=== event_capture_n ===
===== config.mk =====
export PLATFORM = sky130hd
export DESIGN_NAME = event_capture_n
export DESIGN_NICKNAME = d
export VERILOG_FILES = /design/src/rtl/event_capture_pkg.sv /design/src/rtl/event_capture_n_sync_chain.sv /design/src/rtl/event_capture_n.sv
export SDC_FILE = /design/constraint.sdc
export NUM_CORES = 1
export LEC_CHECK = 0
export CAP_MARGIN = 30
export CELL_PAD_IN_SITES_DETAIL_PLACEMENT = 0
export CELL_PAD_IN_SITES_GLOBAL_PLACEMENT = 1
export CORE_MARGIN = 2
export CORE_UTILIZATION = 36
export DETAILED_ROUTE_END_ITERATION = 12
export PLACE_DENSITY = 0.86
export SETUP_SLACK_MARGIN = 0.3
export SLEW_MARGIN = 40
export SYNTH_ARGS = -nofsm -noshare
export SYNTH_HDL_FRONTEND = slang
export SYNTH_SLANG_ARGS = --single-unit
export TNS_END_PERCENT = 50

===== constraint.sdc =====
create_clock -name clk -period 1.65 [get_ports clk]
set_clock_uncertainty 0.2 [all_clocks]
set_input_delay 0.165 -clock clk [delete_from_list [all_inputs] [get_ports clk]]
set_output_delay 0.165 -clock clk [all_outputs]
set_load 0.03 [all_outputs]

===== src/rtl/event_capture_pkg.sv =====
// Shared types and constants for the event capture stage: edge-mode encoding,
// the minimum synchronizer depth and the per-bit edge detector.
package event_capture_pkg;

    typedef enum logic [1:0] {
        EDGE_RISE = 2'd0,
        EDGE_FALL = 2'd1,
        EDGE_BOTH = 2'd2
    } edge_mode_e;

    localparam int MIN_SYNC_STAGES = 2;

    function automatic logic detect_edge(
        input edge_mode_e mode,
        input logic       sync_bit,
        input logic       hist_bit
    );
        logic result;
        case (mode)
            EDGE_RISE: result = sync_bit & ~hist_bit;
            EDGE_FALL: result = ~sync_bit & hist_bit;
            EDGE_BOTH: result = sync_bit ^ hist_bit;
            default:   result = 1'b0;
        endcase
        return result;
    endfunction

endpackage


===== src/rtl/event_capture_n_sync_chain.sv =====
// Single-bit multi-flop synchronizer; every stage resets asynchronously to 0.
module sync_chain #(
    parameter int SYNC_STAGES = 2
) (
    input  logic clk,
    input  logic rst,
    input  logic d,
    output logic q
);

    logic [SYNC_STAGES-1:0] chain_q;

    always_ff @(posedge clk or posedge rst) begin
        if (rst) begin
            chain_q <= '0;
        end else begin
            chain_q <= {chain_q[SYNC_STAGES-2:0], d};
        end
    end

    assign q = chain_q[SYNC_STAGES-1];

endmodule


===== src/rtl/event_capture_n.sv =====
// Per-bit asynchronous event capture: synchronize, detect edges, latch sticky pending bits.
// Optional overflow output enabled by macro EVENT_CAPTURE_OVERFLOW_EN.
module event_capture_n
    import event_capture_pkg::*;
#(
    parameter int NUM_INPUTS  = 8,
    parameter int SYNC_STAGES = 2,
    parameter int EDGE_MODE   = 0
) (
    input  logic                  clk,
    input  logic                  rst,
    input  logic [NUM_INPUTS-1:0] async_in,
    input  logic [NUM_INPUTS-1:0] mask,
    input  logic                  clr_valid,
    input  logic [NUM_INPUTS-1:0] clr_mask,
    output logic [NUM_INPUTS-1:0] pending,
    output logic [NUM_INPUTS-1:0] event_pulse,
    output logic                  armed
`ifdef EVENT_CAPTURE_OVERFLOW_EN
    ,
    output logic [NUM_INPUTS-1:0] overflow
`endif
);

    localparam edge_mode_e MODE  = edge_mode_e'(EDGE_MODE[1:0]);
    localparam int         CNT_W = $clog2(SYNC_STAGES + 2);

    if (SYNC_STAGES < MIN_SYNC_STAGES) begin : g_bad_stages
        $error("event_capture_n: SYNC_STAGES must be at least 2");
    end
    if (EDGE_MODE < 0 || EDGE_MODE > 2) begin : g_bad_mode
        $error("event_capture_n: EDGE_MODE must be 0, 1 or 2");
    end

    logic [NUM_INPUTS-1:0] sync_s;
    logic [NUM_INPUTS-1:0] edge_s;
    logic [NUM_INPUTS-1:0] hist_q;
    logic [NUM_INPUTS-1:0] qual_s;
    logic [NUM_INPUTS-1:0] clr_s;
    logic [NUM_INPUTS-1:0] pending_q,  pending_d;
    logic [NUM_INPUTS-1:0] pulse_q;
    logic [CNT_W-1:0]      arm_cnt_q;
    logic                  armed_q;

    for (genvar gi = 0; gi < NUM_INPUTS; gi++) begin : g_bit
        sync_chain #(
            .SYNC_STAGES(SYNC_STAGES)
        ) u_sync (
            .clk(clk),
            .rst(rst),
            .d  (async_in[gi]),
            .q  (sync_s[gi])
        );
        assign edge_s[gi] = detect_edge(MODE, sync_s[gi], hist_q[gi]);
    end

    // A new edge always wins over a same-cycle clear so no event is dropped.
    always_comb begin
        qual_s    = {NUM_INPUTS{armed_q}} & edge_s & mask;
        clr_s     = {NUM_INPUTS{clr_valid}} & clr_mask;
        pending_d = qual_s | (pending_q & ~clr_s);
    end

    // Arming waits long enough that levels present during reset have fully
    // propagated into the history register before edges are honoured.
    always_ff @(posedge clk or posedge rst) begin
        if (rst) begin
            arm_cnt_q <= '0;
            armed_q   <= 1'b0;
        end else if (!armed_q) begin
            arm_cnt_q <= arm_cnt_q + CNT_W'(1);
            if (arm_cnt_q == CNT_W'(SYNC_STAGES)) begin
                armed_q <= 1'b1;
            end
        end
    end

    always_ff @(posedge clk or posedge rst) begin
        if (rst) begin
            hist_q    <= '0;
            pending_q <= '0;
            pulse_q   <= '0;
        end else begin
            hist_q    <= sync_s;
            pending_q <= pending_d;
            pulse_q   <= qual_s;
        end
    end

    assign pending     = pending_q;
    assign event_pulse = pulse_q;
    assign armed       = armed_q;

`ifdef EVENT_CAPTURE_OVERFLOW_EN
    logic [NUM_INPUTS-1:0] overflow_q, overflow_d;

    always_comb begin
        overflow_d = (qual_s & pending_q & ~clr_s) | (overflow_q & ~clr_s);
    end

    always_ff @(posedge clk or posedge rst) begin
        if (rst) begin
            overflow_q <= '0;
        end else begin
            overflow_q <= overflow_d;
        end
    end

    assign overflow = overflow_q;
`else
    // Without overflow tracking, repeated events merge silently into pending.
`endif

endmodule


=== hazard_forward_unit ===
## config.mk

```make
export PLATFORM = sky130hd
export DESIGN_NAME = hazard_forward_unit
export DESIGN_NICKNAME = d
export VERILOG_FILES = /design/src/rtl/hazard_pkg.sv /design/src/rtl/hazard_forward_unit_fwd_match.sv /design/src/rtl/hazard_forward_unit.sv
export SDC_FILE = /design/constraint.sdc
export NUM_CORES = 1
export LEC_CHECK = 0
export ABC_AREA = 1
export CORE_MARGIN = 2
export CORE_UTILIZATION = 30
export DETAILED_ROUTE_END_ITERATION = 6
export PLACE_DENSITY = 0.59
export SLEW_MARGIN = 0
export SYNTH_ARGS = -nofsm -noshare
export SYNTH_HDL_FRONTEND = slang
export SYNTH_SLANG_ARGS = --single-unit
```

## constraint.sdc

```tcl
create_clock -name clk_i -period 2.19 [get_ports clk_i]
set_input_delay 0.438 -clock clk_i [delete_from_list [all_inputs] [get_ports clk_i]]
set_output_delay 0.438 -clock clk_i [all_outputs]
set_load 0.005 [all_outputs]
```

## src/rtl/hazard_pkg.sv

```systemverilog
// Shared types and constants for the hazard / forwarding unit.
package hazard_pkg;

   // Widest register address the shadow tags can hold; REG_AW must not exceed it.
   localparam int MAX_REG_AW = 8;

   // Forward-select value meaning "take the operand from the register file".
   localparam int FWD_RF = 0;

   // One in-flight destination record per tracked stage.
   typedef struct packed {
      logic                  valid;
      logic [MAX_REG_AW-1:0] rd;
      logic                  wb_en;
      logic                  is_load;
   } tag_t;

   typedef enum logic [0:0] {
      MC_IDLE = 1'b0,
      MC_BUSY = 1'b1
   } mc_state_e;

   // A tag can supply a forwarded value only if it is real and writes back.
   function automatic logic tag_can_fwd(input tag_t t);
      return t.valid & t.wb_en;
   endfunction

endpackage

```

## src/rtl/hazard_forward_unit_fwd_match.sv

```systemverilog
// Priority comparator for one EX operand against all tracked stage tags.
// The youngest stage (lowest index) with a matching destination wins.
module fwd_match
   import hazard_pkg::*;
#(
   parameter int REG_AW     = 5,
   parameter int FWD_STAGES = 2,
   parameter int SEL_W      = 2
)(
   input  logic [REG_AW-1:0]            rs_i,
   input  logic                         rs_used_i,
   input  logic [FWD_STAGES-1:0]        cand_en_i,
   input  logic [FWD_STAGES*REG_AW-1:0] cand_rd_i,
   output logic [SEL_W-1:0]             sel_o
);

   logic [SEL_W-1:0] sel_s;

   // Scan oldest to youngest so the youngest match overwrites older ones; x0 never matches.
   always_comb begin
      sel_s = SEL_W'(FWD_RF);
      for (int j = FWD_STAGES - 1; j >= 0; j--) begin
         if (rs_used_i && (rs_i != {REG_AW{1'b0}}) && cand_en_i[j] &&
             (cand_rd_i[j*REG_AW +: REG_AW] == rs_i)) begin
            sel_s = SEL_W'(j + 1);
         end else begin
            sel_s = sel_s;
         end
      end
   end

   assign sel_o = sel_s;

endmodule

```

## src/rtl/hazard_forward_unit.sv

```systemverilog
// Hazard / forwarding unit: shadow tag pipeline of in-flight destinations,
// per-operand forward selects, load-use detection and multi-cycle stall FSM.
module hazard_forward_unit
   import hazard_pkg::*;
#(
   parameter int REG_AW     = 5,
   parameter int NUM_SRC    = 2,
   parameter int FWD_STAGES = 2,
   parameter int CNT_W      = 4,
   parameter int PERF_W     = 32,
   localparam int SEL_W     = $clog2(FWD_STAGES + 1)
)(
   input  logic                       clk_i,
   input  logic                       rst_n_i,
   input  logic [NUM_SRC*REG_AW-1:0]  id_rs_i,
   input  logic [NUM_SRC-1:0]         id_rs_used_i,
   input  logic [NUM_SRC*REG_AW-1:0]  ex_rs_i,
   input  logic [NUM_SRC-1:0]         ex_rs_used_i,
   input  logic                       ex_valid_i,
   input  logic [REG_AW-1:0]          ex_rd_i,
   input  logic                       ex_wb_en_i,
   input  logic                       ex_is_load_i,
   input  logic                       ex_mc_start_i,
   input  logic [CNT_W-1:0]           ex_mc_lat_i,
   input  logic                       flush_i,
   output logic [NUM_SRC*SEL_W-1:0]   fwd_sel_o,
   output logic                       stall_id_o,
   output logic                       bubble_ex_o,
   output logic                       hold_ex_o,
   output logic                       mc_busy_o,
   output logic [PERF_W-1:0]          stall_cycles_o
);

   tag_t                         tag_q [FWD_STAGES];
   tag_t                         tag_d [FWD_STAGES];
   mc_state_e                    state_q, state_d;
   logic [CNT_W-1:0]             cnt_q, cnt_d;
   logic [PERF_W-1:0]            stall_cnt_q, stall_cnt_d;

   logic                         hold_ex_s;
   logic                         mc_busy_s;
   logic                         id_dep_s;
   logic                         lu_s;
   logic                         stall_id_s;
   logic                         bubble_ex_s;
   logic [FWD_STAGES-1:0]        cand_en_s;
   logic [FWD_STAGES*REG_AW-1:0] cand_rd_s;

   // Next tag pipeline: EX enters stage0 (as a bubble while held), older stages shift down.
   always_comb begin
      tag_d[0].valid   = ex_valid_i & ~hold_ex_s;
      tag_d[0].rd      = MAX_REG_AW'(ex_rd_i);
      tag_d[0].wb_en   = ex_wb_en_i;
      tag_d[0].is_load = ex_is_load_i;
      for (int k = 1; k < FWD_STAGES; k++) begin
         tag_d[k] = tag_q[k-1];
      end
   end

   // Tag pipeline register; it drains every cycle regardless of stalls.
   always_ff @(posedge clk_i) begin
      if (!rst_n_i) begin
         for (int k = 0; k < FWD_STAGES; k++) begin
            tag_q[k] <= '0;
         end
      end else begin
         for (int k = 0; k < FWD_STAGES; k++) begin
            tag_q[k] <= tag_d[k];
         end
      end
   end

   // Flatten tags into the candidate vectors consumed by the per-operand comparators.
   always_comb begin
      cand_en_s = {FWD_STAGES{1'b0}};
      cand_rd_s = {(FWD_STAGES*REG_AW){1'b0}};
      for (int k = 0; k < FWD_STAGES; k++) begin
         cand_en_s[k]                  = tag_can_fwd(tag_q[k]);
         cand_rd_s[k*REG_AW +: REG_AW] = tag_q[k].rd[REG_AW-1:0];
      end
   end

   for (genvar i = 0; i < NUM_SRC; i++) begin : g_src
      fwd_match #(
         .REG_AW     (REG_AW),
         .FWD_STAGES (FWD_STAGES),
         .SEL_W      (SEL_W)
      ) u_fwd_match (
         .rs_i      (ex_rs_i[i*REG_AW +: REG_AW]),
         .rs_used_i (ex_rs_used_i[i]),
         .cand_en_i (cand_en_s),
         .cand_rd_i (cand_rd_s),
         .sel_o     (fwd_sel_o[i*SEL_W +: SEL_W])
      );
   end

   // Does any used ID source read the EX destination?
   always_comb begin
      id_dep_s = 1'b0;
      for (int i = 0; i < NUM_SRC; i++) begin
         if (id_rs_used_i[i] && (id_rs_i[i*REG_AW +: REG_AW] == ex_rd_i)) begin
            id_dep_s = 1'b1;
         end else begin
            id_dep_s = id_dep_s;
         end
      end
   end

   // Load-use: a branch flush kills the ID consumer, so it cannot create a hazard.
   assign lu_s = ~flush_i & ex_valid_i & ex_is_load_i & ex_wb_en_i &
                 (ex_rd_i != {REG_AW{1'b0}}) & id_dep_s;

   // Multi-cycle FSM: hold EX for L-1 cycles; cnt counts remaining held BUSY cycles.
   always_comb begin
      state_d   = state_q;
      cnt_d     = cnt_q;
      hold_ex_s = 1'b0;
      mc_busy_s = 1'b0;
      case (state_q)
         MC_IDLE: begin
            if (ex_mc_start_i && ex_valid_i && (ex_mc_lat_i >= CNT_W'(2))) begin
               hold_ex_s = 1'b1;
               cnt_d     = ex_mc_lat_i - CNT_W'(2);
               state_d   = MC_BUSY;
            end else begin
               state_d   = MC_IDLE;
            end
         end
         MC_BUSY: begin
            mc_busy_s = 1'b1;
            if (cnt_q != {CNT_W{1'b0}}) begin
               hold_ex_s = 1'b1;
               cnt_d     = cnt_q - CNT_W'(1);
            end else begin
               state_d   = MC_IDLE;
            end
         end
         default: begin
            state_d = MC_IDLE;
            cnt_d   = {CNT_W{1'b0}};
         end
      endcase
   end

   // Hold has priority over load-use: no bubble while EX is frozen.
   assign stall_id_s  = hold_ex_s | lu_s;
   assign bubble_ex_s = lu_s & ~hold_ex_s;

   // Stall performance counter, free-running with natural wrap.
   always_comb begin
      if (stall_id_s) begin
         stall_cnt_d = stall_cnt_q + PERF_W'(1);
      end else begin
         stall_cnt_d = stall_cnt_q;
      end
   end

   // FSM state, latency counter and stall counter registers.
   always_ff @(posedge clk_i) begin
      if (!rst_n_i) begin
         state_q     <= MC_IDLE;
         cnt_q       <= {CNT_W{1'b0}};
         stall_cnt_q <= {PERF_W{1'b0}};
      end else begin
         state_q     <= state_d;
         cnt_q       <= cnt_d;
         stall_cnt_q <= stall_cnt_d;
      end
   end

   assign stall_id_o     = stall_id_s;
   assign bubble_ex_o    = bubble_ex_s;
   assign hold_ex_o      = hold_ex_s;
   assign mc_busy_o      = mc_busy_s;
   assign stall_cycles_o = stall_cnt_q;

endmodule
```

=== alu_issue_stage ===
File: src/rtl/alu_issue_stage_pkg.sv
// alu_issue_stage_pkg
//   Shared definitions for the ALU issue stage: data width, opcode
//   encodings, the last legal opcode and the issue FSM state type.
//   No ports; imported by alu_issue_stage and alu_issue_stage_regfile.
package alu_issue_stage_pkg;

  localparam int DATA_W = 32;

  localparam logic [3:0] OP_ADD  = 4'b0000;
  localparam logic [3:0] OP_SUB  = 4'b0001;
  localparam logic [3:0] OP_AND  = 4'b0010;
  localparam logic [3:0] OP_OR   = 4'b0011;
  localparam logic [3:0] OP_XOR  = 4'b0100;
  localparam logic [3:0] OP_SLL  = 4'b0101;
  localparam logic [3:0] OP_SRL  = 4'b0110;
  localparam logic [3:0] OP_SRA  = 4'b0111;
  localparam logic [3:0] OP_SLT  = 4'b1000;
  localparam logic [3:0] OP_SLTU = 4'b1001;
  localparam logic [3:0] OP_NOR  = 4'b1010;
  localparam logic [3:0] OP_PASS = 4'b1011;

  // Any opcode above this one is reported as illegal.
  localparam logic [3:0] OP_LAST_LEGAL = OP_PASS;

  typedef enum logic [1:0] {
    ST_IDLE  = 2'd0,
    ST_ISSUE = 2'd1,
    ST_WB    = 2'd2
  } state_t;

  function automatic logic is_legal(input logic [3:0] op);
    return op <= OP_LAST_LEGAL;
  endfunction

endpackage

File: src/rtl/alu_issue_stage_regfile.sv
// alu_issue_stage_regfile
//   2**REG_AW x DATA_W register file, one write port, three combinational
//   read ports. Register 0 always reads as zero and ignores writes.
//   Ports:
//     clk, rst        clock, asynchronous active-high reset (clears all entries)
//     we, waddr, wdata write port
//     raddr1/rdata1   read port 1 (source 1)
//     raddr2/rdata2   read port 2 (source 2)
//     raddr3/rdata3   read port 3 (debug)
module alu_issue_stage_regfile
  import alu_issue_stage_pkg::*;
#(
  parameter int REG_AW = 4
) (
  input  logic              clk,
  input  logic              rst,
  input  logic              we,
  input  logic [REG_AW-1:0] waddr,
  input  logic [DATA_W-1:0] wdata,
  input  logic [REG_AW-1:0] raddr1,
  output logic [DATA_W-1:0] rdata1,
  input  logic [REG_AW-1:0] raddr2,
  output logic [DATA_W-1:0] rdata2,
  input  logic [REG_AW-1:0] raddr3,
  output logic [DATA_W-1:0] rdata3
);

  localparam int DEPTH = 2 ** REG_AW;

  logic [DATA_W-1:0] mem [DEPTH];

  always_ff @(posedge clk or posedge rst) begin
    if (rst) begin
      for (int i = 0; i < DEPTH; i++) begin
        mem[i] <= '0;
      end
    end else if (we && (waddr != '0)) begin
      mem[waddr] <= wdata;
    end
  end

  // Reads are plain combinational lookups: a write committed on an edge is
  // visible in the following cycle, which is all the issue FSM needs.
  assign rdata1 = (raddr1 == '0) ? '0 : mem[raddr1];
  assign rdata2 = (raddr2 == '0) ? '0 : mem[raddr2];
  assign rdata3 = (raddr3 == '0) ? '0 : mem[raddr3];

endmodule

File: src/rtl/alu_issue_stage.sv
// alu_issue_stage
//   Single-issue ALU front end: accepts one instruction, reads its operands
//   from the register file, drives an external combinational ALU for one
//   cycle, captures the result and writes it back. One instruction per
//   three cycles (IDLE -> ISSUE -> WB).
//   Optional macro: ALU_ISSUE_FLAGS_EN enables zero/overflow status flags;
//   when undefined both flags are tied to 0.
//   Ports:
//     clk, rst                     clock, asynchronous active-high reset
//     in_valid/in_ready            instruction handshake
//     in_opcode, in_rd, in_rs1, in_rs2, in_use_imm, in_imm  instruction fields
//     alu_a, alu_b, alu_opcode     operands/opcode to the ALU (held registers)
//     alu_en                       ALU enable, high only in ISSUE for legal ops
//     alu_res                      ALU result, sampled at the end of ISSUE
//     wb_done                      one-cycle pulse after a legal write-back
//     illegal_op                   one-cycle pulse after an illegal opcode
//     zero_flag, ovf_flag          registered status flags
//     dbg_addr, dbg_data           combinational register-file read port
//
//   Handshake: an instruction transfers on a rising edge where in_valid and
//   in_ready are both high. in_ready depends only on FSM state (high only in
//   IDLE), never on in_valid; the offering side must hold the fields stable
//   while in_valid is high and in_ready is low.
module alu_issue_stage
  import alu_issue_stage_pkg::*;
#(
  parameter int REG_AW = 4
) (
  input  logic              clk,
  input  logic              rst,
  input  logic              in_valid,
  output logic              in_ready,
  input  logic [3:0]        in_opcode,
  input  logic [REG_AW-1:0] in_rd,
  input  logic [REG_AW-1:0] in_rs1,
  input  logic [REG_AW-1:0] in_rs2,
  input  logic              in_use_imm,
  input  logic [31:0]       in_imm,
  output logic [31:0]       alu_a,
  output logic [31:0]       alu_b,
  output logic [3:0]        alu_opcode,
  output logic              alu_en,
  input  logic [31:0]       alu_res,
  output logic              wb_done,
  output logic              illegal_op,
  output logic              zero_flag,
  output logic              ovf_flag,
  input  logic [REG_AW-1:0] dbg_addr,
  output logic [31:0]       dbg_data
);

  state_t              state;
  logic [REG_AW-1:0]   rd_q;
  logic [DATA_W-1:0]   a_q;
  logic [DATA_W-1:0]   b_q;
  logic [3:0]          op_q;
  logic [DATA_W-1:0]   res_q;
  logic [DATA_W-1:0]   rs1_data;
  logic [DATA_W-1:0]   rs2_data;
  logic                legal;
  logic                wr_en;

  assign legal    = is_legal(op_q);
  assign in_ready = (state == ST_IDLE);
  assign alu_en   = (state == ST_ISSUE) && legal;
  assign wr_en    = (state == ST_WB) && legal;

  // Operand/opcode registers drive the ALU directly so they hold their
  // last values outside ISSUE.
  assign alu_a      = a_q;
  assign alu_b      = b_q;
  assign alu_opcode = op_q;

  alu_issue_stage_regfile #(
    .REG_AW (REG_AW)
  ) u_regfile (
    .clk    (clk),
    .rst    (rst),
    .we     (wr_en),
    .waddr  (rd_q),
    .wdata  (res_q),
    .raddr1 (in_rs1),
    .rdata1 (rs1_data),
    .raddr2 (in_rs2),
    .rdata2 (rs2_data),
    .raddr3 (dbg_addr),
    .rdata3 (dbg_data)
  );

  always_ff @(posedge clk or posedge rst) begin
    if (rst) begin
      state      <= ST_IDLE;
      rd_q       <= '0;
      a_q        <= '0;
      b_q        <= '0;
      op_q       <= '0;
      res_q      <= '0;
      wb_done    <= 1'b0;
      illegal_op <= 1'b0;
    end else begin
      // Pulses are registered off the WB state, so they appear in the cycle
      // after WB, together with the register write becoming visible.
      wb_done    <= (state == ST_WB) && legal;
      illegal_op <= (state == ST_WB) && !legal;
      case (state)
        ST_IDLE: begin
          if (in_valid) begin
            op_q  <= in_opcode;
            rd_q  <= in_rd;
            a_q   <= rs1_data;
            b_q   <= in_use_imm ? in_imm : rs2_data;
            state <= ST_ISSUE;
          end
        end
        ST_ISSUE: begin
          res_q <= alu_res;
          state <= ST_WB;
        end
        ST_WB: begin
          state <= ST_IDLE;
        end
        default: begin
          state <= ST_IDLE;
        end
      endcase
    end
  end

`ifdef ALU_ISSUE_FLAGS_EN
  logic [DATA_W:0] sum_ext;
  logic [DATA_W:0] dif_ext;

  // Carry/borrow out of the 33-bit unsigned sum/difference of the latched
  // operands, independent of what the external ALU computed.
  assign sum_ext = {1'b0, a_q} + {1'b0, b_q};
  assign dif_ext = {1'b0, a_q} - {1'b0, b_q};

  always_ff @(posedge clk or posedge rst) begin
    if (rst) begin
      zero_flag <= 1'b0;
      ovf_flag  <= 1'b0;
    end else if (wr_en) begin
      zero_flag <= (res_q == '0);
      case (op_q)
        OP_ADD:  ovf_flag <= sum_ext[DATA_W];
        OP_SUB:  ovf_flag <= dif_ext[DATA_W];
        default: ovf_flag <= 1'b0;
      endcase
    end
  end
`else
  assign zero_flag = 1'b0;
  assign ovf_flag  = 1'b0;
`endif

endmodule

File: config.mk
export PLATFORM = sky130hd
export DESIGN_NAME = alu_issue_stage
export DESIGN_NICKNAME = d
export VERILOG_FILES = /design/src/rtl/alu_issue_stage_pkg.sv /design/src/rtl/alu_issue_stage_regfile.sv /design/src/rtl/alu_issue_stage.sv
export SDC_FILE = /design/constraint.sdc
export NUM_CORES = 2
export LEC_CHECK = 0
export ABC_CLOCK_PERIOD_IN_PS = 23200
export CORE_ASPECT_RATIO = 1.25
export CORE_MARGIN = 3
export CORE_UTILIZATION = 53
export CTS_BUF_LIST = sky130_fd_sc_hd__clkbuf_2
export CTS_CLUSTER_SIZE = 30
export DETAILED_ROUTE_END_ITERATION = 10
export PLACE_DENSITY = 0.71
export SLEW_MARGIN = 20
export SYNTH_ARGS = -nofsm -noshare
export SYNTH_HDL_FRONTEND = slang
export SYNTH_SLANG_ARGS = --single-unit
File: constraint.sdc
create_clock -name clk -period 23.2 [get_ports clk]
set_input_delay 6.96 -clock clk [delete_from_list [all_inputs] [get_ports clk]]
set_output_delay 6.96 -clock clk [all_outputs]
set_load 0.005 [all_outputs]
==> event_capture_n/m1.png <==
Drawn at 8 px/um. Supply wires on this layer in grey.
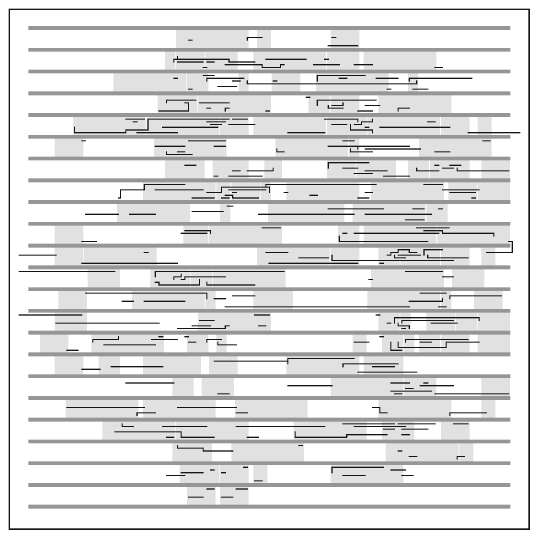
The layer holds 42% of the routed length. 126 nets have wire on it.

==> flow_metrics.py, event_capture_n <==
# Metrics from the implementation run
metrics = {
    "final_layout": {
        "antennaDiodeCount": 0,
        "buffer_area_share_pct": 23.6,
        "comb_area_share_pct": 12.1,
        "fillCellCount": 297,
        "top_register": "g_bit.u_sync.chain_q",
        "lay_top_cells": "dfrtp_1, clkdlybuf4s50_1, nand2_1, clkdlybuf4s15_2, a21o_1",
    },
    "logic_synthesis": {
        "syn_inst": 76,
        "synthArstFlopShare_pct": 100,
        "top_cell": "dfrtp_1",
    },
    "final_timing": {
        "fin_ws_ns": 0.294,
    },
    "clock_network": {
        "cts_tree": "built",
        "post_cts_resized": 35,
    },
    "routing": {
        "drc_errors": 0,
        "via_per_inst": 4.42,
    },
    "global_route": {
        "met1_usage_pct": 15.6,
    },
    "worst_setup_path": {
        "arrival_ns": 0.99,
        "crit_start": "event_pulse[2]",
        "crit_chain": "clkdlybuf4s15_1",
    },
    "die": {
        "coreArea_sq_um": 3610,
        "io_pins": 44,
        "die_h_um": 64.8,
    },
    "run_status": {
        "status": "complete, no violations",
    },
}
==> hazard_forward_unit/m1.png <==
Drawn at 4 px/um. Supply wires on this layer in grey.
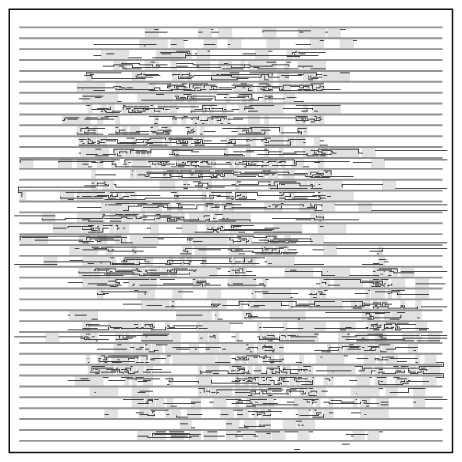
The layer carries 4,590 um of wire. 615 nets have wire on it. The layer holds 48% of the routed length. The wires run mostly horizontal. The longest straight run is 42.3 um.
GRT met1 Usage: 20.0%
total number of vias: 3,578
aggregate routed wire length: 9510 um

==> hazard_forward_unit/class_map.png <==
Drawn at 3 px/um.
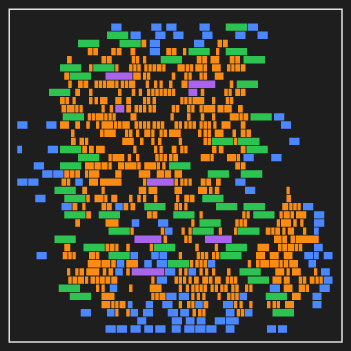
Key: green = registers [cells 51, share of their area 23%]; purple = clock drivers and dummy loads [cells 8, share of their area 3.9%]; blue = remaining buffers and delay cells [cells 99, share of their area 20%]; orange = remaining logic cells [cells 470, share of their area 53%]
final design utilization: 42.0%
core area: 10,900 sq um
standard-cell rows: 38

==> flow_metrics.py, hazard_forward_unit <==
# Metrics from the implementation run
metrics = {
    "placed_design": {
        "dpl_cell_area_sq_um": 4420,
        "dp.cells": 758,
    },
    "final_timing": {
        "fin_worst_skew_ns": 0.00640,
        "period_needed_ns": 2.09,
        "whs_ns": 0.427,
        "max_slew_margin_pct": 76.2,
    },
    "hold_path": {
        "min-delay-start": "tag_q[0][10]",
    },
    "routing": {
        "wirelength_met1_um": 4590,
        "drtIter0Drc": 146,
    },
    "final_layout": {
        "logic_gates": 417,
        "fin_cells": 768,
        "clkbuf_count": 5,
        "comb_area_share_pct": 46.2,
        "syn_to_final_growth_pct": 35.1,
    },
    "clock_network": {
        "htreeDepth": 2,
        "post_cts_resized": 29,
        "cts_made_buffers": 5,
    },
    "worst_setup_path": {
        "crit_family": "buffers and inverters",
    },
    "power_and_ir_drop": {
        "switchingPower_mw": 0.562,
        "sequentialPower_mw": 0.969,
        "switching_share_pct": 25.5,
        "power_density_nw_per_um2": 481,
    },
    "die": {
        "dieWidth_um": 110,
        "die_area_sq_um": 12200,
        "initCoreUtil_pct": 31.1,
    },
    "global_route": {
        "grt_pass1_vias": 3338,
    },
    "run_status": {
        "status": "complete, no violations",
    },
    "logic_synthesis": {
        "logic_family": "simple AND/OR/NAND/NOR gates",
        "ys_types": 29,
        "area_leaders": "dfxtp_1, nand2_1, nor2_1, nand3_1, a21oi_1",
        "ys.flop_type": "dfxtp_1",
    },
    "flow_run": {
        "maxCapViolations": 0,
    },
}
==> alu_issue_stage/class_map.png <==
Drawn at 1 px/um.
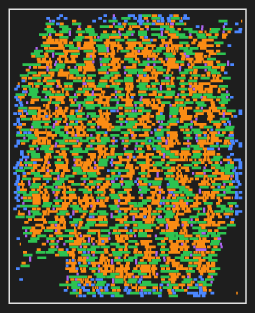
Key: orange = remaining logic cells [cells 1,578, share of their area 49%]; blue = remaining buffers and delay cells [cells 242, share of their area 6.1%]; green = registers [cells 620, share of their area 42%]; purple = clock drivers and dummy loads [cells 272, share of their area 3.6%]
design area: 38,400 sq um
final design utilization: 59.3%
standard-cell rows: 104
core area: 64,800 sq um
Seq/total area: 40.4%

==> flow_metrics.py, alu_issue_stage <==
# Metrics from the implementation run
metrics = {
    "power_and_ir_drop": {
        "power_density_nw_per_um2": 101,
        "pwr.group.clock_mw": 0.726,
    },
    "flow_run": {
        "warnings": 29,
    },
    "logic_synthesis": {
        "ys.flop_type": "dfrtp_1",
        "avgSynthCellArea_sq_um": 14.0,
        "ys_sh_mux_pct": 41.6,
        "yosys-stat-area_sq_um": 34800,
    },
    "global_route": {
        "track_usage_pct": 31.2,
        "gr-total-overflow": 0,
    },
    "worst_setup_path": {
        "critical_path_class": "input port to primary output",
        "slowest_stage": "buf_4",
        "startpoint_type": "input port",
        "crit_required_ns": 16.24,
        "crit_start": "dbg_addr[0]",
        "rrSetupSlack_ns": 19.87,
    },
    "die": {
        "die_area_sq_um": 68900,
        "dieWidth_um": 235,
        "initCoreUtil_pct": 53.8,
    },
    "final_layout": {
        "final-comb-area_sq_um": 18200,
        "final-seq-area_sq_um": 15500,
    },
    "run_status": {
        "status": "complete, no violations",
    },
    "final_timing": {
        "max_freq_mhz": 59.3,
        "finalSetupViolations": 0,
    },
    "hold_path": {
        "hold_class": "register to register",
    },
    "routing": {
        "detail-route-antenna-nets": 0,
        "vias": 24400,
    },
    "placed_design": {
        "gp_congestion": 0.839,
    },
    "clock_network": {
        "postCtsHoldBufs": 0,
    },
}

==> layout pictures side by side <==
Nets reached from selected ports.
(a)
Drawn at 4 px/um.
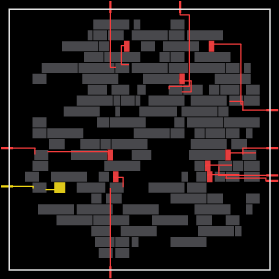
(b)
Drawn at 2 px/um.
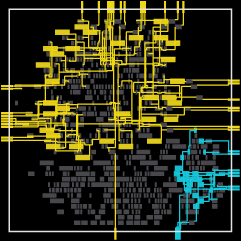
(c)
Drawn at 1 px/um.
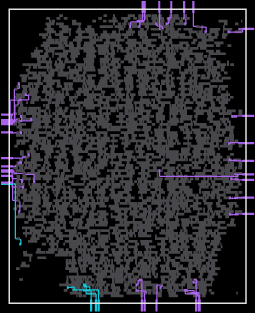
hazard_forward_unit: (b)
event_capture_n: (a)
alu_issue_stage: (c)
Of these, most cells: (c)
Of these, fewest cells: (a)

Key to (b):
Key: cyan = `ex_rs_i` [direction input, edge 7 right, 3 bottom, end cells 23, buffers 10, wire 363 um]; yellow = `stall_cycles_o` [direction output, edge 14 top, 10 left, 7 right, 1 bottom, end cells 32, buffers 33, wire 2,060 um]


=== seq_gen ===
<file path="src/rtl/seq_gen.sv">
// Parallel-to-serial stimulus generator: serializes WIDTH-bit words MSB first with optional gaps and repeat.
// Optional feature: define SEQ_GEN_PARITY_EN to append an even-parity bit after each word.
module seq_gen #(
  parameter int unsigned WIDTH = 8,
  parameter int unsigned GAP   = 0
) (
  input  logic             clk,
  input  logic             r,
  input  logic             load,
  input  logic [WIDTH-1:0] din,
  input  logic             rep,
  output logic             ready,
  output logic             d,
  output logic             valid,
  output logic [7:0]       words
);

`ifdef SEQ_GEN_PARITY_EN
  localparam int unsigned PAR = 1;
`else
  localparam int unsigned PAR = 0;
`endif
  localparam int unsigned NB = WIDTH + PAR;
  localparam int unsigned CW = $clog2(NB);
  localparam int unsigned GW = 4;

  typedef enum logic [1:0] {
    ST_IDLE  = 2'd0,
    ST_SHIFT = 2'd1,
    ST_GAP   = 2'd2
  } state_t;

  state_t          state;
  logic [NB-1:0]   sr;
  logic [WIDTH-1:0] saved;
  logic [CW-1:0]   cnt;
  logic [GW-1:0]   gcnt;

  logic             last_bit;
  logic             last_gap;
  logic             decide;
  logic             reload;
  logic             start;
  logic [WIDTH-1:0] start_word;
  logic [NB-1:0]    start_frame;

  // Serial frame for a word: the word itself, plus its parity bit when enabled.
  function automatic logic [NB-1:0] frame(input logic [WIDTH-1:0] w);
`ifdef SEQ_GEN_PARITY_EN
    return {w, ^w};
`else
    return w;
`endif
  endfunction

  // Word-end decision point: last frame bit without gap, or last gap cycle.
  assign last_bit    = (state == ST_SHIFT) && (cnt == CW'(NB - 1));
  assign last_gap    = (state == ST_GAP) && (gcnt == GW'(GAP - 1));
  assign decide      = ((GAP == 0) && last_bit) || last_gap;
  assign reload      = decide && rep;
  assign ready       = (state == ST_IDLE) || (decide && !rep);
  assign start       = reload || (ready && load);
  assign start_word  = reload ? saved : din;
  assign start_frame = frame(start_word);

  // Current bit is always the shift-register MSB; it is zero outside SHIFT.
  assign d = sr[NB-1];

  always_ff @(posedge clk) begin
    if (r) begin
      state <= ST_IDLE;
      sr    <= '0;
      saved <= '0;
      cnt   <= '0;
      gcnt  <= '0;
      valid <= 1'b0;
      words <= 8'd0;
    end else begin
      unique case (state)
        ST_SHIFT: begin
          sr  <= sr << 1;
          cnt <= cnt + CW'(1);
          if (last_bit) begin
            words <= words + 8'd1;
            if (GAP != 0) begin
              state <= ST_GAP;
              gcnt  <= '0;
              valid <= 1'b0;
            end
          end
        end
        ST_GAP:  gcnt <= gcnt + GW'(1);
        default: ;
      endcase

      // Reload/accept overrides the per-state updates above.
      if (start) begin
        state <= ST_SHIFT;
        sr    <= start_frame;
        saved <= start_word;
        cnt   <= '0;
        valid <= 1'b1;
      end else if (decide) begin
        state <= ST_IDLE;
        sr    <= '0;
        valid <= 1'b0;
      end
    end
  end

endmodule

</file>
<file path="config.mk">
export PLATFORM = sky130hd
export DESIGN_NAME = seq_gen
export DESIGN_NICKNAME = d
export VERILOG_FILES = /design/src/rtl/seq_gen.sv
export SDC_FILE = /design/constraint.sdc
export NUM_CORES = 1
export LEC_CHECK = 0
export CAP_MARGIN = 25
export CORE_UTILIZATION = 55
export DETAILED_ROUTE_END_ITERATION = 6
export PLACE_DENSITY = 0.93
export SYNTH_ARGS = -nofsm -noshare
export SYNTH_HDL_FRONTEND = slang
export SYNTH_SLANG_ARGS = --single-unit
</file>
<file path="constraint.sdc">
create_clock -name clk -period 3 [get_ports clk]
set_clock_uncertainty 0.05 [all_clocks]
set_input_delay 0.3 -clock clk [delete_from_list [all_inputs] [get_ports clk]]
set_output_delay 0.3 -clock clk [all_outputs]
set_load 0.02 [all_outputs]
</file>
=== branch_resolver ===
File: src/rtl/branch_resolver.sv
// Front-end client of the 2-bit branch predictor with an in-order in-flight queue.
// Optional statistics counters are built only when BR_STATS_EN is defined.
module branch_resolver #(
    parameter int DEPTH = 4,
    parameter int CNT_W = 16
) (
    input  logic             clk,
    input  logic             rst_n,
    input  logic             br_fetch,
    output logic             fetch_ready,
    output logic             pred_valid,
    output logic             pred_taken,
    input  logic             br_resolve,
    input  logic             br_actual,
    output logic             mispredict,
    output logic             request,
    input  logic             prediction,
    output logic             result,
    output logic             taken,
    output logic [CNT_W-1:0] branch_count,
    output logic [CNT_W-1:0] mispredict_count
);

    localparam int AW = $clog2(DEPTH);
    localparam logic [AW:0] FULL_CNT = (AW+1)'(DEPTH);

    typedef enum logic [1:0] {IDLE, REQ, WAIT} state_t;

    state_t state, state_nxt;

    logic [DEPTH-1:0] q;
    logic [AW-1:0]    head, tail;
    logic [AW:0]      count;
    logic             full, empty, pop, push, flush;

    assign full  = (count == FULL_CNT);
    assign empty = (count == '0);
    assign pop   = br_resolve && !empty;
    assign flush = pop && (q[head] != br_actual);
    // A flush wipes the queue, so the in-flight prediction is wrong-path too.
    assign push  = (state == WAIT) && !flush;

    always_ff @(posedge clk or negedge rst_n) begin
        if (!rst_n) state <= IDLE;
        else        state <= state_nxt;
    end

    always_comb begin
        state_nxt   = state;
        request     = 1'b0;
        pred_valid  = 1'b0;
        pred_taken  = 1'b0;
        fetch_ready = 1'b0;
        unique case (state)
            IDLE: begin
                fetch_ready = !full;
                if (br_fetch && !full) state_nxt = REQ;
            end
            REQ: begin
                request   = 1'b1;
                state_nxt = WAIT;
            end
            WAIT: begin
                pred_valid = 1'b1;
                pred_taken = prediction;
                state_nxt  = IDLE;
            end
            default: state_nxt = IDLE;
        endcase
        if (flush) state_nxt = IDLE;
    end

    always_ff @(posedge clk or negedge rst_n) begin
        if (!rst_n) begin
            q     <= '0;
            head  <= '0;
            tail  <= '0;
            count <= '0;
        end else if (flush) begin
            head  <= '0;
            tail  <= '0;
            count <= '0;
        end else begin
            if (push) begin
                q[tail] <= prediction;
                tail    <= tail + AW'(1);
            end
            if (pop) head <= head + AW'(1);
            unique case ({push, pop})
                2'b10:   count <= count + (AW+1)'(1);
                2'b01:   count <= count - (AW+1)'(1);
                default: count <= count;
            endcase
        end
    end

    always_ff @(posedge clk or negedge rst_n) begin
        if (!rst_n) begin
            result     <= 1'b0;
            taken      <= 1'b0;
            mispredict <= 1'b0;
        end else begin
            result     <= pop;
            taken      <= pop && br_actual;
            mispredict <= flush;
        end
    end

`ifdef BR_STATS_EN
    always_ff @(posedge clk or negedge rst_n) begin
        if (!rst_n) begin
            branch_count     <= '0;
            mispredict_count <= '0;
        end else begin
            if (pop && (branch_count != '1))
                branch_count <= branch_count + CNT_W'(1);
            if (flush && (mispredict_count != '1))
                mispredict_count <= mispredict_count + CNT_W'(1);
        end
    end
`else
    assign branch_count     = '0;
    assign mispredict_count = '0;
`endif

endmodule

File: config.mk
export PLATFORM = sky130hd
export DESIGN_NAME = branch_resolver
export DESIGN_NICKNAME = d
export VERILOG_FILES = /design/src/rtl/branch_resolver.sv
export SDC_FILE = /design/constraint.sdc
export NUM_CORES = 1
export LEC_CHECK = 0
export CELL_PAD_IN_SITES_DETAIL_PLACEMENT = 0
export CELL_PAD_IN_SITES_GLOBAL_PLACEMENT = 1
export CORE_MARGIN = 2
export CORE_UTILIZATION = 34
export CTS_CLUSTER_SIZE = 24
export DETAILED_ROUTE_END_ITERATION = 12
export GPL_TIMING_DRIVEN = 0
export PLACE_DENSITY_LB_ADDON = 0.1
export SKIP_LAST_GASP = 1
export SLEW_MARGIN = 30
export SYNTH_ARGS = -nofsm -noshare
export SYNTH_HDL_FRONTEND = slang
export SYNTH_SLANG_ARGS = --single-unit
File: constraint.sdc
create_clock -name clk -period 5 [get_ports clk]
set_clock_uncertainty 0.15 [all_clocks]
set_input_delay 1 -clock clk [delete_from_list [all_inputs] [get_ports clk]]
set_output_delay 1 -clock clk [all_outputs]
set_load 0.03 [all_outputs]
=== trap_sequencer_flat ===
`src/rtl/trap_sequencer_if.sv`:
```
// Signal bundle between the decode/CSR side of the core and the trap sequencer.
// The master drives the boundary and CSR read values; the slave owns the CSR write port and PC control.
interface trap_sequencer_if;
  logic        irq_timer;
  logic        irq_ext;
  logic        inst_valid;
  logic        is_mret;
  logic [31:0] pc_in;
  logic        inst_csr_wr;
  logic [11:0] inst_csr_addr;
  logic [31:0] inst_csr_wdata;
  logic [31:0] csr_mstatus;
  logic [31:0] csr_mie;
  logic [31:0] csr_mtvec;
  logic [31:0] csr_mepc;

  logic        csr_we;
  logic [11:0] csr_waddr;
  logic [31:0] csr_wdata;
  logic        kill;
  logic        stall;
  logic        pc_redirect;
  logic [31:0] pc_target;
  logic        busy;

  modport master (
    output irq_timer, irq_ext, inst_valid, is_mret, pc_in,
           inst_csr_wr, inst_csr_addr, inst_csr_wdata,
           csr_mstatus, csr_mie, csr_mtvec, csr_mepc,
    input  csr_we, csr_waddr, csr_wdata, kill, stall,
           pc_redirect, pc_target, busy
  );

  modport slave (
    input  irq_timer, irq_ext, inst_valid, is_mret, pc_in,
           inst_csr_wr, inst_csr_addr, inst_csr_wdata,
           csr_mstatus, csr_mie, csr_mtvec, csr_mepc,
    output csr_we, csr_waddr, csr_wdata, kill, stall,
           pc_redirect, pc_target, busy
  );
endinterface

```
`src/rtl/trap_sequencer.sv`:
```
// Machine-mode trap entry / mret sequencer: takes timer and external interrupts at the
// instruction boundary, sequences mepc/mcause/mstatus writes, and redirects the PC.
module trap_sequencer (
  input logic             clk,
  input logic             rst,
  trap_sequencer_if.slave bus
);

  localparam logic [11:0] ADDR_MSTATUS = 12'h300;
  localparam logic [11:0] ADDR_MEPC    = 12'h341;
  localparam logic [11:0] ADDR_MCAUSE  = 12'h342;

  typedef enum logic [2:0] {
    IDLE,
    CAUSE,
    STATUS,
    VECTOR,
    RET
  } state_t;

  state_t     state;
  logic [3:0] cause_code;

  logic        ext_pend;
  logic        tmr_pend;
  logic        pend;
  logic        trap_go;
  logic        mret_go;
  logic [3:0]  next_cause;
  logic [31:0] mcause_val;
  logic [31:0] trap_status;
  logic [31:0] mret_status;
  logic [31:0] vec_base;
  logic [31:0] vec_target;

  logic unused_bits;
  assign unused_bits = ^{bus.csr_mie[31:12], bus.csr_mie[10:8], bus.csr_mie[6:0], bus.pc_in[1:0]};

  assign ext_pend   = bus.irq_ext & bus.csr_mie[11];
  assign tmr_pend   = bus.irq_timer & bus.csr_mie[7];
  assign pend       = bus.csr_mstatus[3] & (ext_pend | tmr_pend);
  assign trap_go    = bus.inst_valid & pend;
  assign mret_go    = bus.inst_valid & bus.is_mret & ~pend;
  assign next_cause = ext_pend ? 4'hB : 4'h7;
  assign mcause_val = {1'b1, 27'd0, cause_code};

  always_comb begin
    trap_status        = bus.csr_mstatus;
    trap_status[7]     = bus.csr_mstatus[3];
    trap_status[3]     = 1'b0;
    trap_status[12:11] = 2'b11;
  end

  always_comb begin
    mret_status        = bus.csr_mstatus;
    mret_status[3]     = bus.csr_mstatus[7];
    mret_status[7]     = 1'b1;
    mret_status[12:11] = 2'b11;
  end

  // Vectored mode offsets by 4*cause; only the low cause nibble matters for interrupts.
  assign vec_base   = {bus.csr_mtvec[31:2], 2'b00};
  assign vec_target = (bus.csr_mtvec[1:0] == 2'b01)
                    ? vec_base + {26'd0, cause_code, 2'b00}
                    : vec_base;

  always_ff @(posedge clk) begin
    if (rst) begin
      state      <= IDLE;
      cause_code <= '0;
    end else begin
      case (state)
        IDLE: begin
          if (trap_go) begin
            state      <= CAUSE;
            cause_code <= next_cause;
          end else if (mret_go) begin
            state <= RET;
          end
        end
        CAUSE:   state <= STATUS;
        STATUS:  state <= VECTOR;
        VECTOR:  state <= IDLE;
        RET:     state <= IDLE;
        default: state <= IDLE;
      endcase
    end
  end

  always_comb begin
    bus.csr_we      = 1'b0;
    bus.csr_waddr   = '0;
    bus.csr_wdata   = '0;
    bus.kill        = 1'b0;
    bus.stall       = 1'b0;
    bus.pc_redirect = 1'b0;
    bus.pc_target   = '0;
    bus.busy        = 1'b0;
    if (!rst) begin
      bus.busy = (state != IDLE);
      case (state)
        IDLE: begin
          if (trap_go) begin
            bus.kill      = 1'b1;
            bus.csr_we    = 1'b1;
            bus.csr_waddr = ADDR_MEPC;
            bus.csr_wdata = {bus.pc_in[31:2], 2'b00};
          end else if (mret_go) begin
            bus.csr_we    = 1'b1;
            bus.csr_waddr = ADDR_MSTATUS;
            bus.csr_wdata = mret_status;
          end else begin
            bus.csr_we    = bus.inst_csr_wr;
            bus.csr_waddr = bus.inst_csr_addr;
            bus.csr_wdata = bus.inst_csr_wdata;
          end
        end
        CAUSE: begin
          bus.stall     = 1'b1;
          bus.csr_we    = 1'b1;
          bus.csr_waddr = ADDR_MCAUSE;
          bus.csr_wdata = mcause_val;
        end
        STATUS: begin
          bus.stall     = 1'b1;
          bus.csr_we    = 1'b1;
          bus.csr_waddr = ADDR_MSTATUS;
          bus.csr_wdata = trap_status;
        end
        VECTOR: begin
          bus.stall       = 1'b1;
          bus.pc_redirect = 1'b1;
          bus.pc_target   = vec_target;
        end
        RET: begin
          bus.stall       = 1'b1;
          bus.pc_redirect = 1'b1;
          bus.pc_target   = bus.csr_mepc;
        end
        default: ;
      endcase
    end
  end

endmodule

```
`src/flat_wrapper.sv`:
```
// flat-port wrapper written by rule: the top's interface ports become plain ports
module trap_sequencer_flat 
  (clk, rst, bus_irq_timer, bus_irq_ext, bus_inst_valid, bus_is_mret, bus_pc_in, bus_inst_csr_wr, bus_inst_csr_addr, bus_inst_csr_wdata, bus_csr_mstatus, bus_csr_mie, bus_csr_mtvec, bus_csr_mepc, bus_csr_we, bus_csr_waddr, bus_csr_wdata, bus_kill, bus_stall, bus_pc_redirect, bus_pc_target, bus_busy);
  trap_sequencer_if bus_i ();
  input logic clk;
  input logic rst;
  input wire logic [$bits(bus_i.irq_timer)-1:0] bus_irq_timer;
  input wire logic [$bits(bus_i.irq_ext)-1:0] bus_irq_ext;
  input wire logic [$bits(bus_i.inst_valid)-1:0] bus_inst_valid;
  input wire logic [$bits(bus_i.is_mret)-1:0] bus_is_mret;
  input wire logic [$bits(bus_i.pc_in)-1:0] bus_pc_in;
  input wire logic [$bits(bus_i.inst_csr_wr)-1:0] bus_inst_csr_wr;
  input wire logic [$bits(bus_i.inst_csr_addr)-1:0] bus_inst_csr_addr;
  input wire logic [$bits(bus_i.inst_csr_wdata)-1:0] bus_inst_csr_wdata;
  input wire logic [$bits(bus_i.csr_mstatus)-1:0] bus_csr_mstatus;
  input wire logic [$bits(bus_i.csr_mie)-1:0] bus_csr_mie;
  input wire logic [$bits(bus_i.csr_mtvec)-1:0] bus_csr_mtvec;
  input wire logic [$bits(bus_i.csr_mepc)-1:0] bus_csr_mepc;
  output wire logic [$bits(bus_i.csr_we)-1:0] bus_csr_we;
  output wire logic [$bits(bus_i.csr_waddr)-1:0] bus_csr_waddr;
  output wire logic [$bits(bus_i.csr_wdata)-1:0] bus_csr_wdata;
  output wire logic [$bits(bus_i.kill)-1:0] bus_kill;
  output wire logic [$bits(bus_i.stall)-1:0] bus_stall;
  output wire logic [$bits(bus_i.pc_redirect)-1:0] bus_pc_redirect;
  output wire logic [$bits(bus_i.pc_target)-1:0] bus_pc_target;
  output wire logic [$bits(bus_i.busy)-1:0] bus_busy;
  assign bus_i.irq_timer = bus_irq_timer;
  assign bus_i.irq_ext = bus_irq_ext;
  assign bus_i.inst_valid = bus_inst_valid;
  assign bus_i.is_mret = bus_is_mret;
  assign bus_i.pc_in = bus_pc_in;
  assign bus_i.inst_csr_wr = bus_inst_csr_wr;
  assign bus_i.inst_csr_addr = bus_inst_csr_addr;
  assign bus_i.inst_csr_wdata = bus_inst_csr_wdata;
  assign bus_i.csr_mstatus = bus_csr_mstatus;
  assign bus_i.csr_mie = bus_csr_mie;
  assign bus_i.csr_mtvec = bus_csr_mtvec;
  assign bus_i.csr_mepc = bus_csr_mepc;
  assign bus_csr_we = bus_i.csr_we;
  assign bus_csr_waddr = bus_i.csr_waddr;
  assign bus_csr_wdata = bus_i.csr_wdata;
  assign bus_kill = bus_i.kill;
  assign bus_stall = bus_i.stall;
  assign bus_pc_redirect = bus_i.pc_redirect;
  assign bus_pc_target = bus_i.pc_target;
  assign bus_busy = bus_i.busy;
  trap_sequencer u_core (.clk(clk), .rst(rst), .bus(bus_i));
endmodule
```
`config.mk`:
```
export PLATFORM = sky130hd
export DESIGN_NAME = trap_sequencer_flat
export DESIGN_NICKNAME = d
export VERILOG_FILES = /design/src/rtl/trap_sequencer_if.sv /design/src/rtl/trap_sequencer.sv /design/src/flat_wrapper.sv
export SDC_FILE = /design/constraint.sdc
export NUM_CORES = 1
export LEC_CHECK = 0
export ABC_AREA = 1
export CAP_MARGIN = 20
export CORE_AREA = 3 3 113 115
export DETAILED_ROUTE_END_ITERATION = 7
export DIE_AREA = 0 0 116 118
export PLACE_DENSITY = 0.78
export SLEW_MARGIN = 0
export SYNTH_ARGS = -nofsm -noshare
export SYNTH_HDL_FRONTEND = slang
export SYNTH_SLANG_ARGS = --single-unit
```
`constraint.sdc`:
```
create_clock -name clk -period 2.2 [get_ports clk]
set_input_delay 0.22 -clock clk [delete_from_list [all_inputs] [get_ports clk]]
set_output_delay 0.22 -clock clk [all_outputs]
set_load 0.02 [all_outputs]
```
=== pipe_mux_rr ===
$ cat config.mk
export PLATFORM = sky130hd
export DESIGN_NAME = pipe_mux_rr
export DESIGN_NICKNAME = d
export VERILOG_FILES = /design/src/rtl/pipe_mux_pkg.sv /design/src/rtl/rr_arbiter.sv /design/src/rtl/pipe_mux_rr.sv
export SDC_FILE = /design/constraint.sdc
export NUM_CORES = 1
export LEC_CHECK = 0
export ABC_CLOCK_PERIOD_IN_PS = 4800
export CORE_MARGIN = 1
export CORE_UTILIZATION = 43
export CTS_BUF_LIST = sky130_fd_sc_hd__clkbuf_8
export DETAILED_ROUTE_END_ITERATION = 6
export PLACE_DENSITY = 0.86
export SLEW_MARGIN = 30
export SYNTH_ARGS = -nofsm -noshare
export SYNTH_HDL_FRONTEND = slang
export SYNTH_SLANG_ARGS = --single-unit
export TNS_END_PERCENT = 30
$ cat constraint.sdc
create_clock -name clk -period 4.8 [get_ports clk]
set_clock_uncertainty 0.05 [all_clocks]
set_input_delay 1.44 -clock clk [delete_from_list [all_inputs] [get_ports clk]]
set_output_delay 1.44 -clock clk [all_outputs]
set_load 0.005 [all_outputs]
$ cat src/rtl/pipe_mux_pkg.sv
// Shared constants and helpers for the registered N:1 valid/ready multiplexer.
package pipe_mux_pkg;

  localparam int MODE_SEL = 0;
  localparam int MODE_RR  = 1;

  // Smallest r with 2**r >= value; usable in parameter expressions.
  function automatic int clog2(input int value);
    int r;
    r = 0;
    while ((1 << r) < value) begin
      r = r + 1;
    end
    return r;
  endfunction

endpackage

$ cat src/rtl/rr_arbiter.sv
// Round-robin arbiter: grants the first requester at or after ptr, wrapping modulo N.
module rr_arbiter
  import pipe_mux_pkg::*;
#(
  parameter int N  = 8,
  parameter int IW = (clog2(N) < 1) ? 1 : clog2(N)
) (
  input  logic [N-1:0]  req,
  input  logic [IW-1:0] ptr,
  output logic [N-1:0]  gnt,
  output logic [IW-1:0] idx
);

  logic [2*N-1:0] w_req2;
  logic [2*N-1:0] w_shift;
  logic [N-1:0]   w_rot;
  logic           w_found;

  // Duplicating the request vector turns the wrap-around search into a plain shift.
  assign w_req2  = {req, req};
  assign w_shift = w_req2 >> ptr;
  assign w_rot   = w_shift[N-1:0];

  // Priority search, lowest rotated offset wins.
  always_comb begin
    w_found = 1'b0;
    idx     = '0;
    for (int k = N - 1; k >= 0; k--) begin
      if (w_rot[k]) begin
        w_found = 1'b1;
        idx     = (int'(ptr) + k >= N) ? IW'(int'(ptr) + k - N) : IW'(int'(ptr) + k);
      end else begin
        idx     = idx;
      end
    end
  end

  // One-hot form of idx.
  always_comb begin
    gnt = '0;
    for (int i = 0; i < N; i++) begin
      gnt[i] = w_found && (idx == IW'(i));
    end
  end

endmodule

$ cat src/rtl/pipe_mux_rr.sv
// Registered N:1 multiplexer with valid/ready on every channel, explicit or round-robin select.
module pipe_mux_rr
  import pipe_mux_pkg::*;
#(
  parameter int WIDTH    = 4,
  parameter int CHANNELS = 8,
  parameter int SEL_W    = 3,
  parameter int MODE     = MODE_SEL,
  parameter int CNT_W    = 16
) (
  input  logic                      clk,
  input  logic                      reset,
  input  logic [CHANNELS*WIDTH-1:0] in_data,
  input  logic [CHANNELS-1:0]       in_valid,
  output logic [CHANNELS-1:0]       in_ready,
  input  logic [SEL_W-1:0]          sel,
  output logic [WIDTH-1:0]          out_data,
  output logic [SEL_W-1:0]          out_chan,
  output logic                      out_valid,
  input  logic                      out_ready,
  output logic [CNT_W-1:0]          xfer_cnt
);

  logic [CHANNELS-1:0] w_grant;
  logic [SEL_W-1:0]    w_gidx;
  logic                w_slot_free;
  logic                w_xfer;
  logic [WIDTH-1:0]    w_data;

  logic [WIDTH-1:0]    r_out_data;
  logic [SEL_W-1:0]    r_out_chan;
  logic                r_out_valid;
  logic [CNT_W-1:0]    r_xfer_cnt;

  assign w_slot_free = !r_out_valid || out_ready;
  assign in_ready    = w_grant & {CHANNELS{w_slot_free}};
  assign w_xfer      = |(in_valid & in_ready);

  generate
    if (MODE == MODE_RR) begin : g_rr
      logic [SEL_W-1:0] r_rr_ptr;

      rr_arbiter #(
        .N  (CHANNELS),
        .IW (SEL_W)
      ) u_arb (
        .req (in_valid),
        .ptr (r_rr_ptr),
        .gnt (w_grant),
        .idx (w_gidx)
      );

      // Pointer moves past the winner so it has lowest priority next time.
      always_ff @(posedge clk or posedge reset) begin
        if (reset) begin
          r_rr_ptr <= '0;
        end else if (w_xfer) begin
          r_rr_ptr <= (w_gidx == SEL_W'(CHANNELS - 1)) ? '0 : w_gidx + SEL_W'(1);
        end
      end
    end else begin : g_sel
      // Out-of-range select matches no channel, so nothing is granted.
      always_comb begin
        w_grant = '0;
        for (int i = 0; i < CHANNELS; i++) begin
          w_grant[i] = (sel == SEL_W'(i));
        end
      end

      assign w_gidx = sel;
    end
  endgenerate

  // Data select driven from the one-hot grant keeps every slice in range.
  always_comb begin
    w_data = '0;
    for (int i = 0; i < CHANNELS; i++) begin
      if (w_grant[i]) begin
        w_data = in_data[i*WIDTH +: WIDTH];
      end else begin
        w_data = w_data;
      end
    end
  end

  // One-entry output register; holds under backpressure, drains when no new word arrives.
  always_ff @(posedge clk or posedge reset) begin
    if (reset) begin
      r_out_data  <= '0;
      r_out_chan  <= '0;
      r_out_valid <= 1'b0;
      r_xfer_cnt  <= '0;
    end else if (w_xfer) begin
      r_out_data  <= w_data;
      r_out_chan  <= w_gidx;
      r_out_valid <= 1'b1;
      r_xfer_cnt  <= r_xfer_cnt + CNT_W'(1);
    end else if (out_ready) begin
      r_out_valid <= 1'b0;
    end
  end

  assign out_data  = r_out_data;
  assign out_chan  = r_out_chan;
  assign out_valid = r_out_valid;
  assign xfer_cnt  = r_xfer_cnt;

endmodule

==> pipe_mux_rr/port_trees.png <==
Drawn at 4 px/um.
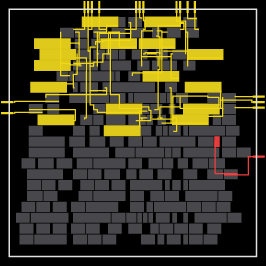
Key: yellow = `xfer_cnt` [direction output, edge 11 top, 3 right, 2 left, end cells 16, buffers 16, wire 557 um]; red = `reset` [direction input, edge right, end cells 1, buffers 1, wire 25.9 um]
IO Port Bufs: 77
Boundary Pins: 78

==> pipe_mux_rr/m1.png <==
Drawn at 8 px/um. Supply wires on this layer in grey.
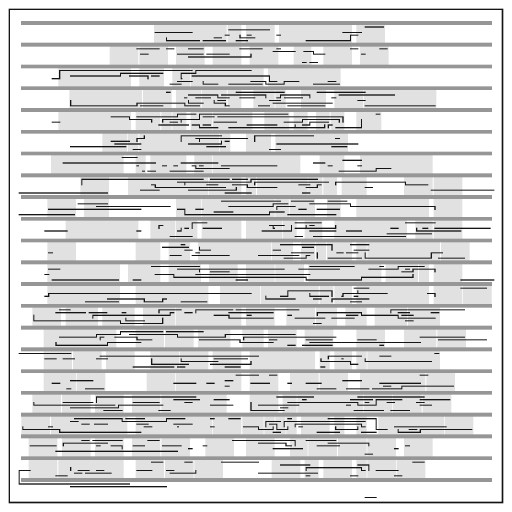
The wires run mostly horizontal. 219 nets have wire on it. The layer holds 42% of the routed length. The layer carries 1,670 um of wire.
aggregate routed wire length: 4020 um
total number of vias: 1,268

==> flow_metrics.py, pipe_mux_rr <==
# Metrics from the implementation run
metrics = {
    "routing": {
        "drtIter0Drc": 19,
    },
    "worst_setup_path": {
        "rrSetupSlack_ns": 3.11,
        "critical_path_class": "input port to primary output",
        "max_stage_delay_ns": 0.60,
        "crit_required_ns": 3.31,
    },
    "logic_synthesis": {
        "ys_sh_mux_pct": 23.5,
        "top_cells_by_count": "dfrtp_1, xor2_1, mux2_2, nand2_1, mux4_2",
        "ys.flop_type": "dfrtp_1",
        "synthDominantCellAreaShare_pct": 39.5,
        "ys.flops": 24,
    },
    "run_status": {
        "status": "complete, no violations",
    },
    "final_layout": {
        "num-nonclk-inverters": 2,
        "num-nonclk-buffers": 81,
    },
    "power_and_ir_drop": {
        "pg_comb_mw": 0.324,
        "p_total_mw": 0.837,
    },
    "die": {
        "rows": 21,
        "dieWidth_um": 61.5,
    },
    "flow_run": {
        "maxCapViolations": 0,
    },
    "global_route": {
        "track_usage_pct": 23.1,
    },
    "clock_network": {
        "root_buffer": "clkbuf_8",
        "cts_setup_buffers": 0,
    },
    "placed_design": {
        "dp_hpwl_um": 3170,
    },
}
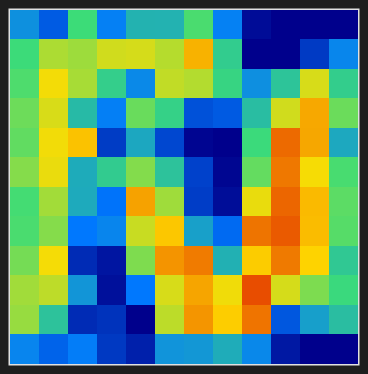
(trap_sequencer_flat/util_map.png)
Drawn at 3 px/um. 12 x 12 tiles, from dark blue (low) to red (high), 0 to 100% covered.
16% of the tiles are over 75% full. The densest ninth of the die: middle right. The fullest tile reaches 91%. 7.6% of the tiles are nearly empty.

==> flow_metrics.py, trap_sequencer_flat <==
# Metrics from the implementation run
metrics = {
    "hold_path": {
        "min-delay-start": "bus_irq_ext",
        "hold_depth": 5,
    },
    "run_status": {
        "violations": "setup timing",
        "status": "finished, violations left",
    },
    "die": {
        "initCoreUtil_pct": 23.5,
        "die_area_sq_um": 13700,
        "die_h_um": 118,
    },
    "power_and_ir_drop": {
        "p_total_mw": 1.71,
        "p_seq_share_pct": 7.1,
    },
    "final_timing": {
        "fin_ws_ns": -0.0862,
        "period_needed_ns": 2.29,
        "finalSetupViolations": 12,
    },
    "worst_setup_path": {
        "max_stage_delay_ns": 0.34,
        "crit_start": "u_core.cause_code[1]",
        "slowest_stage": "dfxtp_2",
    },
    "logic_synthesis": {
        "logic_family": "simple AND/OR/NAND/NOR gates",
        "synthXorXnorAreaFrac_pct": 0.313,
        "synth-compound-area-share_pct": 31.0,
        "yosys-stat-area_sq_um": 2800,
        "synthDominantCellAreaShare_pct": 17.6,
        "edf_count": 0,
    },
    "global_route": {
        "use_met2_pct": 38.3,
        "track_usage_pct": 20.1,
        "grt_pass1_vias": 4877,
    },
    "routing": {
        "vias": 5030,
        "drc_errors": 0,
        "wirelength_met1_um": 5620,
    },
    "final_layout": {
        "fin_cells": 1062,
    },
    "placed_design": {
        "dp_hpwl_um": 12100,
    },
}
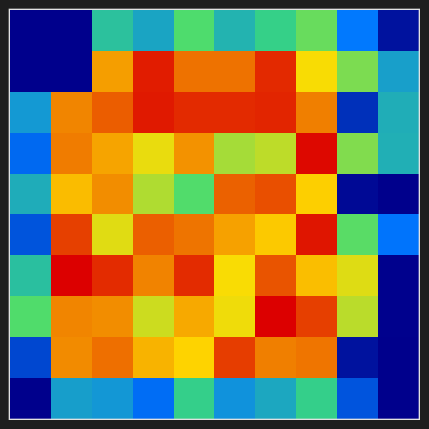
(seq_gen/util_map.png)
Drawn at 8 px/um. 10 x 10 tiles, from dark blue (low) to red (high), 0 to 100% covered.
45% of the tiles are over 75% full. 11% of the tiles are nearly empty. The fullest tile reaches 100%. The mean over all tiles is 59%.

==> flow_metrics.py, seq_gen <==
# Metrics from the implementation run
metrics = {
    "power_and_ir_drop": {
        "p_seq_share_pct": 61.1,
        "pg_comb_mw": 0.104,
        "clkPwrFrac_pct": 23.0,
    },
    "final_layout": {
        "buffer_area_share_pct": 16.2,
        "dominant_cells": "combinational gates",
        "comb_area_share_pct": 44.3,
        "syn_to_final_growth_pct": 18.8,
        "fin_area_sq_um": 1570,
        "fin_cells": 198,
    },
    "logic_synthesis": {
        "ys_types": 37,
        "syn_inst": 154,
        "ys_cells": 154,
        "synth_nets": 169,
        "ys_sh_mux_pct": 4.06,
    },
    "global_route": {
        "use_met2_pct": 39.3,
        "grt_pass1_wl_um": 4650,
    },
    "clock_network": {
        "clock_latency_ns": 0.33,
        "postCtsHoldBufs": 0,
    },
    "final_timing": {
        "max_slew_margin_pct": 61.0,
    },
    "routing": {
        "vias": 1146,
        "drtIter0Drc": 33,
    },
    "placed_design": {
        "dpl_worst_slack_ns": 0.633,
    },
    "worst_setup_path": {
        "setup.worst_path.end": "ready",
        "rrSetupSlack_ns": 0.90,
        "crit_top_cell": "ha_1",
        "crit_start": "cnt[0]",
    },
    "run_status": {
        "status": "complete, no violations",
    },
    "flow_run": {
        "maxCapViolations": 0,
    },
    "hold_path": {
        "min-delay-start": "saved[2]",
    },
    "die": {
        "dieWidth_um": 51.1,
    },
}
==> branch_resolver/port_trees.png <==
Drawn at 4 px/um.
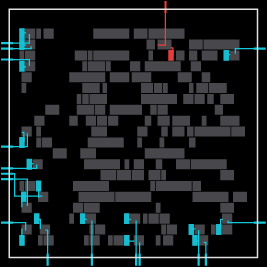
Key: red = `br_fetch` [direction input, edge top, end cells 1, buffers 1, wire 12.6 um]; cyan = `branch_count` [direction output, edge 8 left, 6 bottom, 2 right, end cells 16, buffers 16, wire 134 um]

==> branch_resolver/util_map.png <==
Drawn at 6 px/um. 6 x 6 tiles, from dark blue (low) to red (high), 0 to 100% covered.
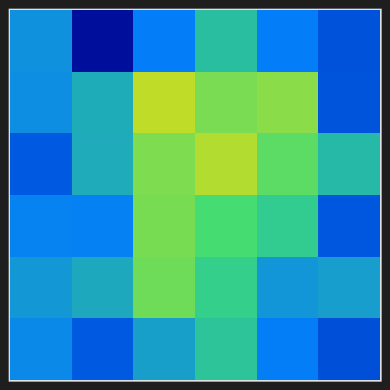
The fullest tile reaches 67%. The mean over all tiles is 37%. The densest ninth of the die: centre.
core area: 3100 sq um
final design utilization: 47.0%

==> flow_metrics.py, branch_resolver <==
# Metrics from the implementation run
metrics = {
    "placed_design": {
        "dpl_cell_area_sq_um": 1420,
    },
    "final_layout": {
        "drive_above_1_share_pct": 29.7,
        "syn_to_final_growth_pct": 29.0,
        "buffer_area_share_pct": 27.4,
        "largest_reg_flops": 4,
        "comb_area_share_pct": 37.9,
        "antennaDiodeCount": 0,
    },
    "flow_run": {
        "maxCapViolations": 0,
    },
    "logic_synthesis": {
        "synth_warnings": 0,
        "ys_sh_simple_pct": 9.96,
        "ys_cells": 111,
        "top_cells_by_count": "buf_4, dfrtp_1, nor2_1, ha_1",
        "logic_family": "buffers and inverters",
        "syn_inst": 111,
        "ys.flops": 16,
    },
    "final_timing": {
        "max_slew_margin_pct": 50.2,
        "finalSetupViolations": 0,
        "maxSlewViolCount": 0,
    },
    "clock_network": {
        "postCtsHoldBufs": 0,
    },
    "power_and_ir_drop": {
        "p_total_mw": 0.767,
        "comb_power_share_pct": 59.0,
        "p_leak_nw": 0.743,
    },
    "run_status": {
        "status": "complete, no violations",
    },
    "routing": {
        "detail-route-antenna-nets": 0,
        "drt-total-wl_um": 1960,
        "routed.top_layer": "met4",
    },
    "hold_path": {
        "min_to": "q[1]",
    },
    "worst_setup_path": {
        "crit_chain": "clkdlybuf4s50_1 > and2_1 > clkdlybuf4s50_1",
        "startpoint_type": "input port",
        "endpoint_kind": "primary output",
    },
    "die": {
        "tap_cells": 44,
    },
}

==> gallery <==
Cell placement.
panel A
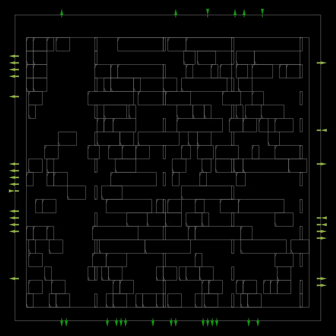
panel B
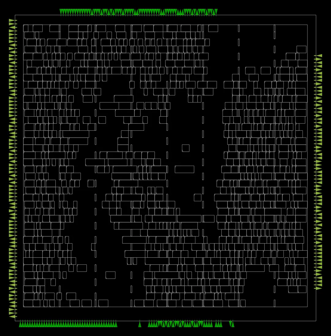
panel C
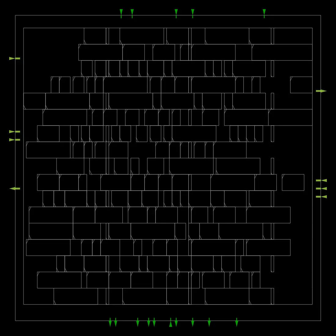
panel D
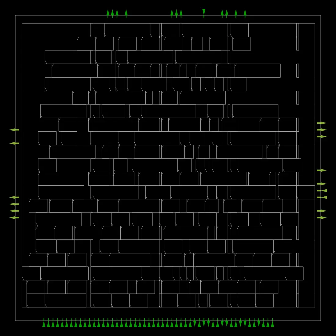
| picture | from |
|---|---|
| panel A | branch_resolver |
| panel C | seq_gen |
| panel D | pipe_mux_rr |
| panel B | trap_sequencer_flat |
The one with the most cells is panel B.
The one with the lowest utilization is panel A.



==> screenshots <==
Cell placement.
image #1
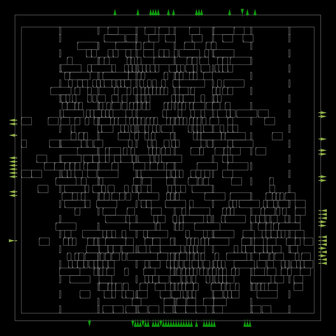
image #2
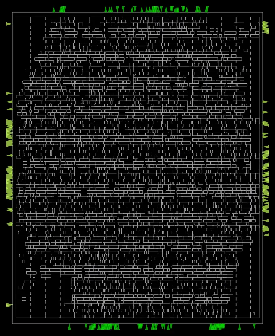
image #3
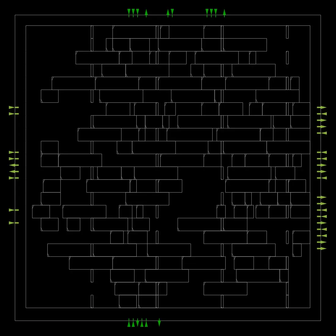
| picture | from |
|---|---|
| image #3 | event_capture_n |
| image #1 | hazard_forward_unit |
| image #2 | alu_issue_stage |
Of these, lowest utilization: image #1
Of these, most cells: image #2


## Gallery

Local utilization.
Plate I
Drawn at 6 px/um. 6 x 6 tiles, from dark blue (low) to red (high), 0 to 100% covered.
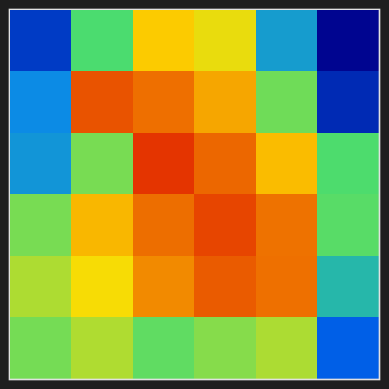
Plate II
Drawn at 3 px/um. 11 x 11 tiles, from dark blue (low) to red (high), 0 to 100% covered.
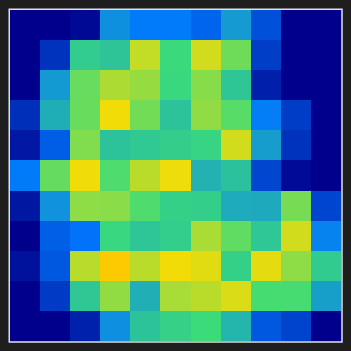
Plate III
Drawn at 6 px/um. 6 x 6 tiles, from dark blue (low) to red (high), 0 to 100% covered.
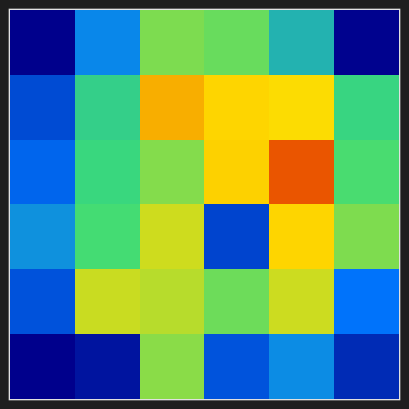
Plate IV
Drawn at 1 px/um. 24 x 29 tiles, from dark blue (low) to red (high), 0 to 100% covered.
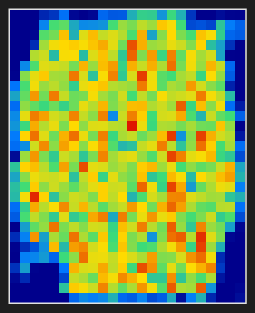
| picture | from |
|---|---|
| Plate III | event_capture_n |
| Plate I | pipe_mux_rr |
| Plate IV | alu_issue_stage |
| Plate II | hazard_forward_unit |
- lowest utilization: Plate II

